# ---- design 1 ----
## src/rtl/fpadd_align_ctrl.sv

```systemverilog
// ---------------------------------------------------------------------------
// fpadd_align_ctrl
//   Alignment-stage sequencer for the single-precision FP adder. It accepts
//   one operand pair, orders the two operands by magnitude and works out a
//   saturated right-shift amount. It then aligns the smaller mantissa with its
//   own shifter and holds the result until the add/normalise stage takes it.
//
// Ports
//   clk        : clock, all state changes on the rising edge
//   rst_n      : synchronous active-low reset
//   in_valid   : operand pair valid
//   in_ready   : controller idle and able to take a pair
//   op_a/op_b  : IEEE-754 single operands
//   out_valid  : aligned result valid (HOLD state)
//   out_ready  : downstream accepts the result
//   sign_big   : sign of larger-magnitude operand
//   sign_small : sign of smaller-magnitude operand
//   exp_big    : effective exponent of larger operand
//   man_big    : {hidden, frac, 3'b000}
//   man_small  : aligned smaller mantissa {shifted 26 bits, sticky}
//   swap       : 1 when operand B was the larger one
//   special    : either operand has exponent 255
// ---------------------------------------------------------------------------

// Right shifter for the smaller mantissa. Two zero bits are appended below
// the mantissa, and everything shifted past them is folded into a sticky bit.
module fpadd_align_shifter (
  input  logic [23:0] i_man,
  input  logic [4:0]  i_shamt,
  output logic [26:0] o_man
);
  logic [25:0] w_g;
  logic [31:0] w_mask;
  logic        w_sticky;

  assign w_g = {i_man, 2'b00};
  // Build the mask in 32 bits so that shifts of 26..31 still cover all of g.
  assign w_mask   = (32'd1 << i_shamt) - 32'd1;
  assign w_sticky = |({6'd0, w_g} & w_mask);
  assign o_man    = {w_g >> i_shamt, w_sticky};
endmodule

module fpadd_align_ctrl #(
  parameter int unsigned SHAMT_SAT = 26
) (
  input  logic        clk,
  input  logic        rst_n,
  input  logic        in_valid,
  output logic        in_ready,
  input  logic [31:0] op_a,
  input  logic [31:0] op_b,
  output logic        out_valid,
  input  logic        out_ready,
  output logic        sign_big,
  output logic        sign_small,
  output logic [7:0]  exp_big,
  output logic [26:0] man_big,
  output logic [26:0] man_small,
  output logic        swap,
  output logic        special
);

  localparam logic [1:0] IDLE  = 2'd0;
  localparam logic [1:0] CMP   = 2'd1;
  localparam logic [1:0] ALIGN = 2'd2;
  localparam logic [1:0] HOLD  = 2'd3;

  localparam logic [7:0] SAT_DIFF  = 8'(SHAMT_SAT);
  localparam logic [4:0] SAT_SHAMT = 5'(SHAMT_SAT);

  logic [1:0]  r_state;
  logic [31:0] r_opA;
  logic [31:0] r_opB;
  logic        r_swapCmp;
  logic        r_specialCmp;
  logic [4:0]  r_shamt;
  logic        r_signBig;
  logic        r_signSmall;
  logic [7:0]  r_expBig;
  logic [26:0] r_manBig;
  logic [26:0] r_manSmall;
  logic        r_swap;
  logic        r_special;

  logic [7:0]  w_expA;
  logic [7:0]  w_expB;
  logic        w_hidA;
  logic        w_hidB;
  logic [7:0]  w_effExpA;
  logic [7:0]  w_effExpB;
  logic [31:0] w_magA;
  logic [31:0] w_magB;
  logic        w_bGreater;
  logic        w_special;
  logic [7:0]  w_diff;
  logic [4:0]  w_shamtNext;
  logic [23:0] w_smallMan;
  logic [26:0] w_shiftOut;

  // Unpack the registered operands. Denormals and zeros use an effective
  // exponent of 1 with no hidden bit.
  assign w_expA    = r_opA[30:23];
  assign w_expB    = r_opB[30:23];
  assign w_hidA    = (w_expA != 8'd0);
  assign w_hidB    = (w_expB != 8'd0);
  assign w_effExpA = w_hidA ? w_expA : 8'd1;
  assign w_effExpB = w_hidB ? w_expB : 8'd1;
  assign w_magA    = {w_effExpA, w_hidA, r_opA[22:0]};
  assign w_magB    = {w_effExpB, w_hidB, r_opB[22:0]};

  // A tie keeps A as the big operand.
  assign w_bGreater = (w_magB > w_magA);
  assign w_special  = (w_expA == 8'hFF) | (w_expB == 8'hFF);
  assign w_diff     = w_bGreater ? (w_effExpB - w_effExpA) : (w_effExpA - w_effExpB);

  // Inf/NaN operands pass through unshifted; large gaps saturate.
  always_comb begin
    w_shamtNext = w_diff[4:0];
    if (w_special) begin
      w_shamtNext = 5'd0;
    end else if (w_diff >= SAT_DIFF) begin
      w_shamtNext = SAT_SHAMT;
    end
  end

  assign w_smallMan = r_swapCmp ? {w_hidA, r_opA[22:0]} : {w_hidB, r_opB[22:0]};

  fpadd_align_shifter u_shifter (
    .i_man   (w_smallMan),
    .i_shamt (r_shamt),
    .o_man   (w_shiftOut)
  );

  // Sequencer: IDLE -> CMP -> ALIGN -> HOLD -> IDLE. The data outputs load
  // only in ALIGN, so they keep their value through HOLD and afterwards.
  always_ff @(posedge clk) begin
    if (!rst_n) begin
      r_state      <= IDLE;
      r_opA        <= 32'd0;
      r_opB        <= 32'd0;
      r_swapCmp    <= 1'b0;
      r_specialCmp <= 1'b0;
      r_shamt      <= 5'd0;
      r_signBig    <= 1'b0;
      r_signSmall  <= 1'b0;
      r_expBig     <= 8'd0;
      r_manBig     <= 27'd0;
      r_manSmall   <= 27'd0;
      r_swap       <= 1'b0;
      r_special    <= 1'b0;
    end else begin
      case (r_state)
        IDLE: begin
          if (in_valid) begin
            r_opA   <= op_a;
            r_opB   <= op_b;
            r_state <= CMP;
          end
        end
        CMP: begin
          r_swapCmp    <= w_bGreater;
          r_specialCmp <= w_special;
          r_shamt      <= w_shamtNext;
          r_state      <= ALIGN;
        end
        ALIGN: begin
          r_manSmall <= w_shiftOut;
          if (r_swapCmp) begin
            r_manBig    <= {w_hidB, r_opB[22:0], 3'b000};
            r_expBig    <= w_effExpB;
            r_signBig   <= r_opB[31];
            r_signSmall <= r_opA[31];
          end else begin
            r_manBig    <= {w_hidA, r_opA[22:0], 3'b000};
            r_expBig    <= w_effExpA;
            r_signBig   <= r_opA[31];
            r_signSmall <= r_opB[31];
          end
          r_swap    <= r_swapCmp;
          r_special <= r_specialCmp;
          r_state   <= HOLD;
        end
        HOLD: begin
          if (out_ready) begin
            r_state <= IDLE;
          end
        end
        default: r_state <= IDLE;
      endcase
    end
  end

  assign in_ready   = (r_state == IDLE);
  assign out_valid  = (r_state == HOLD);
  assign sign_big   = r_signBig;
  assign sign_small = r_signSmall;
  assign exp_big    = r_expBig;
  assign man_big    = r_manBig;
  assign man_small  = r_manSmall;
  assign swap       = r_swap;
  assign special    = r_special;

endmodule

```

## config.mk

```make
export PLATFORM = sky130hd
export DESIGN_NAME = fpadd_align_ctrl
export DESIGN_NICKNAME = d
export VERILOG_FILES = /design/src/rtl/fpadd_align_ctrl.sv
export SDC_FILE = /design/constraint.sdc
export NUM_CORES = 1
export LEC_CHECK = 0
export CAP_MARGIN = 30
export CORE_MARGIN = 4
export CORE_UTILIZATION = 45
export CTS_BUF_LIST = sky130_fd_sc_hd__clkbuf_8
export CTS_CLUSTER_SIZE = 8
export DETAILED_ROUTE_END_ITERATION = 10
export PLACE_DENSITY = 0.68
export SYNTH_ARGS = -nofsm -noshare
export SYNTH_HDL_FRONTEND = slang
export SYNTH_HIERARCHICAL = 1
export SYNTH_SLANG_ARGS = --single-unit
```

## constraint.sdc

```tcl
create_clock -name clk -period 8 [get_ports clk]
set_clock_uncertainty 0.1 [all_clocks]
set_input_delay 1.2 -clock clk [delete_from_list [all_inputs] [get_ports clk]]
set_output_delay 1.2 -clock clk [all_outputs]
set_load 0.02 [all_outputs]
```

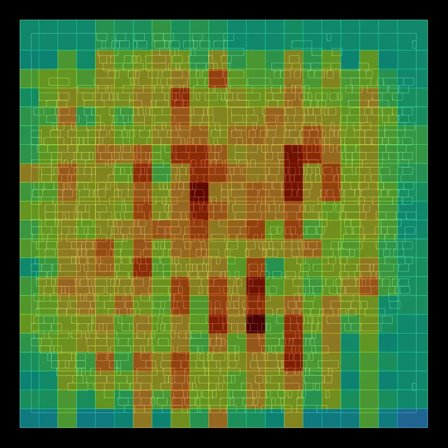
(design_1/final_congestion.png)
gr busiest metal: met2
fin util: 54.91%

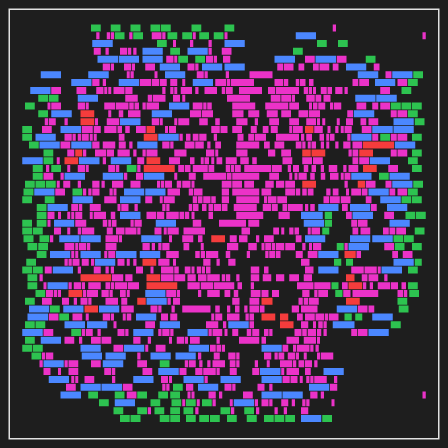
(design_1/cell_classes.png)
clock drivers and dummy loads: drawn in red, cells 32. flip-flops: drawn in blue, cells 136. other buffers and delay cells: drawn in green, cells 142. all other logic: drawn in magenta, cells 815.

==> run_results.csv <==
group,metric,value,unit
status,run_status,"complete, no violations",
setup_path,timing.rr.start,"r_opA[25]",
setup_path,crit_required,8270,ps
sta,setup_violations,0,
cells_and_area,signal_buffers,142,
cells_and_area,instances_no_fill,1390,
setup_path,endpoint_kind,"flop",
cells_and_area,num-fill-cells,1859,
setup_path,crit_fanout,12,
placement,dpl_worst_slack,3971,ps
cells_and_area,syn2layout_area_growth,19.78,%
drt,drtPass1Iterations,5,
clocking,cts_max_level,4,
cells_and_area,layout.nets,1224,
cells_and_area,final_area,10720,sq um
cells_and_area,multiInputGateArea,5625,sq um
run,cap_violations,0,
cells_and_area,seq_share,25.42,%
sta,hold_ws,384.2,ps
drt,drc,0,
setup_path,critPathBufInv,1,
synthesis,synth-xor-area-share,1.538,%
power,peakVddDrop,0.1932,mV
synthesis,synth_top_cell_by_count,"nand2_1",
clocking,cts_root_buf,"clkbuf_8",
floorplan,tap_cells,265,
synthesis,netlist_area,8951,sq um
synthesis,yosysTopAreaCellShare,30.42,%
sta,rsz0062_at_grt,"false",
placed cells by master (no fill, tap or decap), types with 3 or more instances in the layout:
cell             count
o211ai_1            30
nor2b_1             39
xnor2_2              3
nor4_1               3
o221ai_1             3
nand2_1            192
bufinv_16            4
nand2b_1             5
clkdlybuf4s50_1    131
nor2_1              40
a21oi_1             36
a211oi_1            13
o22ai_1              9
clkbuf_8            18
a21o_1               8
o21ai_0             28
inv_6                3
xnor2_1              5
buf_4               11
nand4_1             12
clkinv_4             3
a21boi_0            64
a2111oi_0            3
nor3_1               6
ha_1                41
mux4_1               5
a41oi_1              3
mux4_2              11
nand3_1              5
o31ai_1              5
conb_1               3
inv_1               49
and2_1               3
mux2_2              31
mux2i_1             67
o211a_1             34
dfxtp_1            134
metal layers:
layer | global-route usage, % | part of all wire [%] | wire, microns
met5 | 0 | 0.053 | 13
met4 | 7.002 | 2.1 | 513
met3 | 4.983 | 6.2 | 1503
met2 | 32.63 | 43 | 10450
met1 | 32.00 | 49 | 11850
power by group:
part           internal, uW  switching [uW]  total [uW]
Clock                   357             313         670
Combinational           987            1400        2390
Sequential              845             125         970
Total                  2190            1840        4030

# ---- design 2 ----
==> design_2/pdn.png <==
The bar under the picture is 50 microns long. Pins as bars on the die edge.
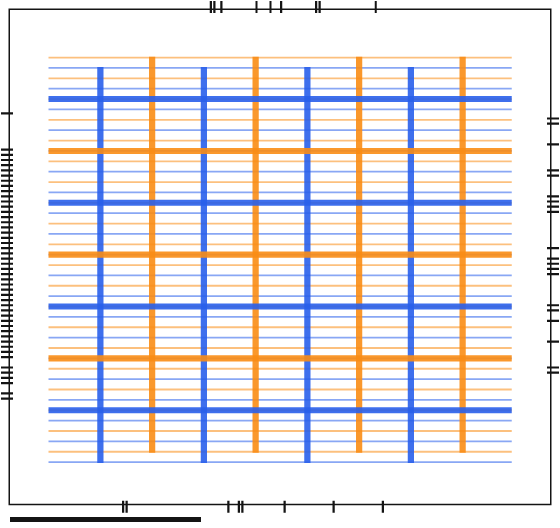
==> design_2/cell_classes.png <==
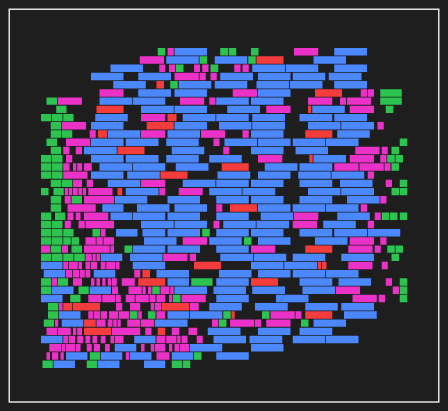
==> design_2/clock_map.png <==
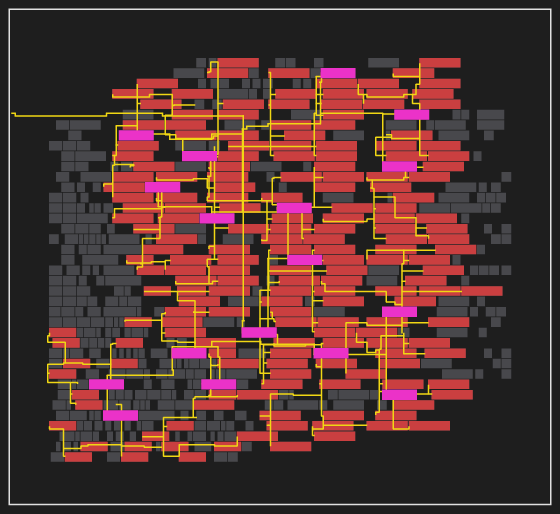
--- src/rtl/mux_rx_deser.sv ---
// Receive side of the 4-lane byte-serial mux link: reassembles MSB-first words per channel,
// flags link protocol errors and buffers completed words in a small valid/ready FIFO.
module mux_rx_deser #(
  parameter int FIFO_DEPTH = 4,
  parameter int CNT_W      = 8
) (
  input  logic             clk,
  input  logic             rst,
  input  logic             in_valid,
  input  logic [1:0]       in_chan,
  input  logic [7:0]       in_data0,
  input  logic [7:0]       in_data1,
  input  logic [7:0]       in_data2,
  input  logic [7:0]       in_data3,
  output logic             out_valid,
  input  logic             out_ready,
  output logic [1:0]       out_chan,
  output logic [31:0]      out_data,
  output logic             proto_err,
  output logic [1:0]       err_code,
  output logic             overflow,
  output logic [CNT_W-1:0] drop_cnt
);

  localparam int AW = $clog2(FIFO_DEPTH);

  localparam logic [1:0] ERR_NONE = 2'd0;
  localparam logic [1:0] ERR_GAP  = 2'd1;
  localparam logic [1:0] ERR_CHAN = 2'd2;
  localparam logic [1:0] ERR_LANE = 2'd3;

  typedef enum logic {
    IDLE    = 1'b0,
    COLLECT = 1'b1
  } state_t;

  function automatic logic [CNT_W-1:0] sat_inc(input logic [CNT_W-1:0] v);
    return (&v) ? v : v + CNT_W'(1);
  endfunction

  state_t      state_p0, state_n;
  logic [1:0]  idx_p0, idx_n;
  logic [1:0]  chan_p0, chan_n;
  logic [23:0] hi_p0, hi_n;
  logic        wr_en;
  logic        err_n;
  logic [1:0]  code_n;
  logic [7:0]  lane_byte;
  logic        lane_err;

  logic [33:0] mem [FIFO_DEPTH];
  logic [AW:0] wr_ptr, rd_ptr;
  logic        fifo_empty, fifo_full;
  logic        push, pop, drop;

  // Lane select and stray-lane detection on the incoming link byte
  always_comb begin
    lane_byte = 8'h00;
    case (in_chan)
      2'd0:    lane_byte = in_data0;
      2'd1:    lane_byte = in_data1;
      2'd2:    lane_byte = in_data2;
      default: lane_byte = in_data3;
    endcase
    lane_err = in_valid && (((in_chan != 2'd0) && (in_data0 != 8'h00)) ||
                            ((in_chan != 2'd1) && (in_data1 != 8'h00)) ||
                            ((in_chan != 2'd2) && (in_data2 != 8'h00)) ||
                            ((in_chan != 2'd3) && (in_data3 != 8'h00)));
  end

  always_comb begin
    state_n = state_p0;
    idx_n   = idx_p0;
    chan_n  = chan_p0;
    hi_n    = hi_p0;
    wr_en   = 1'b0;
    err_n   = 1'b0;
    code_n  = ERR_NONE;
    case (state_p0)
      IDLE: begin
        if (in_valid) begin
          hi_n[23:16] = lane_byte;
          chan_n      = in_chan;
          idx_n       = 2'd1;
          state_n     = COLLECT;
        end
      end
      default: begin
        if (!in_valid) begin
          err_n   = 1'b1;
          code_n  = ERR_GAP;
          idx_n   = 2'd0;
          state_n = IDLE;
        end else if (in_chan != chan_p0) begin
          // The switching byte restarts a fresh word on the new channel
          err_n       = 1'b1;
          code_n      = ERR_CHAN;
          hi_n[23:16] = lane_byte;
          chan_n      = in_chan;
          idx_n       = 2'd1;
        end else begin
          case (idx_p0)
            2'd1: begin
              hi_n[15:8] = lane_byte;
              idx_n      = 2'd2;
            end
            2'd2: begin
              hi_n[7:0] = lane_byte;
              idx_n     = 2'd3;
            end
            2'd3: begin
              wr_en   = 1'b1;
              idx_n   = 2'd0;
              state_n = IDLE;
            end
            default: begin
              idx_n   = 2'd0;
              state_n = IDLE;
            end
          endcase
        end
      end
    endcase
    if (lane_err && (code_n == ERR_NONE)) begin
      err_n  = 1'b1;
      code_n = ERR_LANE;
    end
  end

  assign fifo_empty = (wr_ptr == rd_ptr);
  assign fifo_full  = (wr_ptr[AW] != rd_ptr[AW]) && (wr_ptr[AW-1:0] == rd_ptr[AW-1:0]);
  assign pop        = out_valid && out_ready;
  assign push       = wr_en && (!fifo_full || pop);
  assign drop       = wr_en && fifo_full && !pop;

  assign out_valid = !fifo_empty;
  assign out_chan  = out_valid ? mem[rd_ptr[AW-1:0]][33:32] : 2'd0;
  assign out_data  = out_valid ? mem[rd_ptr[AW-1:0]][31:0]  : 32'd0;

  // Stage p0: assembly state, error pulse and FIFO control
  always_ff @(posedge clk) begin
    if (rst) begin
      state_p0  <= IDLE;
      idx_p0    <= 2'd0;
      chan_p0   <= 2'd0;
      proto_err <= 1'b0;
      err_code  <= ERR_NONE;
      wr_ptr    <= '0;
      rd_ptr    <= '0;
      overflow  <= 1'b0;
      drop_cnt  <= '0;
    end else begin
      state_p0  <= state_n;
      idx_p0    <= idx_n;
      chan_p0   <= chan_n;
      proto_err <= err_n;
      err_code  <= code_n;
      if (push) wr_ptr <= wr_ptr + (AW+1)'(1);
      if (pop)  rd_ptr <= rd_ptr + (AW+1)'(1);
      if (drop) begin
        overflow <= 1'b1;
        drop_cnt <= sat_inc(drop_cnt);
      end
    end
  end

  always_ff @(posedge clk) begin
    hi_p0 <= hi_n;
    if (push) mem[wr_ptr[AW-1:0]] <= {chan_p0, hi_p0, lane_byte};
  end

endmodule
--- config.mk ---
export PLATFORM = sky130hd
export DESIGN_NAME = mux_rx_deser
export DESIGN_NICKNAME = d
export VERILOG_FILES = /design/src/rtl/mux_rx_deser.sv
export SDC_FILE = /design/constraint.sdc
export NUM_CORES = 1
export LEC_CHECK = 0
export CAP_MARGIN = 5
export CORE_ASPECT_RATIO = 0.9
export CORE_MARGIN = 10
export CORE_UTILIZATION = 56
export DETAILED_ROUTE_END_ITERATION = 12
export PLACE_DENSITY = 0.87
export SYNTH_ARGS = -nofsm -noshare
export SYNTH_HDL_FRONTEND = slang
export SYNTH_SLANG_ARGS = --single-unit
--- constraint.sdc ---
create_clock -name clk -period 3.4 [get_ports clk]
set_input_delay 0.51 -clock clk [delete_from_list [all_inputs] [get_ports clk]]
set_output_delay 0.51 -clock clk [all_outputs]
set_load 0.1 [all_outputs]
==> run_results.csv <==
group,metric,value,unit
power,seq_power,2500,uW
cells_and_area,layout.nonclk_buf_share,9.824,%
synthesis,synth_stat.cells,411,
placement,dpl_worst_slack,523.4,ps
cells_and_area,seqCellArea,5306,sq um
cells_and_area,layout.nets,554,
drt,m1WireLength,6133,microns
setup_path,start_kind,"flop",
setup_path,worstSetupPathType,"flop to output pin",
drt,vias_per_cell,5.802,
synthesis,syn_avg_cell_area,18.13,sq um
status,run_status,"complete, no violations",
hold_path,hp-class,"flop to flop",
sta,min_period,2817,ps
synthesis,yosys_warnings,0,
synthesis,synth-main-ff-cell,"edfxtp_1",
floorplan,ios,85,
hold_path,whs_path_depth,2,
drt,drc,0,
cells_and_area,nClkBuffers,19,
placement,dp.cells,652,
sta,finalWorstSetupSlack,583.4,ps
run,warning_count,31,
drt,wl_per_cell,21.87,microns
clocking,cts_max_level,4,
sta,max_slew_margin,32.71,%
cells_and_area,clkCellAreaFrac,5.694,%
About design_2/pdn.png:
VSS: drawn in blue. VDD: drawn in orange.
The core has 39 rows. 85 signal pins sit on the boundary. 8 straps on met4. 40 met1 rails follow the rows.
core area: 12,880 sq um
VDD IR-drop max: 0.3632 mV

About design_2/cell_classes.png:
clock drivers and dummy loads: drawn in red, cells 30. other buffers and delay cells: drawn in green, cells 96. all other logic: drawn in magenta, cells 207. flip-flops: drawn in blue, cells 185.
sequential share of cell area: 59.18%
std cell rows: 39
fin util: 69.60%
final instance area: 8966 sq um

About design_2/clock_map.png:
cells driving clock nets: drawn in magenta, count 17. clock wires: drawn in yellow, length 1,800 microns. flip-flops: drawn in red, count 185.
There are 18 routed clock nets.

## synthesized netlist by cell type, drive strengths merged (2+ instances only)
cell type  number  share of area, %
or3             2              0.17
ha              9               1.5
xnor2           4              0.47
nor3            4              0.27
mux4           42                13
and2           47               3.9
mux2i           5              0.67
nor4b           2              0.44
clkbuf         14              0.71
xor2            7               1.1
a21oi           9              0.60
o21ai           4              0.27
nand2           8              0.40
dfxtp          25               6.7
inv             9              0.45
nor2           17              0.86
buf             5              0.42
nand2b          4              0.34
a311oi          2              0.24
and3            2              0.17
edfxtp        160                64
nor4            8              0.67
nand3           6              0.40
and4b           2              0.27
nor2b           3              0.25
## critical path, cell delays in order (launching register included)
cell	delay, ps
dfxtp_2	610
buf_12	280
mux4_2	560
and2_1	180
buf_4	230
## cells by family after synthesis
kind of cell,count (synthesis),synth area share (%)
buf+inv,28,1.578
fa+ha+maj,9,1.511
xor+xnor,11,1.545
flops,185,71.19
mux,48,13.62
compound gates,21,1.981
simple gates,109,8.580
## stage by stage
stage,area [sq um],total power [uW]
detailed placement,8456,2710
CTS,8966,4398
global route,8966,4515
finish,8966,4371
floorplan,7452,2623
global placement,8456,2699

# ---- design 3 ----
`src/rtl/mem_responder_8085.sv`:
```
// Byte-wide wait-stated memory responder for the 8085 read/write bus, with side-band loader.
// Optional MEMRESP_OOR_ERR_EN adds err_o and blocks accesses at or beyond DEPTH.
module mem_responder_8085 #(
   parameter int unsigned ADDR_W      = 8,
   parameter int unsigned DEPTH       = 256,
   parameter int unsigned WAIT_STATES = 1
) (
   input  logic              clk_i,
   input  logic              reset_i,
   input  logic              read_i,
   input  logic              write_i,
   input  logic [ADDR_W-1:0] addr_i,
   input  logic [7:0]        wdata_i,
   output logic [7:0]        rdata_o,
   output logic              ready_o,
   output logic              busy_o,
   input  logic              ld_en_i,
   input  logic [ADDR_W-1:0] ld_addr_i,
   input  logic [7:0]        ld_data_i
`ifdef MEMRESP_OOR_ERR_EN
   ,
   output logic              err_o
`endif
);

   localparam int unsigned IdxW = (DEPTH > 1) ? $clog2(DEPTH) : 1;

   typedef enum logic [1:0] {StIdle, StWait, StResp} state_e;

   state_e            state_q, state_d;
   logic [3:0]        cnt_q, cnt_d;
   logic [ADDR_W-1:0] addr_q, addr_d;
   logic [7:0]        wdata_q, wdata_d;
   logic [7:0]        rdata_q, rdata_d;
   logic              we_q, we_d;
   logic              commit;
   logic [7:0]        mem_q [DEPTH];

   function automatic logic [IdxW-1:0] wrap_idx(input logic [ADDR_W-1:0] a);
      return IdxW'(32'(a) % DEPTH);
   endfunction

`ifdef MEMRESP_OOR_ERR_EN
   logic oor_q, oor_d;

   function automatic logic in_range(input logic [ADDR_W-1:0] a);
      return 32'(a) < DEPTH;
   endfunction
`endif

   always_comb begin
      state_d = state_q;
      cnt_d   = cnt_q;
      addr_d  = addr_q;
      wdata_d = wdata_q;
      we_d    = we_q;
      rdata_d = rdata_q;
`ifdef MEMRESP_OOR_ERR_EN
      oor_d   = oor_q;
`endif
      case (state_q)
         StIdle: begin
            if (read_i || write_i) begin
               addr_d  = addr_i;
               wdata_d = wdata_i;
               we_d    = write_i;
               cnt_d   = 4'(WAIT_STATES);
`ifdef MEMRESP_OOR_ERR_EN
               oor_d   = !in_range(addr_i);
`endif
               state_d = (WAIT_STATES == 0) ? StResp : StWait;
            end
         end
         StWait: begin
            if (!read_i && !write_i) begin
               cnt_d   = 4'd0;
               state_d = StIdle;
            end else begin
               cnt_d = cnt_q - 4'd1;
               if (cnt_q == 4'd1) state_d = StResp;
            end
         end
         StResp:  state_d = StIdle;
         default: state_d = StIdle;
      endcase

      // Read data is fetched on the edge entering RESP so a same-cycle load cannot race it.
      if (state_d == StResp && !we_d) begin
         rdata_d = mem_q[wrap_idx(addr_d)];
`ifdef MEMRESP_OOR_ERR_EN
         if (oor_d) rdata_d = 8'hFF;
`endif
      end
   end

   always_comb begin
      commit = (state_q == StResp) && we_q && !reset_i;
`ifdef MEMRESP_OOR_ERR_EN
      if (oor_q) commit = 1'b0;
`endif
   end

   always_ff @(posedge clk_i) begin
      if (reset_i) begin
         state_q <= StIdle;
         cnt_q   <= 4'd0;
         addr_q  <= '0;
         wdata_q <= 8'h00;
         we_q    <= 1'b0;
         rdata_q <= 8'h00;
`ifdef MEMRESP_OOR_ERR_EN
         oor_q   <= 1'b0;
`endif
      end else begin
         state_q <= state_d;
         cnt_q   <= cnt_d;
         addr_q  <= addr_d;
         wdata_q <= wdata_d;
         we_q    <= we_d;
         rdata_q <= rdata_d;
`ifdef MEMRESP_OOR_ERR_EN
         oor_q   <= oor_d;
`endif
      end
   end

   // Loader is independent of reset; the request write is last so it wins a same-address clash.
   always_ff @(posedge clk_i) begin
`ifdef MEMRESP_OOR_ERR_EN
      if (ld_en_i && in_range(ld_addr_i)) mem_q[wrap_idx(ld_addr_i)] <= ld_data_i;
`else
      if (ld_en_i) mem_q[wrap_idx(ld_addr_i)] <= ld_data_i;
`endif
      if (commit) mem_q[wrap_idx(addr_q)] <= wdata_q;
   end

   assign rdata_o = rdata_q;
   assign ready_o = (state_q == StResp);
   assign busy_o  = (state_q != StIdle);
`ifdef MEMRESP_OOR_ERR_EN
   assign err_o   = (state_q == StResp) && oor_q;
`endif

endmodule

```
`config.mk`:
```
export PLATFORM = sky130hd
export DESIGN_NAME = mem_responder_8085
export DESIGN_NICKNAME = d
export VERILOG_FILES = /design/src/rtl/mem_responder_8085.sv
export SDC_FILE = /design/constraint.sdc
export NUM_CORES = 2
export LEC_CHECK = 0
export ABC_AREA = 1
export CAP_MARGIN = 20
export CORE_MARGIN = 10
export CORE_UTILIZATION = 40
export CTS_CLUSTER_SIZE = 8
export DETAILED_ROUTE_END_ITERATION = 8
export PLACE_DENSITY_LB_ADDON = 0.1
export SYNTH_ARGS = -nofsm -noshare
export SYNTH_HDL_FRONTEND = slang
export SYNTH_SLANG_ARGS = --single-unit
```
`constraint.sdc`:
```
create_clock -name clk_i -period 2.8 [get_ports clk_i]
set_clock_uncertainty 0.05 [all_clocks]
set_input_delay 0.28 -clock clk_i [delete_from_list [all_inputs] [get_ports clk_i]]
set_output_delay 0.28 -clock clk_i [all_outputs]
set_load 0.02 [all_outputs]
```
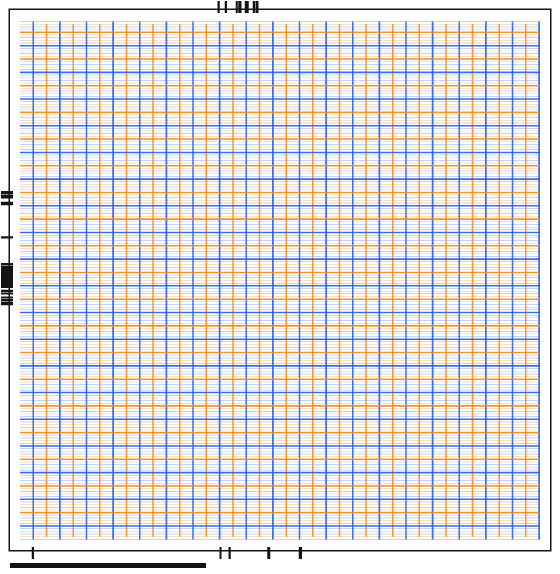
(design_3/pdn.png)
The bar under the picture is 200 microns long. Pins as bars on the die edge.
VDD: drawn in orange. VSS: drawn in blue.
39 straps on met4. 195 met1 rails follow the rows. The core has 194 rows. 47 signal pins sit on the boundary. 38 straps on met5.
VDD IR-drop max: 0.5523 mV
Die X: 550.4 microns

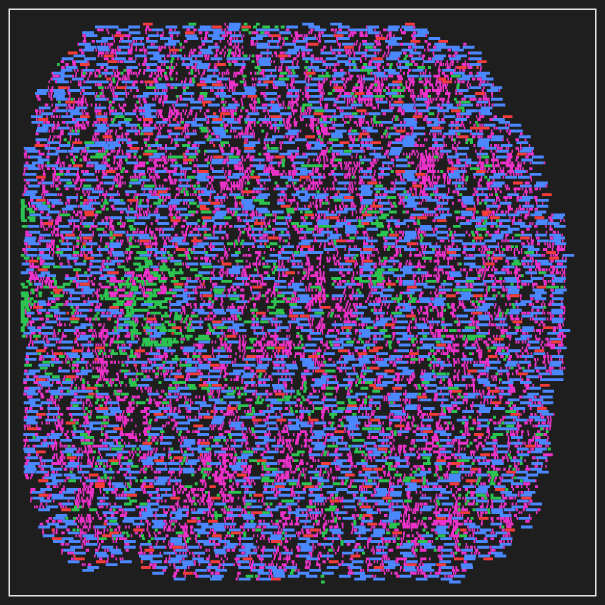
(design_3/cell_classes.png)
other buffers and delay cells: drawn in green, cells 1,366. clock drivers and dummy loads: drawn in red, cells 382. all other logic: drawn in magenta, cells 10,513. flip-flops: drawn in blue, cells 2,079.

==> run_results.csv <==
group,metric,value,unit
status,violations,"setup timing",
sta,finalWorstSetupSlack,-134.5,ps
synthesis,synth_stat.cells,13820,
status,run_status,"complete, but fails checks",
floorplan,fp_util,40.25,%
cells_and_area,top_area_cell_class,"sequential cells",
setup_path,cp_common_cell,"nand3_2",
power,p_int,60650,uW
sta,setup_violations,8,
sta,max_slew_margin,36.43,%
cells_and_area,signal_buffers,1366,
synthesis,mux_share,0,%
synthesis,synth-main-ff-cell,"edfxtp_1",
synthesis,syn_avg_cell_area,8.145,sq um
setup_path,timing.rr.start,"state_q[0]",
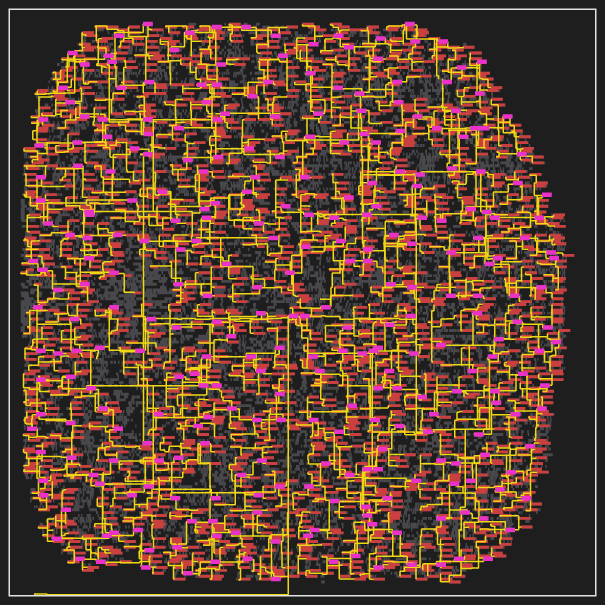
(design_3/clock_map.png)
clock wires: drawn in yellow, length 32.1 mm. cells driving clock nets: drawn in magenta, count 299. flip-flops: drawn in red, count 2,079.
Position of the flops: widely spread. There are 300 routed clock nets.
power in the clock group: 33,400 uW
Clk pwr share: 37.7%

## worst max-delay path: cells and delay by family, from the launching register on
kind | cells | cell delay (ps)
AOI/OAI and AO/OA | 1 | 190
buffers and inverters | 8 | 1120
DFF | 1 | 360
and+or+nand+nor | 11 | 1120
## timing repair
item | 4_1_cts | 5_1_grt
cloned | 33 | 25
gates resized | 326 | 384
pin swaps | 48 | 131
setup endpoints to repair | 10 | 85
hold buffers | 16 | 0
buffers inserted | 49 | 32
hold endpoints to repair | 208 | 0
## registers in the layout (all words and copies together), names as in the netlist
signal   cells
cnt_q        4
state_q      2
wdata_q      8
we_q         1
rdata_o      8
mem_q     2048
addr_q       8
## worst paths after layout
check,slack [ps],to,cells after the start
setup / recovery,-130,rdata_o[4],20
hold / removal,110,we_q,4
setup reg to reg,-130,rdata_o[4],20
hold reg to reg,440,cnt_q[1],2
## stage by stage
step	std cells	power, uW	TNS (ps)	area [sq um]
2_1_floorplan	13820	43690	0	112500
3_3_place_gp	17540	51630	-27900	124500
3_5_place_dp	17540	51690	-26950	124500
4_1_cts	18020	87030	-951.9	135800
5_1_grt	18070	91110	-1504	138500
6_report	18120	88780	-954.3	138700

# ---- design 4 ----
==> design_4/clock_map.png <==
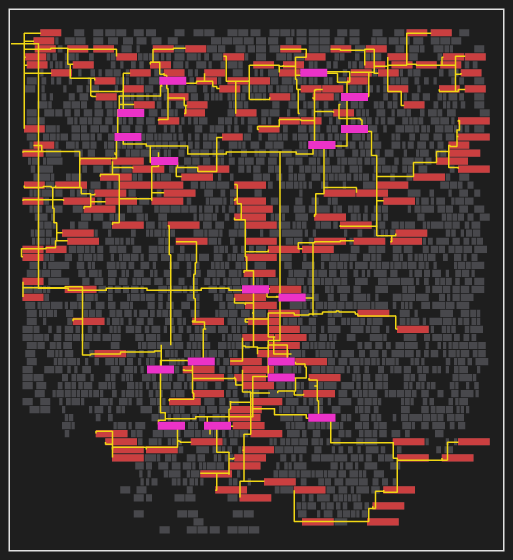
==> design_4/cell_classes.png <==
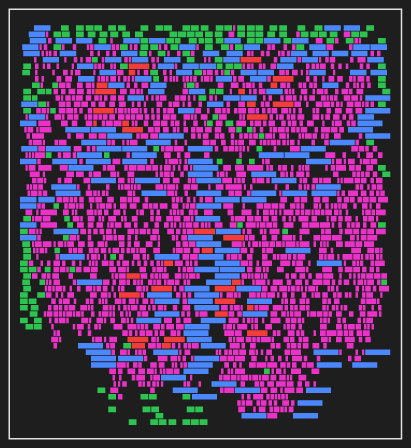
==> design_4/metal_stack.png <==
The bar under the picture is 50 microns long.
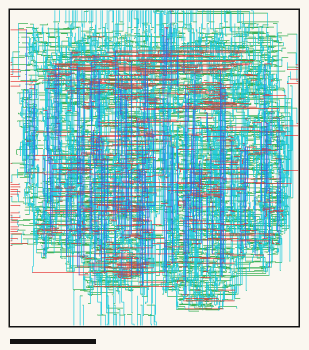
**src/rtl/muldiv_unit_pkg.sv**
```systemverilog
// Shared definitions for the multiply/divide unit: funct codes and FSM states.
package muldiv_unit_pkg;

  // R-type funct codes handled beside the ALU
  localparam logic [5:0] FUNCT_MFHI  = 6'h10;
  localparam logic [5:0] FUNCT_MTHI  = 6'h11;
  localparam logic [5:0] FUNCT_MFLO  = 6'h12;
  localparam logic [5:0] FUNCT_MTLO  = 6'h13;
  localparam logic [5:0] FUNCT_MULT  = 6'h18;
  localparam logic [5:0] FUNCT_MULTU = 6'h19;
  localparam logic [5:0] FUNCT_DIV   = 6'h1A;
  localparam logic [5:0] FUNCT_DIVU  = 6'h1B;

  typedef enum logic [1:0] {
    MD_IDLE,
    MD_MUL,
    MD_DIV,
    MD_FIX
  } md_state_t;

endpackage

```
**src/rtl/muldiv_step.sv**
```systemverilog
// One combinational iteration of the multiply/divide datapath.
// Multiply: {hi,lo} holds {partial product, remaining multiplier}; add-then-shift-right.
// Divide:   {hi,lo} holds {partial remainder, dividend/quotient}; shift-left-then-subtract.
module muldiv_step #(
  parameter int WIDTH = 32
) (
  input  logic             div_mode_i,
  input  logic [WIDTH-1:0] hi_i,
  input  logic [WIDTH-1:0] lo_i,
  input  logic [WIDTH-1:0] opnd_i,
  output logic [WIDTH-1:0] hi_o,
  output logic [WIDTH-1:0] lo_o
);

  logic [WIDTH:0]   sum;
  logic [WIDTH:0]   shifted;
  logic [WIDTH-1:0] diff;
  logic             ge;

  // Single shift-add or restoring shift-subtract step
  always_comb begin
    sum     = {1'b0, hi_i} + (lo_i[0] ? {1'b0, opnd_i} : '0);
    shifted = {hi_i, lo_i[WIDTH-1]};
    ge      = (shifted >= {1'b0, opnd_i});
    // When ge holds the true difference is below the divisor, so WIDTH bits suffice.
    diff    = shifted[WIDTH-1:0] - opnd_i;
    if (div_mode_i) begin
      hi_o = ge ? diff : shifted[WIDTH-1:0];
      lo_o = {lo_i[WIDTH-2:0], ge};
    end else begin
      hi_o = sum[WIDTH:1];
      lo_o = {sum[0], lo_i[WIDTH-1:1]};
    end
  end

endmodule

```
**src/rtl/muldiv_unit.sv**
```systemverilog
// Iterative multiply/divide unit holding the architectural HI/LO pair.
// Operates on magnitudes and fixes signs in a final FIX cycle.
module muldiv_unit
  import muldiv_unit_pkg::*;
#(
  parameter  int WIDTH = 32,
  localparam int CNT_W = $clog2(WIDTH + 1)
) (
  input  logic             clk,
  input  logic             rst_n,
  input  logic             in_valid,
  input  logic [5:0]       funct,
  input  logic [WIDTH-1:0] op_a,
  input  logic [WIDTH-1:0] op_b,
  input  logic             flush,
  output logic             busy,
  output logic             done,
  output logic             illegal,
  output logic [WIDTH-1:0] hi,
  output logic [WIDTH-1:0] lo
);

  md_state_t        state_q, state_d;
  logic [CNT_W-1:0] cnt_q, cnt_d;
  logic [WIDTH-1:0] hi_q, hi_d, lo_q, lo_d;
  logic             done_q, done_d, illegal_q, illegal_d;

  // Working datapath registers (no reset; only meaningful while busy)
  logic [WIDTH-1:0] wh_q, wh_d, wl_q, wl_d, opnd_q, opnd_d;
  logic             qneg_q, qneg_d, rneg_q, rneg_d, dz_q, dz_d, mul_q, mul_d;

  logic [WIDTH-1:0]   step_hi, step_lo;
  logic               sgn;
  logic [2*WIDTH-1:0] prod;
  logic [WIDTH-1:0]   quo, rem;

  function automatic logic [WIDTH-1:0] mag(input logic [WIDTH-1:0] v, input logic signed_op);
    return (signed_op && v[WIDTH-1]) ? -v : v;
  endfunction

  muldiv_step #(.WIDTH(WIDTH)) u_step (
    .div_mode_i (state_q == MD_DIV),
    .hi_i       (wh_q),
    .lo_i       (wl_q),
    .opnd_i     (opnd_q),
    .hi_o       (step_hi),
    .lo_o       (step_lo)
  );

  // Next-state: request decode, iteration, and sign fix-up
  always_comb begin
    state_d   = state_q;
    cnt_d     = cnt_q;
    hi_d      = hi_q;
    lo_d      = lo_q;
    done_d    = 1'b0;
    illegal_d = 1'b0;
    wh_d      = wh_q;
    wl_d      = wl_q;
    opnd_d    = opnd_q;
    qneg_d    = qneg_q;
    rneg_d    = rneg_q;
    dz_d      = dz_q;
    mul_d     = mul_q;
    sgn       = 1'b0;
    prod      = '0;
    quo       = '0;
    rem       = '0;
    if (flush) begin
      // Squash wins over accept and over a pending HI/LO write
      state_d = MD_IDLE;
      cnt_d   = '0;
    end else begin
      case (state_q)
        MD_IDLE: begin
          if (in_valid) begin
            case (funct)
              FUNCT_MULT, FUNCT_MULTU: begin
                sgn     = (funct == FUNCT_MULT);
                state_d = MD_MUL;
                cnt_d   = '0;
                mul_d   = 1'b1;
                wh_d    = '0;
                wl_d    = mag(op_b, sgn);
                opnd_d  = mag(op_a, sgn);
                qneg_d  = sgn && (op_a[WIDTH-1] ^ op_b[WIDTH-1]);
                rneg_d  = 1'b0;
                dz_d    = 1'b0;
              end
              FUNCT_DIV, FUNCT_DIVU: begin
                sgn     = (funct == FUNCT_DIV);
                state_d = MD_DIV;
                cnt_d   = '0;
                mul_d   = 1'b0;
                wh_d    = '0;
                wl_d    = mag(op_a, sgn);
                opnd_d  = mag(op_b, sgn);
                qneg_d  = sgn && (op_a[WIDTH-1] ^ op_b[WIDTH-1]);
                rneg_d  = sgn && op_a[WIDTH-1];
                dz_d    = (op_b == '0);
              end
              FUNCT_MTHI: hi_d = op_a;
              FUNCT_MTLO: lo_d = op_a;
              FUNCT_MFHI, FUNCT_MFLO: ;
              default: illegal_d = 1'b1;
            endcase
          end
        end
        MD_MUL, MD_DIV: begin
          wh_d  = step_hi;
          wl_d  = step_lo;
          cnt_d = cnt_q + 1'b1;
          if (cnt_q == CNT_W'(WIDTH - 1)) state_d = MD_FIX;
        end
        MD_FIX: begin
          if (mul_q) begin
            prod = {wh_q, wl_q};
            if (qneg_q) prod = -prod;
            {hi_d, lo_d} = prod;
          end else begin
            quo = qneg_q ? -wl_q : wl_q;
            rem = rneg_q ? -wh_q : wh_q;
            // Divide by zero: remainder already equals the dividend, quotient forced to all ones
            if (dz_q) quo = '1;
            hi_d = rem;
            lo_d = quo;
          end
          done_d  = 1'b1;
          state_d = MD_IDLE;
        end
        default: state_d = MD_IDLE;
      endcase
    end
  end

  // Control and architectural state with synchronous active-low reset
  always_ff @(posedge clk) begin
    if (!rst_n) begin
      state_q   <= MD_IDLE;
      cnt_q     <= '0;
      hi_q      <= '0;
      lo_q      <= '0;
      done_q    <= 1'b0;
      illegal_q <= 1'b0;
    end else begin
      state_q   <= state_d;
      cnt_q     <= cnt_d;
      hi_q      <= hi_d;
      lo_q      <= lo_d;
      done_q    <= done_d;
      illegal_q <= illegal_d;
    end
  end

  // Working datapath registers
  always_ff @(posedge clk) begin
    wh_q   <= wh_d;
    wl_q   <= wl_d;
    opnd_q <= opnd_d;
    qneg_q <= qneg_d;
    rneg_q <= rneg_d;
    dz_q   <= dz_d;
    mul_q  <= mul_d;
  end

  assign busy    = (state_q != MD_IDLE);
  assign done    = done_q;
  assign illegal = illegal_q;
  assign hi      = hi_q;
  assign lo      = lo_q;

endmodule
```
**config.mk**
```make
export PLATFORM = sky130hd
export DESIGN_NAME = muldiv_unit
export DESIGN_NICKNAME = d
export VERILOG_FILES = /design/src/rtl/muldiv_unit_pkg.sv /design/src/rtl/muldiv_step.sv /design/src/rtl/muldiv_unit.sv
export SDC_FILE = /design/constraint.sdc
export NUM_CORES = 1
export LEC_CHECK = 0
export ABC_CLOCK_PERIOD_IN_PS = 5700
export CORE_ASPECT_RATIO = 1.1
export CORE_MARGIN = 4
export CORE_UTILIZATION = 55
export DETAILED_ROUTE_END_ITERATION = 10
export GPL_ROUTABILITY_DRIVEN = 0
export PLACE_DENSITY = 0.77
export SLEW_MARGIN = 20
export SYNTH_ARGS = -nofsm -noshare
export SYNTH_HDL_FRONTEND = slang
export SYNTH_SLANG_ARGS = --single-unit
```
**constraint.sdc**
```tcl
create_clock -name clk -period 5.7 [get_ports clk]
set_clock_uncertainty 0.05 [all_clocks]
set_input_delay 1.425 -clock clk [delete_from_list [all_inputs] [get_ports clk]]
set_output_delay 1.425 -clock clk [all_outputs]
set_load 0.01 [all_outputs]
```
==> run_results.csv <==
group,metric,value,unit
power,switching_share,30.62,%
drt,drtIter0Drc,2068,
setup_path,reg2reg_to,"wh_q[28]",
power,power.switching,969.4,uW
synthesis,synth_top_cell_by_count,"nor2_1",
status,run_status,"complete, no violations",
setup_path,ff2ff_setup_slack,1300,ps
global_routing,grt_pass1_vias,15580,
cells_and_area,syn2layout_area_growth,15.36,%
floorplan,fp.dieW,167.2,microns
cells_and_area,lay_top_cells,"nor2_1, a21oi_1, nand2_1",
sta,timing.setup.tns,0,ps
cells_and_area,num-fill-cells,2381,
drt,drc,0,
synthesis,synth_stat.cells,1973,
drt,vias_per_cell,6.748,
floorplan,fp_util,56.41,%
power,peakVddDrop,0.1553,mV
Notes on design_4/clock_map.png above:
flip-flops: drawn in red, count 174. clock wires: drawn in yellow, length 2,410 microns. cells driving clock nets: drawn in magenta, count 17.
There are 18 routed clock nets. Position of the flops: widely spread.

Notes on design_4/cell_classes.png above:
other buffers and delay cells: drawn in green, cells 176. flip-flops: drawn in blue, cells 174. all other logic: drawn in magenta, cells 1,685. clock drivers and dummy loads: drawn in red, cells 32.

Notes on design_4/metal_stack.png above:
met4: drawn in blue, wire length 5,330 microns. met2: drawn in cyan, wire length 25.9 mm. met1: drawn in green, wire length 19,700 microns. met3: drawn in red, wire length 5,620 microns.
overall routing resource usage: 35.69%
vias post-DR: 16,360
final WL: 56,600 microns

==> per-stage QoR <==
| step | std cells | hold WS [ps] | util [%] | setup WS (ps) |
|---|---|---|---|---|
| floorplan | 1973 | 399.3 | - | 675.9 |
| global placement | 2392 | 393.7 | 62.84 | 527.4 |
| detailed placement | 2392 | 396.1 | 62.86 | 422.0 |
| CTS | 2424 | 406.4 | 65.05 | 874.5 |
| global route | 2424 | 425.7 | 65.07 | 684.1 |
| finish | 2424 | 405.0 | 65.07 | 838.4 |
==> metal layers <==
metal  vias to the layer above  part of all wire, %  track usage [%]  wire, microns
li1                       7323                    -                -              -
met1                      7691                   35            41.00          19710
met2                      1030                   46            58.91          25940
met3                       314                  9.9            7.329           5620
met4                         0                  9.4            26.66           5328
met5                         -                    0                0              0
==> worst max-delay path, cell delays in order <==
cell             delay (ps)
clkdlybuf4s50_1         520
inv_1                   110
ha_1                    200
or3b_4                  410
or3_4                   380
or4_4                   510
or4_4                   470
or3_1                   430
nor3_2                  190
or3_1                   140
nand3_1                  80
o2bb2ai_1               140

# ---- design 5 ----
==> design_5/cell_classes.png <==
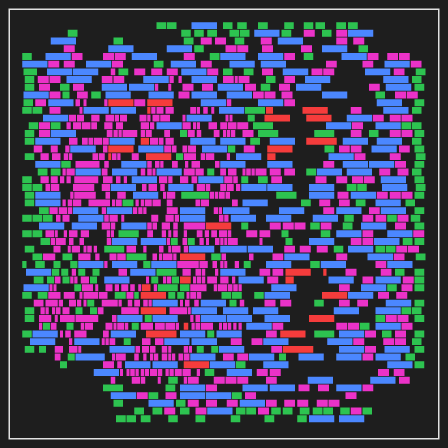
==> design_5/clock_map.png <==
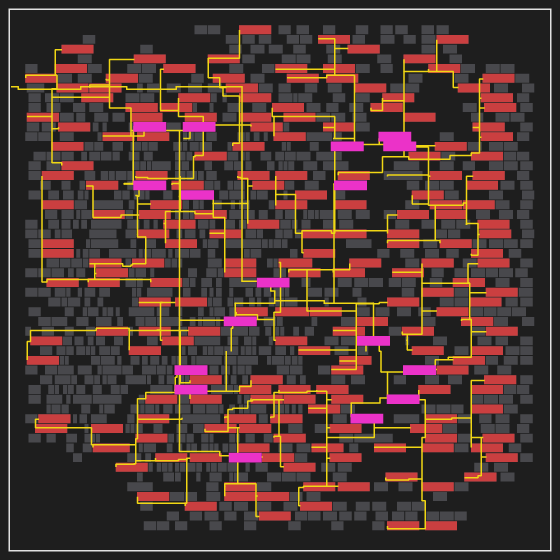
==> design_5/pdn.png <==
The bar under the picture is 50 microns long. Pins as bars on the die edge.
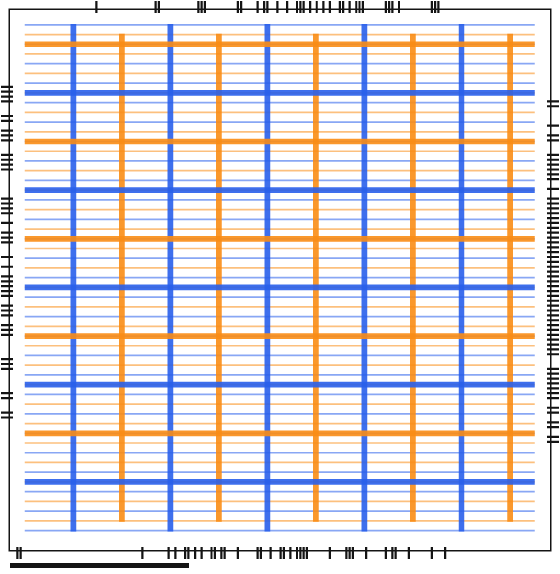
File: config.mk
export PLATFORM = sky130hd
export DESIGN_NAME = fetch_unit_flat
export DESIGN_NICKNAME = d
export VERILOG_FILES = /design/src/rtl/fetch_unit_if.sv /design/src/rtl/fetch_unit.sv /design/src/flat_wrapper.sv
export SDC_FILE = /design/constraint.sdc
export NUM_CORES = 1
export LEC_CHECK = 0
export CAP_MARGIN = 40
export CORE_MARGIN = 4
export CORE_UTILIZATION = 48
export CTS_BUF_LIST = sky130_fd_sc_hd__clkbuf_16
export CTS_CLUSTER_SIZE = 28
export DETAILED_ROUTE_END_ITERATION = 6
export MAX_ROUTING_LAYER = met4
export PLACE_DENSITY = 0.75
export SLEW_MARGIN = 0
export SYNTH_ARGS = -nofsm -noshare
export SYNTH_HDL_FRONTEND = slang
export SYNTH_SLANG_ARGS = --single-unit
File: constraint.sdc
create_clock -name clk -period 2.5 [get_ports clk]
set_input_delay 0.25 -clock clk [delete_from_list [all_inputs] [get_ports clk]]
set_output_delay 0.25 -clock clk [all_outputs]
set_load 0.03 [all_outputs]
File: src/rtl/fetch_unit_if.sv
// Fetch unit bus bundle: instruction-memory request/response, core redirect,
// and the decode-side output handshake.
interface fetch_unit_if;
  logic        imem_req;
  logic [31:0] imem_addr;
  logic        imem_ack;
  logic [31:0] imem_rdata;
  logic        redirect;
  logic [31:0] redirect_pc;
  logic        out_valid;
  logic        out_ready;
  logic [31:0] out_inst;
  logic [31:0] out_pc;

  // Fetch unit side
  modport master (
    output imem_req, imem_addr, out_valid, out_inst, out_pc,
    input  imem_ack, imem_rdata, redirect, redirect_pc, out_ready
  );

  // Memory / core / decode side
  modport slave (
    input  imem_req, imem_addr, out_valid, out_inst, out_pc,
    output imem_ack, imem_rdata, redirect, redirect_pc, out_ready
  );
endinterface

File: src/rtl/fetch_unit.sv
// Instruction fetch unit: one outstanding memory read at a time, a 2-entry
// in-order {inst, pc} buffer toward decode, and redirect/flush handling.
// A request is only launched when the buffer will have room for its data,
// so a push never lands in a full buffer.
module fetch_unit #(
  parameter logic [31:0] RESET_PC = 32'h0000_1000
) (
  input  logic         clk,
  input  logic         rstn,
  fetch_unit_if.master bus
);

  typedef enum logic [1:0] {
    IDLE   = 2'd0,  // no request outstanding
    REQ    = 2'd1,  // request outstanding, response will be kept
    SQUASH = 2'd2   // request outstanding, response will be dropped
  } state_e;

  state_e            state_q, state_d;
  logic [31:0]       pc_q, pc_d;
  logic [31:0]       addr_q, addr_d;
  logic [1:0][31:0]  inst_q, inst_d;
  logic [1:0][31:0]  epc_q, epc_d;
  logic              wr_ptr_q, wr_ptr_d;
  logic              rd_ptr_q, rd_ptr_d;
  logic [1:0]        cnt_q, cnt_d;

  logic              pop;
  logic              push;
  logic [1:0]        cnt_pop;
  logic [1:0]        cnt_post;
  logic [31:0]       tgt_pc;

  // Buffer occupancy bookkeeping; a redirect overrides any pop or push.
  always_comb begin
    pop      = (cnt_q != 2'd0) && bus.out_ready && !bus.redirect;
    push     = (state_q == REQ) && bus.imem_ack && !bus.redirect;
    cnt_pop  = cnt_q - {1'b0, pop};
    cnt_post = cnt_pop + {1'b0, push};
    tgt_pc   = {bus.redirect_pc[31:2], 2'b00};
  end

  // Next-state, fetch PC and request address.
  always_comb begin
    state_d = state_q;
    pc_d    = pc_q;
    addr_d  = addr_q;
    if (bus.redirect) begin
      pc_d = tgt_pc;
      unique case (state_q)
        IDLE: begin
          state_d = REQ;
          addr_d  = tgt_pc;
        end
        REQ, SQUASH: begin
          if (bus.imem_ack) begin
            // Old response dies here; the new target goes out immediately.
            state_d = REQ;
            addr_d  = tgt_pc;
          end else begin
            // Address must hold until the old request completes.
            state_d = SQUASH;
          end
        end
        default: state_d = IDLE;
      endcase
    end else begin
      unique case (state_q)
        IDLE: begin
          if (cnt_pop < 2'd2) begin
            state_d = REQ;
            addr_d  = pc_q;
          end
        end
        REQ: begin
          if (bus.imem_ack) begin
            pc_d = addr_q + 32'd4;
            if (cnt_post < 2'd2) begin
              addr_d = addr_q + 32'd4;
            end else begin
              state_d = IDLE;
            end
          end
        end
        SQUASH: begin
          if (bus.imem_ack) begin
            state_d = REQ;
            addr_d  = pc_q;
          end
        end
        default: state_d = IDLE;
      endcase
    end
  end

  // Buffer storage and pointers; a redirect empties it.
  always_comb begin
    inst_d   = inst_q;
    epc_d    = epc_q;
    wr_ptr_d = wr_ptr_q;
    rd_ptr_d = rd_ptr_q;
    cnt_d    = cnt_q;
    if (bus.redirect) begin
      wr_ptr_d = 1'b0;
      rd_ptr_d = 1'b0;
      cnt_d    = 2'd0;
    end else begin
      if (push) begin
        inst_d[wr_ptr_q] = bus.imem_rdata;
        epc_d[wr_ptr_q]  = addr_q;
        wr_ptr_d         = ~wr_ptr_q;
      end
      if (pop) begin
        rd_ptr_d = ~rd_ptr_q;
      end
      cnt_d = cnt_post;
    end
  end

  // State registers with asynchronous reset.
  always_ff @(posedge clk or negedge rstn) begin
    if (!rstn) begin
      state_q  <= IDLE;
      pc_q     <= RESET_PC;
      addr_q   <= RESET_PC;
      inst_q   <= '0;
      epc_q    <= '0;
      wr_ptr_q <= 1'b0;
      rd_ptr_q <= 1'b0;
      cnt_q    <= 2'd0;
    end else begin
      state_q  <= state_d;
      pc_q     <= pc_d;
      addr_q   <= addr_d;
      inst_q   <= inst_d;
      epc_q    <= epc_d;
      wr_ptr_q <= wr_ptr_d;
      rd_ptr_q <= rd_ptr_d;
      cnt_q    <= cnt_d;
    end
  end

  assign bus.imem_req  = (state_q != IDLE);
  assign bus.imem_addr = addr_q;
  assign bus.out_valid = (cnt_q != 2'd0);
  assign bus.out_inst  = inst_q[rd_ptr_q];
  assign bus.out_pc    = epc_q[rd_ptr_q];

endmodule
File: src/flat_wrapper.sv
// flat-port wrapper written by rule: the top's interface ports become plain ports
module fetch_unit_flat 
#(
  parameter logic [31:0] RESET_PC = 32'h0000_1000
)
  (clk, rstn, bus_imem_req, bus_imem_addr, bus_out_valid, bus_out_inst, bus_out_pc, bus_imem_ack, bus_imem_rdata, bus_redirect, bus_redirect_pc, bus_out_ready);
  fetch_unit_if bus_i ();
  input  logic clk;
  input  logic rstn;
  output wire logic [$bits(bus_i.imem_req)-1:0] bus_imem_req;
  output wire logic [$bits(bus_i.imem_addr)-1:0] bus_imem_addr;
  output wire logic [$bits(bus_i.out_valid)-1:0] bus_out_valid;
  output wire logic [$bits(bus_i.out_inst)-1:0] bus_out_inst;
  output wire logic [$bits(bus_i.out_pc)-1:0] bus_out_pc;
  input wire logic [$bits(bus_i.imem_ack)-1:0] bus_imem_ack;
  input wire logic [$bits(bus_i.imem_rdata)-1:0] bus_imem_rdata;
  input wire logic [$bits(bus_i.redirect)-1:0] bus_redirect;
  input wire logic [$bits(bus_i.redirect_pc)-1:0] bus_redirect_pc;
  input wire logic [$bits(bus_i.out_ready)-1:0] bus_out_ready;
  assign bus_imem_req = bus_i.imem_req;
  assign bus_imem_addr = bus_i.imem_addr;
  assign bus_out_valid = bus_i.out_valid;
  assign bus_out_inst = bus_i.out_inst;
  assign bus_out_pc = bus_i.out_pc;
  assign bus_i.imem_ack = bus_imem_ack;
  assign bus_i.imem_rdata = bus_imem_rdata;
  assign bus_i.redirect = bus_redirect;
  assign bus_i.redirect_pc = bus_redirect_pc;
  assign bus_i.out_ready = bus_out_ready;
  fetch_unit #(.RESET_PC(RESET_PC)) u_core (.clk(clk), .rstn(rstn), .bus(bus_i));
endmodule
==> run_results.csv <==
group,metric,value,unit
status,run_status,"complete, no violations",
cells_and_area,layout.nonclk_buf_share,17.77,%
setup_path,start_kind,"flop",
floorplan,chip_area,22810,sq um
drt,drtIter0Drc,520,
clocking,clk_pin_slew_worst_paths,70,ps
sta,fin_crit_sh,97.32,%
global_routing,grt_usage,22.40,%
clocking,hold_buffers,1,
setup_path,arrival,2750,ps
synthesis,mux_share,21.74,%
setup_path,crit_required,2820,ps
drt,wl_met2,11710,microns
floorplan,ios,167,
cells_and_area,nClkBuffers,17,
power,seq_power_share,31.6,%
power,switching_share,39.58,%
clocking,clockBufferDepth,2,
## Picture notes: design_5/cell_classes.png
flip-flops: drawn in blue, cells 198. clock drivers and dummy loads: drawn in red, cells 30. other buffers and delay cells: drawn in green, cells 225. all other logic: drawn in magenta, cells 581.

## Picture notes: design_5/clock_map.png
clock wires: drawn in yellow, length 2,340 microns. cells driving clock nets: drawn in magenta, count 17. flip-flops: drawn in red, count 198.
Position of the flops: widely spread. There are 18 routed clock nets.
power in the clock group: 2780 uW
Clk pwr share: 16.3%
Final Skew: 8.465 ps
Late-Pin Clk Latency: 430 ps

## Picture notes: design_5/pdn.png
VSS: drawn in blue. VDD: drawn in orange.
10 straps on met5. 53 met1 rails follow the rows.

-- path summary, 6_finish.rpt --
| kind | start | to | slack [ps] | cells past startpoint |
|---|---|---|---|---|
| max reg2reg | u_core.cnt_q[0] | u_core.bus.imem_addr[23] | 70 | 11 |
| min reg2reg | u_core.epc_q[42] | u_core.epc_q[42] | 480 | 2 |
| max | u_core.cnt_q[0] | u_core.bus.imem_addr[23] | 70 | 11 |
| min | bus_redirect | u_core.rd_ptr_q | 300 | 3 |
| max in group asynchronous | rstn | u_core.pc_q[12] | 1290 | 3 |
| min in group asynchronous | rstn | u_core.epc_q[27] | 400 | 2 |
-- stage by stage --
stage / utilization, % / instance area, sq um / cells
after global placement: 59.86 / 12070 / 1266
after global routing: 63.51 / 12810 / 1304
after detailed placement: 59.86 / 12070 / 1266
after CTS: 63.15 / 12740 / 1301
final: 63.51 / 12810 / 1304
after floorplan: - / 9851 / 842
-- critical path, stage by stage, from the launching register on --
cell and delay (ps):
dfrtp_1 380, or2_4 250, nand2_2 80, nor2_2 40, ha_1 260, inv_1 40, ha_2 160, xnor3_1 220
o221a_1 280, o21a_4 270, o21ai_0 170, o2bb2ai_2 160

# ---- design 6 ----
==> design_6/pdn.png <==
The bar under the picture is 20 microns long. Pins as bars on the die edge.
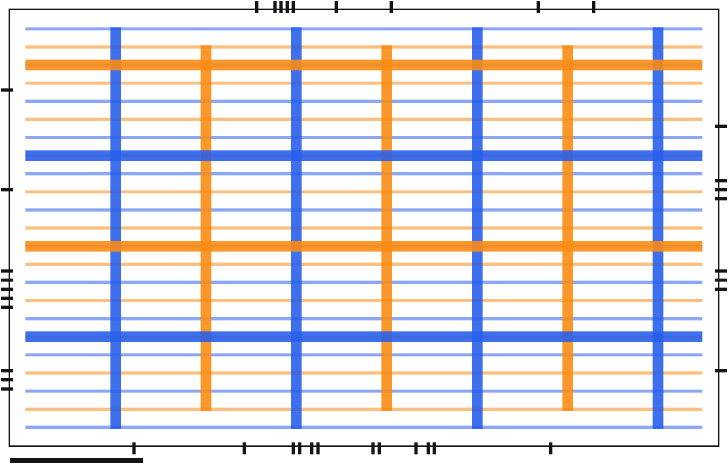
==> design_6/cell_classes.png <==
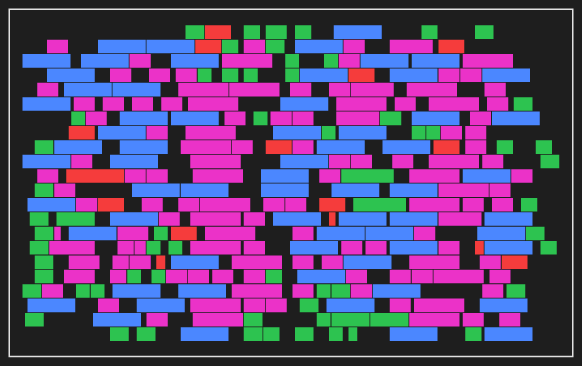
--- src/rtl/reg_file_pkg.sv ---
// Shared definitions for the ALU-side register file: address width, register count
// and the register address type.
package reg_file_pkg;

    localparam int REG_ADDR_W = 3;
    localparam int REG_COUNT  = 1 << REG_ADDR_W;

    typedef logic [REG_ADDR_W-1:0] reg_addr_t;

endpackage : reg_file_pkg

--- src/rtl/flag_reg.sv ---
// Single-bit status flag with a capture enable and an asynchronous active-high clear.
// It holds the ALU zero flag and is reusable for carry or parity flags.
module flag_reg (
    input  logic Clk,
    input  logic Reset,
    input  logic En,
    input  logic D,
    output logic Q
);

    always_ff @(posedge Clk or posedge Reset) begin
        if (Reset)
            Q <= 1'b0;
        else if (En)
            Q <= D;
    end

endmodule : flag_reg

--- src/rtl/reg_file.sv ---
// Register file feeding the ALU: two combinational read ports, one synchronous write port
// and a registered zero flag. Define REG_FILE_BYPASS_EN to forward same-cycle write data.
module reg_file
    import reg_file_pkg::*;
#(
    parameter int W = 8,
    parameter int D = REG_ADDR_W
) (
    input  logic         Clk,
    input  logic         Reset,
    input  logic [D-1:0] RdAddrA,
    input  logic [D-1:0] RdAddrB,
    output logic [W-1:0] DatA,
    output logic [W-1:0] DatB,
    input  logic         WrEn,
    input  logic [D-1:0] WrAddr,
    input  logic [W-1:0] WrDat,
    input  logic         FlagEn,
    input  logic         ZeroIn,
    output logic         ZeroFlag
);

    localparam int N = 1 << D;

    logic [W-1:0] mem [N];

    // Clearing the whole array asynchronously keeps reads at 0 for as long as Reset is high.
    always_ff @(posedge Clk or posedge Reset) begin
        if (Reset) begin
            for (int i = 0; i < N; i++)
                mem[i] <= '0;
        end else if (WrEn) begin
            mem[WrAddr] <= WrDat;
        end
    end

`ifdef REG_FILE_BYPASS_EN
    always_comb begin
        DatA = mem[RdAddrA];
        DatB = mem[RdAddrB];
        if (!Reset && WrEn && (WrAddr == RdAddrA))
            DatA = WrDat;
        if (!Reset && WrEn && (WrAddr == RdAddrB))
            DatB = WrDat;
    end
`else
    always_comb begin
        DatA = mem[RdAddrA];
        DatB = mem[RdAddrB];
    end
`endif

    flag_reg u_zero_flag (
        .Clk   (Clk),
        .Reset (Reset),
        .En    (FlagEn),
        .D     (ZeroIn),
        .Q     (ZeroFlag)
    );

endmodule : reg_file

--- config.mk ---
export PLATFORM = sky130hd
export DESIGN_NAME = reg_file
export DESIGN_NICKNAME = d
export VERILOG_FILES = /design/src/rtl/reg_file_pkg.sv /design/src/rtl/flag_reg.sv /design/src/rtl/reg_file.sv
export SDC_FILE = /design/constraint.sdc
export NUM_CORES = 1
export LEC_CHECK = 0
export CORE_ASPECT_RATIO = 0.6
export CORE_MARGIN = 2
export CORE_UTILIZATION = 57
export CTS_CLUSTER_SIZE = 25
export DETAILED_ROUTE_END_ITERATION = 10
export PLACE_DENSITY = 0.79
export SLEW_MARGIN = 20
export SYNTH_ARGS = -nofsm -noshare
export SYNTH_HDL_FRONTEND = slang
export SYNTH_SLANG_ARGS = --single-unit
--- constraint.sdc ---
create_clock -name Clk -period 2.7 [get_ports Clk]
set_input_delay 0.54 -clock Clk [delete_from_list [all_inputs] [get_ports Clk]]
set_output_delay 0.54 -clock Clk [all_outputs]
set_load 0.005 [all_outputs]
==> run_results.csv <==
group,metric,value,unit
status,run_status,"complete, no violations",
run,cap_violations,0,
clocking,clockBufferDepth,2,
synthesis,yosys_warnings,0,
placement,dp_hpwl,5116,microns
sta,rsz0062_at_grt,"false",
synthesis,edf_count,0,
clocking,clock_sinks,65,
global_routing,overflow,0,
power,p_leak,0.001903,uW
clocking,cts_tree,"done",
synthesis,common_cells,"mux2_2, dfrtp_1, mux4_1",
global_routing,grt_pass1_vias,2349,
synthesis,postSynthSeqShare,45.44,%
setup_path,arrival,2140,ps
sta,fin_crit_sh,99.14,%
setup_path,timing.rr.start,"mem[53]",
About design_6/pdn.png:
VDD: drawn in orange. VSS: drawn in blue.
The core has 22 rows. 7 straps on met4. 23 met1 rails follow the rows. 4 straps on met5. 39 signal pins sit on the boundary.
Die Y: 65.39 microns
core area: 6083 sq um
VDD IR-drop max: 0.4058 mV
Die X: 106.3 microns

About design_6/cell_classes.png:
flip-flops: drawn in blue, cells 65. clock drivers and dummy loads: drawn in red, cells 15. other buffers and delay cells: drawn in green, cells 63. all other logic: drawn in magenta, cells 122.
sequential share of cell area: 36.95%
std cell rows: 22
fin util: 72.36%

## metal layers
| layer | vias up | share of wire (%) |
|---|---|---|
| met1 | 1128 | 44 |
| li1 | 951 | - |
| met3 | 17 | 6.4 |
| met5 | - | 0 |
| met4 | 0 | 2.2 |
| met2 | 71 | 47 |
## stage by stage
stage	TNS (ps)	area (sq um)	util [%]	total power, uW	instances
floorplan	0	3580	-	1819	204
global placement	-5238	4158	68.35	2116	330
detailed placement	-5392	4158	68.35	2152	330
CTS	0	4399	72.32	2969	349
global route	0	4402	72.36	3111	349
finish	0	4402	72.36	2961	349
## cell families (layout without fill, tap and decap cells)
kind of cell	Yosys count	in the layout	share of synthesized area, %
buffers and inverters	18	79	3.495
DFF	65	65	45.44
muxes	113	113	48.65
and+or+nand+nor	8	8	2.412
## state kept, by name, indices dropped and copies added, names as in the netlist
name	count
mem	64
u_zero_flag.Q	1
## power breakdown
part           switching [uW]  internal [uW]
Combinational             234            537
Clock                     365            469
Sequential                167           1190
## final cells by class
class,count,area [sq um]
well taps,84,105.1
clock inverters,3,40.04
multi-input cells,121,1843
fillers,413,1682
flip-flops and latches,65,1627
inverters,1,3.754
repair buffers,63,628.1
clock buffers,12,155.1

# ---- design 7 ----
--- src/rtl/dda_pkg.sv ---
// Shared definitions for the DDA core and its trace buffer.
package dda_pkg;

  // Posit word defaults shared with the DDA core.
  localparam int N_DEF  = 16;
  localparam int ES_DEF = 1;

  // Trace buffer capture sequencer states (debug-visible encoding).
  typedef enum logic [1:0] {
    IDLE    = 2'd0,
    ARMED   = 2'd1,
    CAPTURE = 2'd2,
    DONE    = 2'd3
  } trace_state_e;

  // Bit index of the posit sign bit for an n-bit word.
  function automatic int sign_idx(input int n);
    return n - 1;
  endfunction

endpackage

--- src/rtl/dda_trace_buffer_if.sv ---
// Capture/readout bus between the DDA, the trace buffer and the SPI readout logic.
interface dda_trace_buffer_if #(
  parameter int N     = 16,
  parameter int DEPTH = 16,
  parameter int DEC_W = 8
);
  localparam int CW = $clog2(DEPTH) + 1;

  logic             step_valid;
  logic [N-1:0]     x;
  logic [N-1:0]     y;
  logic [DEC_W-1:0] decim;
  logic             arm;
  logic             abort;
  logic             trig_en;
  logic             one_shot;
  logic             clear;
  logic             pop;
  logic [2*N-1:0]   dout;
  logic             dout_valid;
  logic             empty;
  logic             full;
  logic [CW-1:0]    count;
  logic             overflow;
  logic [1:0]       state;

  modport master (
    output step_valid, x, y, decim, arm, abort, trig_en, one_shot, clear, pop,
    input  dout, dout_valid, empty, full, count, overflow, state
  );

  modport slave (
    input  step_valid, x, y, decim, arm, abort, trig_en, one_shot, clear, pop,
    output dout, dout_valid, empty, full, count, overflow, state
  );
endinterface

--- src/rtl/sync_fifo.sv ---
// Single-clock FIFO with registered read data, registered flags and synchronous flush.
module sync_fifo #(
  parameter int WIDTH = 32,
  parameter int DEPTH = 16
) (
  input  logic                       clk,
  input  logic                       rst,
  input  logic                       clear,
  input  logic                       wr_en,
  input  logic [WIDTH-1:0]           wr_data,
  input  logic                       rd_en,
  output logic [WIDTH-1:0]           rd_data,
  output logic                       rd_valid,
  output logic                       empty,
  output logic                       full,
  output logic [$clog2(DEPTH):0]     count
);
  localparam int AW = $clog2(DEPTH);
  localparam int CW = AW + 1;

  logic [WIDTH-1:0] mem_r [DEPTH];
  logic [AW-1:0]    wr_ptr_r, rd_ptr_r;
  logic [CW-1:0]    count_r, count_nxt_s;
  logic             empty_r, full_r, rd_valid_r;
  logic [WIDTH-1:0] rd_data_r;
  logic             wr_ok_s, rd_ok_s;

  // A read frees a slot in the same cycle, so a full FIFO still accepts a write alongside a read.
  assign rd_ok_s = rd_en && !empty_r;
  assign wr_ok_s = wr_en && (!full_r || rd_ok_s);

  // Next occupancy from the accepted write/read pair.
  always_comb begin
    count_nxt_s = count_r;
    case ({wr_ok_s, rd_ok_s})
      2'b10:   count_nxt_s = count_r + CW'(1);
      2'b01:   count_nxt_s = count_r - CW'(1);
      default: count_nxt_s = count_r;
    endcase
  end

  // Pointers, occupancy, flags and registered read port.
  always_ff @(posedge clk or posedge rst) begin
    if (rst) begin
      wr_ptr_r   <= '0;
      rd_ptr_r   <= '0;
      count_r    <= '0;
      empty_r    <= 1'b1;
      full_r     <= 1'b0;
      rd_valid_r <= 1'b0;
      rd_data_r  <= '0;
    end else if (clear) begin
      wr_ptr_r   <= '0;
      rd_ptr_r   <= '0;
      count_r    <= '0;
      empty_r    <= 1'b1;
      full_r     <= 1'b0;
      rd_valid_r <= 1'b0;
    end else begin
      if (wr_ok_s) wr_ptr_r <= wr_ptr_r + AW'(1);
      if (rd_ok_s) begin
        rd_ptr_r  <= rd_ptr_r + AW'(1);
        rd_data_r <= mem_r[rd_ptr_r];
      end
      count_r    <= count_nxt_s;
      empty_r    <= (count_nxt_s == CW'(0));
      full_r     <= (count_nxt_s == CW'(DEPTH));
      rd_valid_r <= rd_ok_s;
    end
  end

  // Storage array; stale contents are unreachable once the pointers reset.
  always_ff @(posedge clk) begin
    if (wr_ok_s && !clear) mem_r[wr_ptr_r] <= wr_data;
  end

  assign rd_data  = rd_data_r;
  assign rd_valid = rd_valid_r;
  assign empty    = empty_r;
  assign full     = full_r;
  assign count    = count_r;
endmodule

--- src/rtl/dda_trace_buffer.sv ---
// Trace capture of decimated DDA {x,y} posit pairs with optional sign-crossing trigger.
module dda_trace_buffer
  import dda_pkg::*;
#(
  parameter int N     = N_DEF,
  parameter int DEPTH = 16,
  parameter int DEC_W = 8
) (
  input  logic               clk,
  input  logic               rst,
  dda_trace_buffer_if.slave  bus
);
  localparam int CW = $clog2(DEPTH) + 1;

  trace_state_e     state_r, state_nxt_s;
  logic [DEC_W-1:0] dec_cnt_r;
  logic             prev_sign_r;
  logic             overflow_r;

  logic             x_sign_s, trigger_s, step_cap_s, adv_s;
  logic             push_s, pop_s, drop_s, fills_s, arm_ok_s;
  logic             fifo_empty_s, fifo_full_s, fifo_rd_valid_s;
  logic [CW-1:0]    fifo_count_s;
  logic [2*N-1:0]   fifo_rd_data_s;

  assign x_sign_s   = bus.x[sign_idx(N)];
  assign trigger_s  = (state_r == ARMED) && bus.trig_en && bus.step_valid &&
                      prev_sign_r && !x_sign_s;
  assign step_cap_s = (state_r == CAPTURE) && bus.step_valid;
  assign adv_s      = step_cap_s || trigger_s;
  assign arm_ok_s   = bus.arm && !bus.abort && ((state_r == IDLE) || (state_r == DONE));

  // The triggering sample is decimation index 0, so it is always stored.
  assign push_s  = !bus.clear && !bus.abort &&
                   (trigger_s || (step_cap_s && (dec_cnt_r == DEC_W'(0))));
  assign pop_s   = bus.pop && !bus.clear;
  assign drop_s  = push_s && fifo_full_s && !pop_s;
  assign fills_s = push_s && !(pop_s && !fifo_empty_s) &&
                   (fifo_count_s == CW'(DEPTH - 1));

  // Capture sequencer next state; abort overrides everything, including arm.
  always_comb begin
    state_nxt_s = state_r;
    if (bus.abort) begin
      state_nxt_s = IDLE;
    end else begin
      case (state_r)
        IDLE, DONE: begin
          if (bus.arm) state_nxt_s = ARMED;
          else         state_nxt_s = state_r;
        end
        ARMED: begin
          if (!bus.trig_en)                   state_nxt_s = CAPTURE;
          else if (trigger_s && bus.one_shot && fills_s) state_nxt_s = DONE;
          else if (trigger_s)                 state_nxt_s = CAPTURE;
          else                                state_nxt_s = ARMED;
        end
        CAPTURE: begin
          if (bus.one_shot && fills_s) state_nxt_s = DONE;
          else                         state_nxt_s = CAPTURE;
        end
        default: state_nxt_s = IDLE;
      endcase
    end
  end

  // Sequencer state register.
  always_ff @(posedge clk or posedge rst) begin
    if (rst) state_r <= IDLE;
    else     state_r <= state_nxt_s;
  end

  // Decimation counter: restarts on arm and clear, advances on every captured step.
  always_ff @(posedge clk or posedge rst) begin
    if (rst)                     dec_cnt_r <= '0;
    else if (bus.clear)          dec_cnt_r <= '0;
    else if (arm_ok_s)           dec_cnt_r <= '0;
    else if (adv_s && !bus.abort)
      dec_cnt_r <= (dec_cnt_r == bus.decim) ? DEC_W'(0) : dec_cnt_r + DEC_W'(1);
  end

  // Sign history for the negative-to-non-negative crossing, tracked only while armed.
  always_ff @(posedge clk or posedge rst) begin
    if (rst)                                       prev_sign_r <= 1'b0;
    else if ((state_r == ARMED) && bus.step_valid) prev_sign_r <= x_sign_s;
  end

  // Sticky flag for samples lost to a full FIFO.
  always_ff @(posedge clk or posedge rst) begin
    if (rst)            overflow_r <= 1'b0;
    else if (bus.clear) overflow_r <= 1'b0;
    else if (drop_s)    overflow_r <= 1'b1;
  end

  sync_fifo #(.WIDTH(2*N), .DEPTH(DEPTH)) u_fifo (
    .clk      (clk),
    .rst      (rst),
    .clear    (bus.clear),
    .wr_en    (push_s),
    .wr_data  ({bus.x, bus.y}),
    .rd_en    (pop_s),
    .rd_data  (fifo_rd_data_s),
    .rd_valid (fifo_rd_valid_s),
    .empty    (fifo_empty_s),
    .full     (fifo_full_s),
    .count    (fifo_count_s)
  );

  assign bus.dout       = fifo_rd_data_s;
  assign bus.dout_valid = fifo_rd_valid_s;
  assign bus.empty      = fifo_empty_s;
  assign bus.full       = fifo_full_s;
  assign bus.count      = fifo_count_s;
  assign bus.overflow   = overflow_r;
  assign bus.state      = state_r;
endmodule

--- src/flat_wrapper.sv ---
// flat-port wrapper written by rule: the top's interface ports become plain ports
module dda_trace_buffer_flat import dda_pkg::*;
#(
  parameter int N     = N_DEF,
  parameter int DEPTH = 16,
  parameter int DEC_W = 8
)
  (clk, rst, bus_step_valid, bus_x, bus_y, bus_decim, bus_arm, bus_abort, bus_trig_en, bus_one_shot, bus_clear, bus_pop, bus_dout, bus_dout_valid, bus_empty, bus_full, bus_count, bus_overflow, bus_state);
  dda_trace_buffer_if #(.N(N), .DEPTH(DEPTH), .DEC_W(DEC_W)) bus_i ();
  input  logic clk;
  input  logic rst;
  input wire logic [$bits(bus_i.step_valid)-1:0] bus_step_valid;
  input wire logic [$bits(bus_i.x)-1:0] bus_x;
  input wire logic [$bits(bus_i.y)-1:0] bus_y;
  input wire logic [$bits(bus_i.decim)-1:0] bus_decim;
  input wire logic [$bits(bus_i.arm)-1:0] bus_arm;
  input wire logic [$bits(bus_i.abort)-1:0] bus_abort;
  input wire logic [$bits(bus_i.trig_en)-1:0] bus_trig_en;
  input wire logic [$bits(bus_i.one_shot)-1:0] bus_one_shot;
  input wire logic [$bits(bus_i.clear)-1:0] bus_clear;
  input wire logic [$bits(bus_i.pop)-1:0] bus_pop;
  output wire logic [$bits(bus_i.dout)-1:0] bus_dout;
  output wire logic [$bits(bus_i.dout_valid)-1:0] bus_dout_valid;
  output wire logic [$bits(bus_i.empty)-1:0] bus_empty;
  output wire logic [$bits(bus_i.full)-1:0] bus_full;
  output wire logic [$bits(bus_i.count)-1:0] bus_count;
  output wire logic [$bits(bus_i.overflow)-1:0] bus_overflow;
  output wire logic [$bits(bus_i.state)-1:0] bus_state;
  assign bus_i.step_valid = bus_step_valid;
  assign bus_i.x = bus_x;
  assign bus_i.y = bus_y;
  assign bus_i.decim = bus_decim;
  assign bus_i.arm = bus_arm;
  assign bus_i.abort = bus_abort;
  assign bus_i.trig_en = bus_trig_en;
  assign bus_i.one_shot = bus_one_shot;
  assign bus_i.clear = bus_clear;
  assign bus_i.pop = bus_pop;
  assign bus_dout = bus_i.dout;
  assign bus_dout_valid = bus_i.dout_valid;
  assign bus_empty = bus_i.empty;
  assign bus_full = bus_i.full;
  assign bus_count = bus_i.count;
  assign bus_overflow = bus_i.overflow;
  assign bus_state = bus_i.state;
  dda_trace_buffer #(.N(N), .DEPTH(DEPTH), .DEC_W(DEC_W)) u_core (.clk(clk), .rst(rst), .bus(bus_i));
endmodule
--- config.mk ---
export PLATFORM = sky130hd
export DESIGN_NAME = dda_trace_buffer_flat
export DESIGN_NICKNAME = d
export VERILOG_FILES = /design/src/rtl/dda_pkg.sv /design/src/rtl/dda_trace_buffer_if.sv /design/src/rtl/sync_fifo.sv /design/src/rtl/dda_trace_buffer.sv /design/src/flat_wrapper.sv
export SDC_FILE = /design/constraint.sdc
export NUM_CORES = 1
export LEC_CHECK = 0
export CORE_ASPECT_RATIO = 0.8
export CORE_MARGIN = 3
export CORE_UTILIZATION = 54
export CTS_CLUSTER_DIAMETER = 30
export CTS_CLUSTER_SIZE = 16
export DETAILED_ROUTE_END_ITERATION = 10
export PLACE_DENSITY_LB_ADDON = 0.05
export SYNTH_ARGS = -nofsm -noshare
export SYNTH_HDL_FRONTEND = slang
export SYNTH_SLANG_ARGS = --single-unit
export TNS_END_PERCENT = 1
--- constraint.sdc ---
create_clock -name clk -period 5.3 [get_ports clk]
set_input_delay 1.06 -clock clk [delete_from_list [all_inputs] [get_ports clk]]
set_output_delay 1.06 -clock clk [all_outputs]
set_load 0.005 [all_outputs]
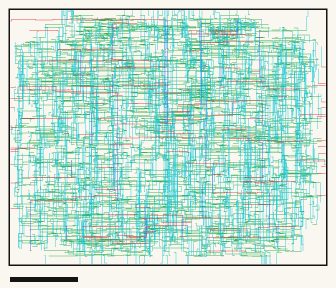
(design_7/metal_stack.png)
The bar under the picture is 50 microns long.
met3: drawn in red, wire length 2,360 microns. met2: drawn in cyan, wire length 23.2 mm. met4: drawn in blue, wire length 782 microns. met1: drawn in green, wire length 22.1 mm.
vias post-DR: 11,100
DR WL/cell: 25.96 microns
overall routing resource usage: 22.95%
final WL: 48,450 microns

==> run_results.csv <==
group,metric,value,unit
hold_path,hold_start,"u_core.u_fifo.rd_data[1]",
synthesis,synth-main-ff-cell,"edfxtp_1",
cells_and_area,drive_above_1_share,29.52,%
synthesis,ys_area,22350,sq um
status,run_status,"complete, no violations",
global_routing,overflow,0,
setup_path,endpoint_kind,"flop",
sta,min_period,4156,ps
synthesis,yosysTopAreaCellShare,68.78,%
power,seq_power,5150,uW
drt,met3_length,2363,microns
clocking,hold_buffers,0,
clocking,cts_root_buf,"clkbuf_16",
setup_path,cp_top_family,"simple AND/OR/NAND/NOR gates",
cells_and_area,clkCellAreaFrac,12.20,%
placement,place.gp.congestion,0.7625,
synthesis,synth_async_sr_flop_share,10.49,%
setup_path,crit_required,5800,ps
synthesis,synth_nets,1131,
drt,m1WireLength,22080,microns
clocking,cts_setup_buffers,0,
setup_path,crit_chain,"clkdlybuf4s50_1 > nand4b_1 > or4_1 > a221o_1 > ha_1 > xor2_1 > ha_1 > a21oi_1 > or3_1 > a221oi_1 > xnor2_1 > nor4_1",
power,p_leak,0.008983,uW
power,p_int,9605,uW
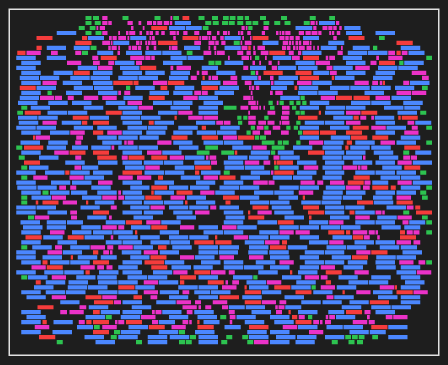
(design_7/cell_classes.png)
flip-flops: drawn in blue, cells 572. other buffers and delay cells: drawn in green, cells 134. all other logic: drawn in magenta, cells 438. clock drivers and dummy loads: drawn in red, cells 177.
std cell rows: 66
final instance area: 27,580 sq um
fin util: 67.61%

path summary, 6_finish.rpt:
kind                                              to  slack (ps)  cells past startpoint
setup / recovery                  u_core.u_fifo.full        1140                     12
hold / removal              u_core.u_fifo.rd_data[1]         500                      1
setup reg to reg                  u_core.u_fifo.full        1390                     13
max in group asynchronous  u_core.u_fifo.rd_ptr_r[3]        3300                      3
min in group asynchronous        u_core.dec_cnt_r[3]         850                      2
hold reg to reg             u_core.u_fifo.rd_data[1]         500                      1
registers in the layout (all words and copies together), names as in the netlist:
| signal | cells |
|---|---|
| u_core.bus.overflow | 1 |
| u_core.bus.state | 2 |
| u_core.dec_cnt_r | 8 |
| u_core.prev_sign_r | 1 |
| u_core.u_fifo.count | 5 |
| u_core.u_fifo.empty | 1 |
| u_core.u_fifo.full | 1 |
| u_core.u_fifo.mem_r | 512 |
| u_core.u_fifo.rd_data | 32 |
| u_core.u_fifo.rd_ptr_r | 4 |
| u_core.u_fifo.rd_valid | 1 |
| u_core.u_fifo.wr_ptr_r | 4 |

# ---- design 8 ----
==> design_8/pdn.png <==
The bar under the picture is 20 microns long. Pins as bars on the die edge.
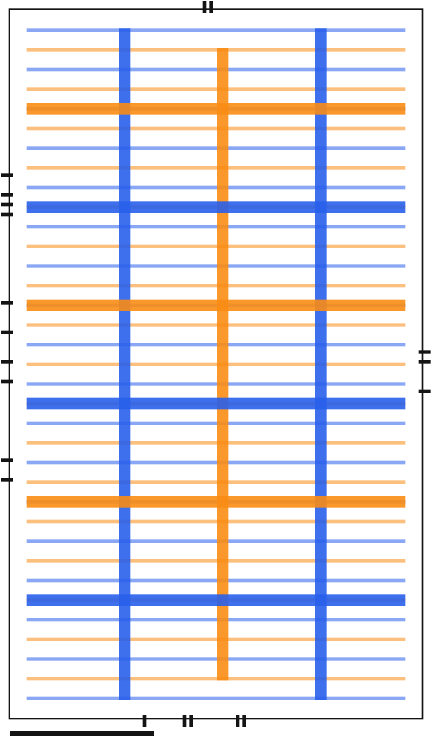
==> design_8/cell_classes.png <==
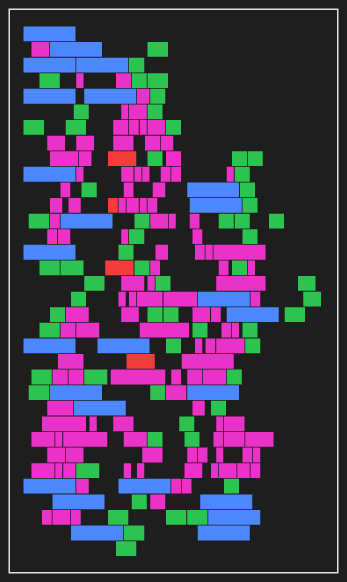
`src/rtl/traffic_phase_ctrl_if.sv`:
```
// Control and lamp bus of the traffic phase controller.
// The master drives the control inputs; the controller (slave) drives lamps and status.
interface traffic_phase_ctrl_if #(
    parameter int unsigned NUM_DIRS = 4
);
    localparam int unsigned DIR_W   = (NUM_DIRS > 1) ? $clog2(NUM_DIRS) : 1;
    localparam int unsigned LIGHT_W = 2 * NUM_DIRS;

    // Control side
    logic               en;
    logic               ped_req;
    logic               flash_mode;

    // Lamp and status side
    logic [LIGHT_W-1:0] light;
    logic [2:0]         state;
    logic [DIR_W-1:0]   active_dir;
    logic               ped_walk;
    logic               ped_pending;

    modport master (
        output en,
        output ped_req,
        output flash_mode,
        input  light,
        input  state,
        input  active_dir,
        input  ped_walk,
        input  ped_pending
    );

    modport slave (
        input  en,
        input  ped_req,
        input  flash_mode,
        output light,
        output state,
        output active_dir,
        output ped_walk,
        output ped_pending
    );
endinterface

```
`src/rtl/traffic_phase_ctrl.sv`:
```
// Multi-approach traffic phase controller.
// Sequences NUM_DIRS approaches through GREEN/YELLOW/ALLRED, inserts an all-red
// pedestrian walk phase for latched requests, and offers a flashing-yellow mode.
// Lamp outputs are computed from the next-state values and registered, so light,
// state and ped_walk always describe the same cycle.
module traffic_phase_ctrl #(
    parameter int unsigned NUM_DIRS      = 4,
    parameter int unsigned GREEN_CYCLES  = 5,
    parameter int unsigned YELLOW_CYCLES = 2,
    parameter int unsigned ALLRED_CYCLES = 1,
    parameter int unsigned PED_CYCLES    = 3,
    parameter int unsigned FLASH_HALF    = 2,
    parameter int unsigned CNT_W         = 8
) (
    input  logic                 clk,
    input  logic                 rst,
    traffic_phase_ctrl_if.slave  bus
);

    localparam int unsigned DIR_W   = (NUM_DIRS > 1) ? $clog2(NUM_DIRS) : 1;
    localparam int unsigned LIGHT_W = 2 * NUM_DIRS;

    // Phase encodings (externally visible on bus.state)
    localparam logic [2:0] ST_ALLRED = 3'd0;
    localparam logic [2:0] ST_GREEN  = 3'd1;
    localparam logic [2:0] ST_YELLOW = 3'd2;
    localparam logic [2:0] ST_PED    = 3'd3;
    localparam logic [2:0] ST_FLASH  = 3'd4;

    // Lamp encodings per approach
    localparam logic [1:0] LAMP_RED    = 2'b00;
    localparam logic [1:0] LAMP_YELLOW = 2'b01;
    localparam logic [1:0] LAMP_GREEN  = 2'b10;
    localparam logic [1:0] LAMP_DARK   = 2'b11;

    // Counter reload values: a phase of N cycles counts N-1 down to 0
    localparam logic [CNT_W-1:0] GREEN_LD  = CNT_W'(GREEN_CYCLES - 1);
    localparam logic [CNT_W-1:0] YELLOW_LD = CNT_W'(YELLOW_CYCLES - 1);
    localparam logic [CNT_W-1:0] ALLRED_LD = CNT_W'(ALLRED_CYCLES - 1);
    localparam logic [CNT_W-1:0] PED_LD    = CNT_W'(PED_CYCLES - 1);
    localparam logic [CNT_W-1:0] FLASH_LD  = CNT_W'(FLASH_HALF - 1);
    localparam logic [DIR_W-1:0] LAST_DIR  = DIR_W'(NUM_DIRS - 1);

    // Elaboration-time parameter sanity checks
    generate
        if (NUM_DIRS < 2 || NUM_DIRS > 8) begin : g_bad_dirs
            $error("traffic_phase_ctrl: NUM_DIRS must be in 2..8");
        end
        if (GREEN_CYCLES < 1 || YELLOW_CYCLES < 1 || ALLRED_CYCLES < 1 ||
            PED_CYCLES < 1 || FLASH_HALF < 1) begin : g_bad_dur
            $error("traffic_phase_ctrl: every duration must be at least 1");
        end
        if ((GREEN_CYCLES - 1) >= (2 ** CNT_W) || (YELLOW_CYCLES - 1) >= (2 ** CNT_W) ||
            (ALLRED_CYCLES - 1) >= (2 ** CNT_W) || (PED_CYCLES - 1) >= (2 ** CNT_W) ||
            (FLASH_HALF - 1) >= (2 ** CNT_W)) begin : g_bad_cnt
            $error("traffic_phase_ctrl: CNT_W too narrow for a duration");
        end
    endgenerate

    // Registered state
    logic [2:0]         state_q,    state_nxt;
    logic [CNT_W-1:0]   cnt_q,      cnt_nxt;
    logic [DIR_W-1:0]   dir_q,      dir_nxt;
    logic               flash_ph_q, flash_ph_nxt;
    logic               served_q,   served_nxt;
    logic               pend_q,     pend_nxt;
    logic [LIGHT_W-1:0] light_q,    light_nxt;
    logic               walk_q,     walk_nxt;

    logic               cnt_done;

    assign cnt_done = (cnt_q == '0);

    // Lamp pattern for a given phase, owning approach and flash half-period
    function automatic logic [LIGHT_W-1:0] lamp_pattern(
        input logic [2:0]       st,
        input logic [DIR_W-1:0] dir,
        input logic             ph
    );
        logic [LIGHT_W-1:0] pat;
        pat = '0;
        for (int i = 0; i < NUM_DIRS; i++) begin
            case (st)
                ST_GREEN: begin
                    if (DIR_W'(i) == dir) pat[2*i +: 2] = LAMP_GREEN;
                    else                  pat[2*i +: 2] = LAMP_RED;
                end
                ST_YELLOW: begin
                    if (DIR_W'(i) == dir) pat[2*i +: 2] = LAMP_YELLOW;
                    else                  pat[2*i +: 2] = LAMP_RED;
                end
                ST_FLASH: begin
                    pat[2*i +: 2] = ph ? LAMP_DARK : LAMP_YELLOW;
                end
                default: begin
                    pat[2*i +: 2] = LAMP_RED;
                end
            endcase
        end
        return pat;
    endfunction

    // Next-state, counter, pedestrian bookkeeping and next lamp values
    always_comb begin
        state_nxt    = state_q;
        cnt_nxt      = cnt_q;
        dir_nxt      = dir_q;
        flash_ph_nxt = flash_ph_q;
        served_nxt   = served_q;
        pend_nxt     = pend_q;

        // Requests latch in every phase but the walk itself, even while frozen
        if (bus.ped_req && (state_q != ST_PED)) begin
            pend_nxt = 1'b1;
        end

        if (bus.en) begin
            case (state_q)
                ST_ALLRED: begin
                    if (cnt_done) begin
                        if (bus.flash_mode) begin
                            state_nxt    = ST_FLASH;
                            cnt_nxt      = FLASH_LD;
                            flash_ph_nxt = 1'b0;
                        end else if ((pend_q || bus.ped_req) && !served_q) begin
                            state_nxt  = ST_PED;
                            cnt_nxt    = PED_LD;
                            pend_nxt   = 1'b0;
                            served_nxt = 1'b1;
                        end else begin
                            state_nxt  = ST_GREEN;
                            cnt_nxt    = GREEN_LD;
                            served_nxt = 1'b0;
                        end
                    end else begin
                        cnt_nxt = cnt_q - CNT_W'(1);
                    end
                end

                ST_GREEN: begin
                    // Flash request cuts green short; yellow still runs in full
                    if (cnt_done || bus.flash_mode) begin
                        state_nxt = ST_YELLOW;
                        cnt_nxt   = YELLOW_LD;
                    end else begin
                        cnt_nxt = cnt_q - CNT_W'(1);
                    end
                end

                ST_YELLOW: begin
                    if (cnt_done) begin
                        state_nxt = ST_ALLRED;
                        cnt_nxt   = ALLRED_LD;
                        dir_nxt   = (dir_q == LAST_DIR) ? '0 : dir_q + DIR_W'(1);
                    end else begin
                        cnt_nxt = cnt_q - CNT_W'(1);
                    end
                end

                ST_PED: begin
                    if (cnt_done) begin
                        state_nxt = ST_ALLRED;
                        cnt_nxt   = ALLRED_LD;
                    end else begin
                        cnt_nxt = cnt_q - CNT_W'(1);
                    end
                end

                ST_FLASH: begin
                    // Leave flashing only on a half-period boundary
                    if (cnt_done) begin
                        if (!bus.flash_mode) begin
                            state_nxt    = ST_ALLRED;
                            cnt_nxt      = ALLRED_LD;
                            flash_ph_nxt = 1'b0;
                        end else begin
                            cnt_nxt      = FLASH_LD;
                            flash_ph_nxt = ~flash_ph_q;
                        end
                    end else begin
                        cnt_nxt = cnt_q - CNT_W'(1);
                    end
                end

                default: begin
                    state_nxt    = ST_ALLRED;
                    cnt_nxt      = ALLRED_LD;
                    flash_ph_nxt = 1'b0;
                end
            endcase
        end

        light_nxt = lamp_pattern(state_nxt, dir_nxt, flash_ph_nxt);
        walk_nxt  = (state_nxt == ST_PED);
    end

    // State and output registers with asynchronous reset
    always_ff @(posedge clk or posedge rst) begin
        if (rst) begin
            state_q    <= ST_ALLRED;
            cnt_q      <= ALLRED_LD;
            dir_q      <= '0;
            flash_ph_q <= 1'b0;
            served_q   <= 1'b0;
            pend_q     <= 1'b0;
            light_q    <= '0;
            walk_q     <= 1'b0;
        end else begin
            state_q    <= state_nxt;
            cnt_q      <= cnt_nxt;
            dir_q      <= dir_nxt;
            flash_ph_q <= flash_ph_nxt;
            served_q   <= served_nxt;
            pend_q     <= pend_nxt;
            light_q    <= light_nxt;
            walk_q     <= walk_nxt;
        end
    end

    assign bus.light       = light_q;
    assign bus.state       = state_q;
    assign bus.active_dir  = dir_q;
    assign bus.ped_walk    = walk_q;
    assign bus.ped_pending = pend_q;

endmodule

```
`src/flat_wrapper.sv`:
```
// flat-port wrapper written by rule: the top's interface ports become plain ports
module traffic_phase_ctrl_flat 
#(
    parameter int unsigned NUM_DIRS      = 4,
    parameter int unsigned GREEN_CYCLES  = 5,
    parameter int unsigned YELLOW_CYCLES = 2,
    parameter int unsigned ALLRED_CYCLES = 1,
    parameter int unsigned PED_CYCLES    = 3,
    parameter int unsigned FLASH_HALF    = 2,
    parameter int unsigned CNT_W         = 8
)
  (clk, rst, bus_en, bus_ped_req, bus_flash_mode, bus_light, bus_state, bus_active_dir, bus_ped_walk, bus_ped_pending);
  traffic_phase_ctrl_if #(.NUM_DIRS(NUM_DIRS)) bus_i ();
  input  logic clk;
  input  logic rst;
  input wire logic [$bits(bus_i.en)-1:0] bus_en;
  input wire logic [$bits(bus_i.ped_req)-1:0] bus_ped_req;
  input wire logic [$bits(bus_i.flash_mode)-1:0] bus_flash_mode;
  output wire logic [$bits(bus_i.light)-1:0] bus_light;
  output wire logic [$bits(bus_i.state)-1:0] bus_state;
  output wire logic [$bits(bus_i.active_dir)-1:0] bus_active_dir;
  output wire logic [$bits(bus_i.ped_walk)-1:0] bus_ped_walk;
  output wire logic [$bits(bus_i.ped_pending)-1:0] bus_ped_pending;
  assign bus_i.en = bus_en;
  assign bus_i.ped_req = bus_ped_req;
  assign bus_i.flash_mode = bus_flash_mode;
  assign bus_light = bus_i.light;
  assign bus_state = bus_i.state;
  assign bus_active_dir = bus_i.active_dir;
  assign bus_ped_walk = bus_i.ped_walk;
  assign bus_ped_pending = bus_i.ped_pending;
  traffic_phase_ctrl #(.NUM_DIRS(NUM_DIRS), .GREEN_CYCLES(GREEN_CYCLES), .YELLOW_CYCLES(YELLOW_CYCLES), .ALLRED_CYCLES(ALLRED_CYCLES), .PED_CYCLES(PED_CYCLES), .FLASH_HALF(FLASH_HALF), .CNT_W(CNT_W)) u_core (.clk(clk), .rst(rst), .bus(bus_i));
endmodule
```
`config.mk`:
```
export PLATFORM = sky130hd
export DESIGN_NAME = traffic_phase_ctrl_flat
export DESIGN_NICKNAME = d
export VERILOG_FILES = /design/src/rtl/traffic_phase_ctrl_if.sv /design/src/rtl/traffic_phase_ctrl.sv /design/src/flat_wrapper.sv
export SDC_FILE = /design/constraint.sdc
export NUM_CORES = 1
export LEC_CHECK = 0
export CORE_AREA = 2 2 55 96
export DETAILED_ROUTE_END_ITERATION = 7
export DIE_AREA = 0 0 57 98
export MAX_ROUTING_LAYER = met4
export PLACE_DENSITY = 0.49
export SLEW_MARGIN = 5
export SYNTH_ARGS = -nofsm -noshare
export SYNTH_HDL_FRONTEND = slang
export SYNTH_SLANG_ARGS = --single-unit
```
`constraint.sdc`:
```
create_clock -name clk -period 2.13 [get_ports clk]
set_input_delay 0.5325 -clock clk [delete_from_list [all_inputs] [get_ports clk]]
set_output_delay 0.5325 -clock clk [all_outputs]
set_load 0.01 [all_outputs]
```
==> run_results.csv <==
group,metric,value,unit
cells_and_area,diodes,0,
cells_and_area,drive_above_1_share,38.65,%
clocking,clockBufferDepth,2,
synthesis,yosys_warnings,0,
synthesis,synth_nets,154,
placement,place.gp.congestion,0.7973,
clocking,hold_buffers,0,
sta,slew_violations,0,
sta,hold_viol,0,
placement,dp.cells,247,
global_routing,grt_max_degree,26,
synthesis,synth-xor-area-share,0.6211,%
global_routing,overflow,0,
floorplan,ios,20,
cells_and_area,layout.nets,216,
floorplan,die-height,98,microns
sta,max_slew_margin,77.56,%
placement,dpl_worst_slack,-642.1,ps
floorplan,num_rows,34,
placement,dp_hpwl,3304,microns
sta,finalWorstSetupSlack,-72.13,ps
sta,rsz0062_at_grt,"true",
drt,vias_per_cell,5.119,
status,violations,"setup timing",
status,run_status,"complete, but fails checks",
sta,setup_violations,4,
synthesis,synth_cell_types,46,
global_routing,grt_pass1_wl,7176,microns
## Picture notes: design_8/pdn.png
VDD: drawn in orange. VSS: drawn in blue.
The core has 34 rows. 20 signal pins sit on the boundary. 35 met1 rails follow the rows. 6 straps on met5.

## Picture notes: design_8/cell_classes.png
flip-flops: drawn in blue, cells 25. clock drivers and dummy loads: drawn in red, cells 4. all other logic: drawn in magenta, cells 117. other buffers and delay cells: drawn in green, cells 61.

## area by class of cell
cell class / count / area [sq um]
fill: 492 / 2690
multi-input combinational: 108 / 872.1
sequential: 25 / 625.6
timing repair buffer: 61 / 514.2
tap: 54 / 67.56
clock buffer: 3 / 41.29
inverter: 9 / 33.78
clock inverter: 1 / 5.005
## worst max path at each step
stage / from / to / slack [ps] / cells after the start
after global routing: u_core.cnt_q[1] / u_core.bus.light[7] / -130 / 8
after detailed placement: bus_en / u_core.bus.light[7] / -640 / 7
final: u_core.cnt_q[1] / u_core.bus.light[7] / -70 / 8
after CTS: u_core.cnt_q[1] / u_core.bus.light[7] / -110 / 8
after floorplan: u_core.cnt_q[1] / u_core.bus.light[7] / 4 / 8
after global placement: bus_en / u_core.bus.light[7] / -650 / 7
## state kept, by name, indices dropped and copies added (netlist names)
| name | count |
|---|---|
| u_core.bus.light | 8 |
| u_core.cnt_q | 8 |
| u_core.bus.state | 3 |
| u_core.bus.active_dir | 2 |
| u_core.bus.ped_pending | 1 |
| u_core.bus.ped_walk | 1 |
| u_core.flash_ph_q | 1 |
| u_core.served_q | 1 |

# ---- design 9 ----
**src/rtl/mac_pkg.sv**
```systemverilog
// Shared definitions for the MAC cell and the FIR tap sequencer that drives it.
package mac_pkg;

  localparam int MAC_WID = 16;

  typedef enum logic [1:0] {
    IDLE   = 2'd0,
    RUN    = 2'd1,
    SETTLE = 2'd2,
    OUT    = 2'd3
  } state_e;

  // Index width for n entries; never narrower than one bit.
  function automatic int clog2(input int n);
    int r;
    r = 0;
    for (int i = 0; i < 31; i++) begin
      if ((1 << i) < n) r = i + 1;
    end
    return (r < 1) ? 1 : r;
  endfunction

endpackage

```
**src/rtl/fir_tap_sequencer_if.sv**
```systemverilog
// Bundle of coefficient-write, sample-in, MAC-drive and result-out signals of the tap sequencer.
interface fir_tap_sequencer_if import mac_pkg::*; #(
  parameter int WID  = MAC_WID,
  parameter int TAPS = 8
);
  localparam int AW = clog2(TAPS);

  logic             coef_we;
  logic [AW-1:0]    coef_addr;
  logic [WID-1:0]   coef_data;

  // Valid/ready: a transfer happens on a rising edge where valid and ready are
  // both high; valid holds its data until that edge, ready never waits on valid.
  logic             s_valid;
  logic             s_ready;
  logic [WID-1:0]   s_data;

  logic             mac_ena;
  logic [WID-1:0]   mac_k;
  logic [WID-1:0]   mac_x;
  logic [2*WID-1:0] mac_acc;

  logic             y_valid;
  logic             y_ready;
  logic [2*WID-1:0] y_data;

  logic [1:0]       dbg_state;

  modport slave (
    input  coef_we, coef_addr, coef_data,
    input  s_valid, s_data,
    output s_ready,
    output mac_ena, mac_k, mac_x,
    input  mac_acc,
    output y_valid, y_data,
    input  y_ready,
    output dbg_state
  );

  modport master (
    output coef_we, coef_addr, coef_data,
    output s_valid, s_data,
    input  s_ready,
    input  mac_ena, mac_k, mac_x,
    output mac_acc,
    input  y_valid, y_data,
    output y_ready,
    input  dbg_state
  );

endinterface

```
**src/rtl/fir_delay_line.sv**
```systemverilog
// Sample delay line: entry 0 is the newest sample; one combinational indexed read port.
module fir_delay_line import mac_pkg::*; #(
  parameter  int WID  = MAC_WID,
  parameter  int TAPS = 8,
  localparam int AW   = clog2(TAPS)
) (
  input  logic           clk,
  input  logic           rst_n,
  input  logic           shift,
  input  logic [WID-1:0] din,
  input  logic [AW-1:0]  idx,
  output logic [WID-1:0] dout
);

  logic [WID-1:0] dly [TAPS];

  always_ff @(posedge clk or negedge rst_n) begin
    if (!rst_n) begin
      for (int i = 0; i < TAPS; i++) dly[i] <= '0;
    end else if (shift) begin
      dly[0] <= din;
      for (int i = 1; i < TAPS; i++) dly[i] <= dly[i-1];
    end
  end

  // Indices past the last tap read as zero rather than aliasing.
  always_comb begin
    dout = '0;
    for (int i = 0; i < TAPS; i++) begin
      if (idx == AW'(i)) dout = dly[i];
    end
  end

endmodule

```
**src/rtl/fir_tap_sequencer.sv**
```systemverilog
// FIR control stage: per sample, issues TAPS coefficient/sample pairs to the MAC and
// reports the accumulator growth over that sequence as the filter output.
module fir_tap_sequencer import mac_pkg::*; #(
  parameter int WID  = MAC_WID,
  parameter int TAPS = 8
) (
  input  logic                 clk,
  input  logic                 reset,
  fir_tap_sequencer_if.slave   bus
);

  localparam int AW = clog2(TAPS);

  localparam logic [1:0] S_IDLE   = 2'(IDLE);
  localparam logic [1:0] S_RUN    = 2'(RUN);
  localparam logic [1:0] S_SETTLE = 2'(SETTLE);
  localparam logic [1:0] S_OUT    = 2'(OUT);

  logic [1:0]       state;
  logic [AW-1:0]    cnt;
  logic [2*WID-1:0] base;
  logic [2*WID-1:0] y_reg;
  logic [WID-1:0]   coef [TAPS];
  logic [WID-1:0]   coef_rd;
  logic [WID-1:0]   dly_rd;
  logic             accept;
  logic             last_tap;
  logic             running;

  assign accept   = bus.s_valid && (state == S_IDLE);
  assign last_tap = (cnt == AW'(TAPS - 1));
  assign running  = (state == S_RUN);

  // The accumulator is never cleared, so the result is measured against the
  // value it held when the sample was accepted.
  always_ff @(posedge clk or negedge reset) begin
    if (!reset) begin
      state <= S_IDLE;
      cnt   <= '0;
      base  <= '0;
      y_reg <= '0;
    end else begin
      case (state)
        S_IDLE: begin
          if (bus.s_valid) begin
            state <= S_RUN;
            cnt   <= '0;
            base  <= bus.mac_acc;
          end
        end
        S_RUN: begin
          if (last_tap) begin
            state <= S_SETTLE;
            cnt   <= '0;
          end else begin
            cnt <= cnt + AW'(1);
          end
        end
        S_SETTLE: begin
          y_reg <= bus.mac_acc - base;
          state <= S_OUT;
        end
        S_OUT: begin
          if (bus.y_ready) state <= S_IDLE;
        end
        default: state <= S_IDLE;
      endcase
    end
  end

  always_ff @(posedge clk or negedge reset) begin
    if (!reset) begin
      for (int i = 0; i < TAPS; i++) coef[i] <= '0;
    end else if (bus.coef_we) begin
      for (int i = 0; i < TAPS; i++) begin
        if (bus.coef_addr == AW'(i)) coef[i] <= bus.coef_data;
      end
    end
  end

  // Same-cycle write and read of one index returns the pre-write value.
  always_comb begin
    coef_rd = '0;
    for (int i = 0; i < TAPS; i++) begin
      if (cnt == AW'(i)) coef_rd = coef[i];
    end
  end

  fir_delay_line #(
    .WID  (WID),
    .TAPS (TAPS)
  ) u_delay_line (
    .clk   (clk),
    .rst_n (reset),
    .shift (accept),
    .din   (bus.s_data),
    .idx   (cnt),
    .dout  (dly_rd)
  );

  assign bus.s_ready   = (state == S_IDLE);
  assign bus.y_valid   = (state == S_OUT);
  assign bus.y_data    = y_reg;
  assign bus.mac_ena   = running;
  assign bus.mac_k     = running ? coef_rd : '0;
  assign bus.mac_x     = running ? dly_rd  : '0;
  assign bus.dbg_state = state;

endmodule

```
**src/flat_wrapper.sv**
```systemverilog
// flat-port wrapper written by rule: the top's interface ports become plain ports
module fir_tap_sequencer_flat import mac_pkg::*;
#(
  parameter int WID  = MAC_WID,
  parameter int TAPS = 8
)
  (clk, reset, bus_coef_we, bus_coef_addr, bus_coef_data, bus_s_valid, bus_s_data, bus_s_ready, bus_mac_ena, bus_mac_k, bus_mac_x, bus_mac_acc, bus_y_valid, bus_y_data, bus_y_ready, bus_dbg_state);
  fir_tap_sequencer_if #(.WID(WID), .TAPS(TAPS)) bus_i ();
  input  logic clk;
  input  logic reset;
  input wire logic [$bits(bus_i.coef_we)-1:0] bus_coef_we;
  input wire logic [$bits(bus_i.coef_addr)-1:0] bus_coef_addr;
  input wire logic [$bits(bus_i.coef_data)-1:0] bus_coef_data;
  input wire logic [$bits(bus_i.s_valid)-1:0] bus_s_valid;
  input wire logic [$bits(bus_i.s_data)-1:0] bus_s_data;
  output wire logic [$bits(bus_i.s_ready)-1:0] bus_s_ready;
  output wire logic [$bits(bus_i.mac_ena)-1:0] bus_mac_ena;
  output wire logic [$bits(bus_i.mac_k)-1:0] bus_mac_k;
  output wire logic [$bits(bus_i.mac_x)-1:0] bus_mac_x;
  input wire logic [$bits(bus_i.mac_acc)-1:0] bus_mac_acc;
  output wire logic [$bits(bus_i.y_valid)-1:0] bus_y_valid;
  output wire logic [$bits(bus_i.y_data)-1:0] bus_y_data;
  input wire logic [$bits(bus_i.y_ready)-1:0] bus_y_ready;
  output wire logic [$bits(bus_i.dbg_state)-1:0] bus_dbg_state;
  assign bus_i.coef_we = bus_coef_we;
  assign bus_i.coef_addr = bus_coef_addr;
  assign bus_i.coef_data = bus_coef_data;
  assign bus_i.s_valid = bus_s_valid;
  assign bus_i.s_data = bus_s_data;
  assign bus_s_ready = bus_i.s_ready;
  assign bus_mac_ena = bus_i.mac_ena;
  assign bus_mac_k = bus_i.mac_k;
  assign bus_mac_x = bus_i.mac_x;
  assign bus_i.mac_acc = bus_mac_acc;
  assign bus_y_valid = bus_i.y_valid;
  assign bus_y_data = bus_i.y_data;
  assign bus_i.y_ready = bus_y_ready;
  assign bus_dbg_state = bus_i.dbg_state;
  fir_tap_sequencer #(.WID(WID), .TAPS(TAPS)) u_core (.clk(clk), .reset(reset), .bus(bus_i));
endmodule
```
**config.mk**
```make
export PLATFORM = sky130hd
export DESIGN_NAME = fir_tap_sequencer_flat
export DESIGN_NICKNAME = d
export VERILOG_FILES = /design/src/rtl/mac_pkg.sv /design/src/rtl/fir_tap_sequencer_if.sv /design/src/rtl/fir_delay_line.sv /design/src/rtl/fir_tap_sequencer.sv /design/src/flat_wrapper.sv
export SDC_FILE = /design/constraint.sdc
export NUM_CORES = 1
export LEC_CHECK = 0
export ABC_AREA = 1
export CORE_AREA = 4 4 171 173
export DETAILED_ROUTE_END_ITERATION = 8
export DIE_AREA = 0 0 175 177
export PLACE_DENSITY = 0.86
export SLEW_MARGIN = 20
export SYNTH_ARGS = -nofsm -noshare
export SYNTH_HDL_FRONTEND = slang
export SYNTH_SLANG_ARGS = --single-unit
```
**constraint.sdc**
```tcl
create_clock -name clk -period 5.3 [get_ports clk]
set_input_delay 0.53 -clock clk [delete_from_list [all_inputs] [get_ports clk]]
set_output_delay 0.53 -clock clk [all_outputs]
set_load 0.02 [all_outputs]
```
==> run_results.csv <==
group,metric,value,unit
status,run_status,"complete, no violations",
synthesis,postSynthSeqShare,47.21,%
synthesis,synth_stat.cells,2390,
setup_path,arrival,3880,ps
cells_and_area,clkCellAreaFrac,5.443,%
cells_and_area,drive_above_1_share,4.535,%
power,p_leak,0.01036,uW
power,switching_share,42.24,%
global_routing,grt_usage,28.84,%
synthesis,area_leaders,"dfrtp_1, nand2_1, o21ai_0",
clocking,cts_tree,"done",
cells_and_area,top_area_cell_class,"sequential cells",
synthesis,common_cells,"nand2_1, inv_1, dfrtp_1",
hold_path,hp-class,"input port to async pin",
cells_and_area,num-fill-cells,2168,
drt,met3_length,2187,microns
placement,dpl_worst_slack,1542,ps
cells_and_area,sh_comb_area,36.97,%
synthesis,top_area_cell,"dfrtp_1",
global_routing,grtUsageMet3,3.333,%
cells_and_area,ff_count,325,
setup_path,timing.rr.start,"u_core.bus.dbg_state[0]",
global_routing,antenna_found_initial,0,
synthesis,synth_nets,2504,
drt,drc,0,
placement,place.gp.congestion,0.9041,
placement,dp_hpwl,30450,microns
sta,finClkSkew,18.03,ps
drt,vias,15660,
[cells in the final DEF (no fill, tap or decap), types with 2 or more instances in the layout]
| master | count |
|---|---|
| a21oi_1 | 144 |
| a21o_1 | 2 |
| o21bai_1 | 3 |
| xnor2_1 | 11 |
| o21ai_0 | 294 |
| nor3_1 | 3 |
| nor2_2 | 2 |
| or2_2 | 34 |
| clkinv_2 | 6 |
| dfrtp_1 | 325 |
| ha_1 | 41 |
| xor2_1 | 2 |
| inv_2 | 3 |
| nand2_1 | 755 |
| nor2_1 | 158 |
| clkbuf_8 | 8 |
| clkdlybuf4s50_1 | 139 |
| mux2_2 | 2 |
| clkinv_8 | 2 |
| nand3b_1 | 4 |
| clkbuf_1 | 7 |
| buf_12 | 2 |
| nand3_1 | 142 |
| buf_4 | 15 |
| inv_1 | 342 |
| nand4_1 | 3 |
| clkbuf_16 | 35 |
[worst max-delay path: stages, from the launching register on]
cell             delay [ps]
dfrtp_1                 400
ha_1                    230
ha_1                    190
buf_4                   190
inv_1                   800
buf_4                   370
nand3_1                 120
nand2_1                  80
nand2_1                  50
nand2_1                  60
nand2_1                  80
a21oi_1                 120
clkdlybuf4s50_1         610
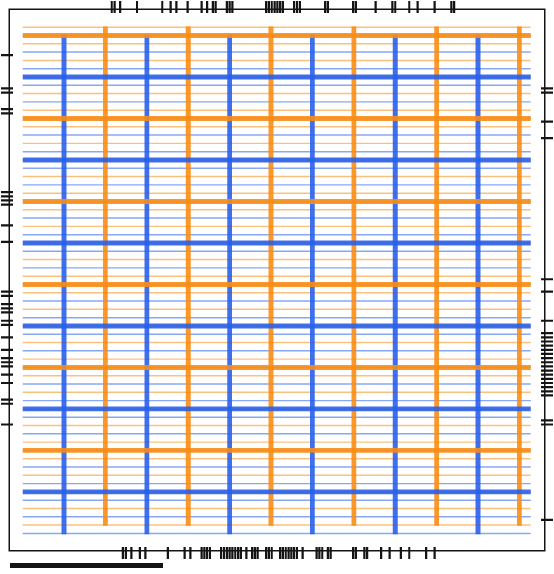
(design_9/pdn.png)
The bar under the picture is 50 microns long. Pins as bars on the die edge.
VDD: drawn in orange. VSS: drawn in blue.
141 signal pins sit on the boundary. 12 straps on met4. The core has 61 rows. 62 met1 rails follow the rows.
core area: 27,630 sq um
Die Y: 177 microns
Die X: 175 microns
VDD IR-drop max: 0.3001 mV

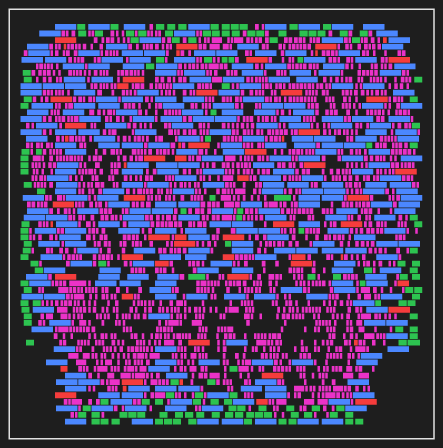
(design_9/cell_classes.png)
all other logic: drawn in magenta, cells 1,951. clock drivers and dummy loads: drawn in red, cells 59. other buffers and delay cells: drawn in green, cells 157. flip-flops: drawn in blue, cells 325.
final instance area: 19,910 sq um
fin util: 72.05%

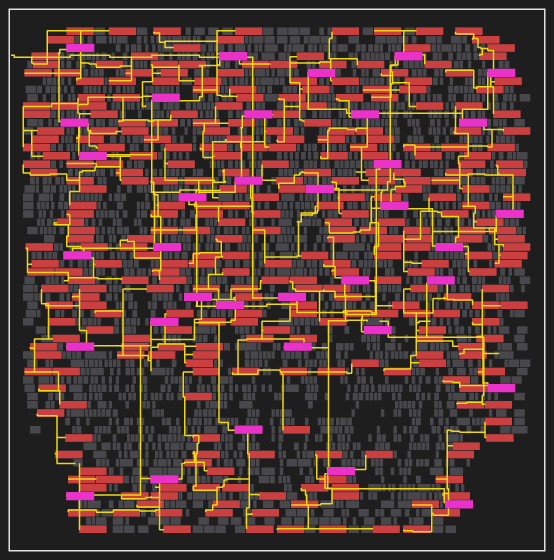
(design_9/clock_map.png)
clock wires: drawn in yellow, length 4,060 microns. cells driving clock nets: drawn in magenta, count 35. flip-flops: drawn in red, count 325.
There are 36 routed clock nets.



## Gallery

Routing congestion map.
(a)
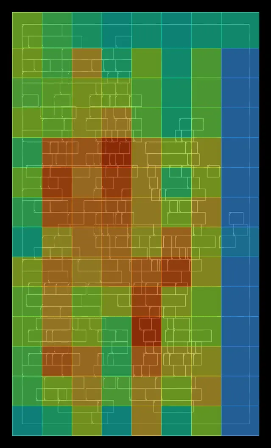
(b)
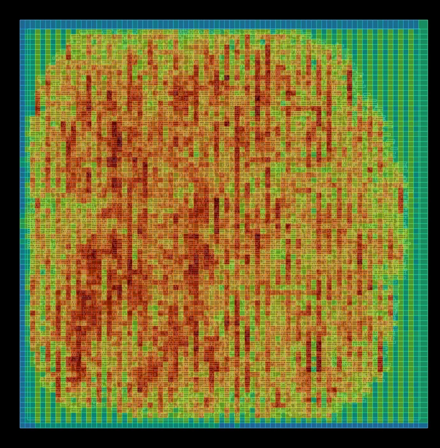
(c)
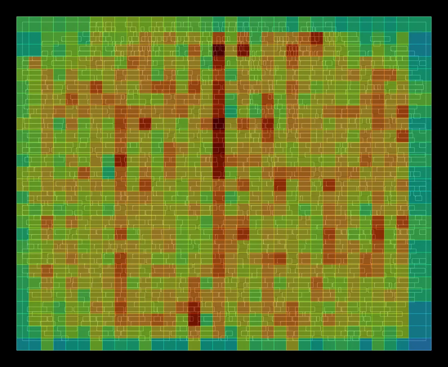
(d)
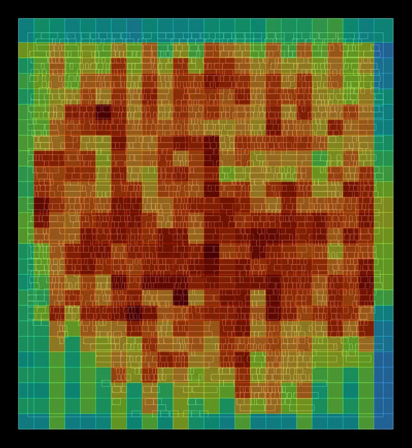
(e)
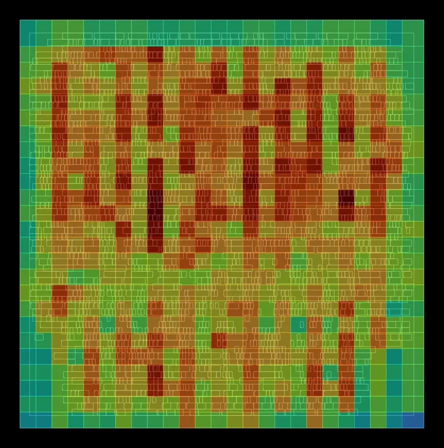
(f)
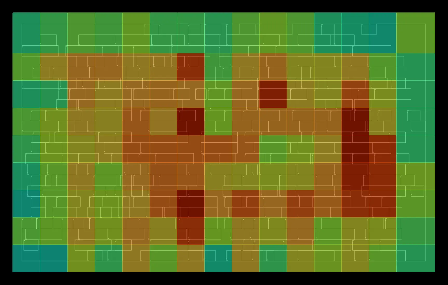
(e) comes from design 9.
(d) comes from design 4.
(b) comes from design 3.
(a) comes from design 8.
(f) comes from design 6.
(c) comes from design 7.


==> layout pictures side by side <==
Wiring by layer.
panel A
The bar under the picture is 20 microns long.
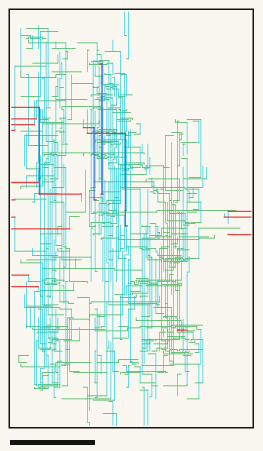
panel B
The bar under the picture is 50 microns long.
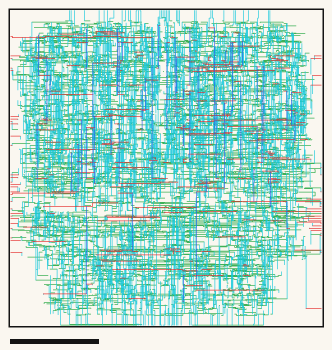
panel C
The bar under the picture is 50 microns long.
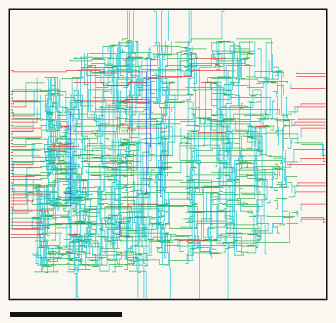
panel D
The bar under the picture is 50 microns long.
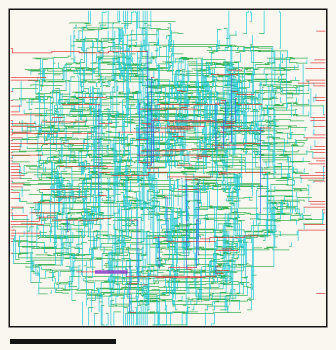
panel E
The bar under the picture is 200 microns long.
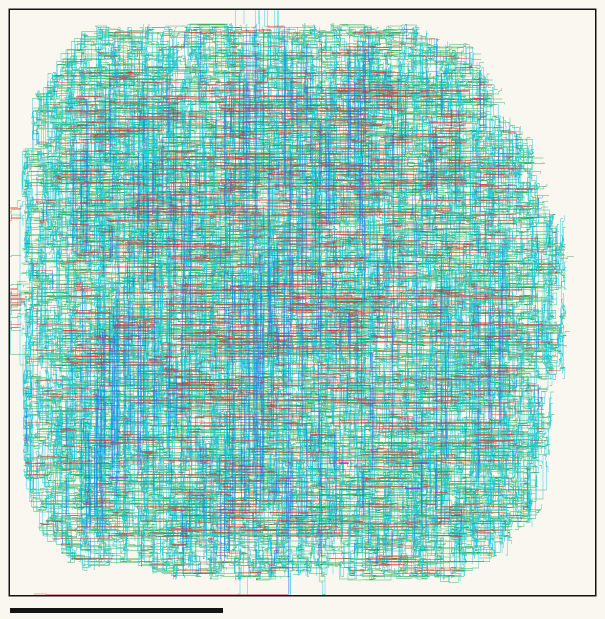
panel F
The bar under the picture is 20 microns long.
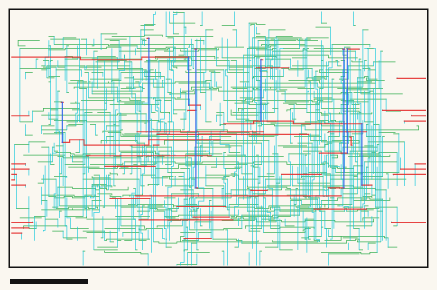
For design 2, see panel C.
For design 8, see panel A.
For design 3, see panel E.
For design 6, see panel F.
For design 9, see panel B.
For design 1, see panel D.
Of these, smallest die: panel A

No activity file was given, so power comes from the tool's default toggle rates.
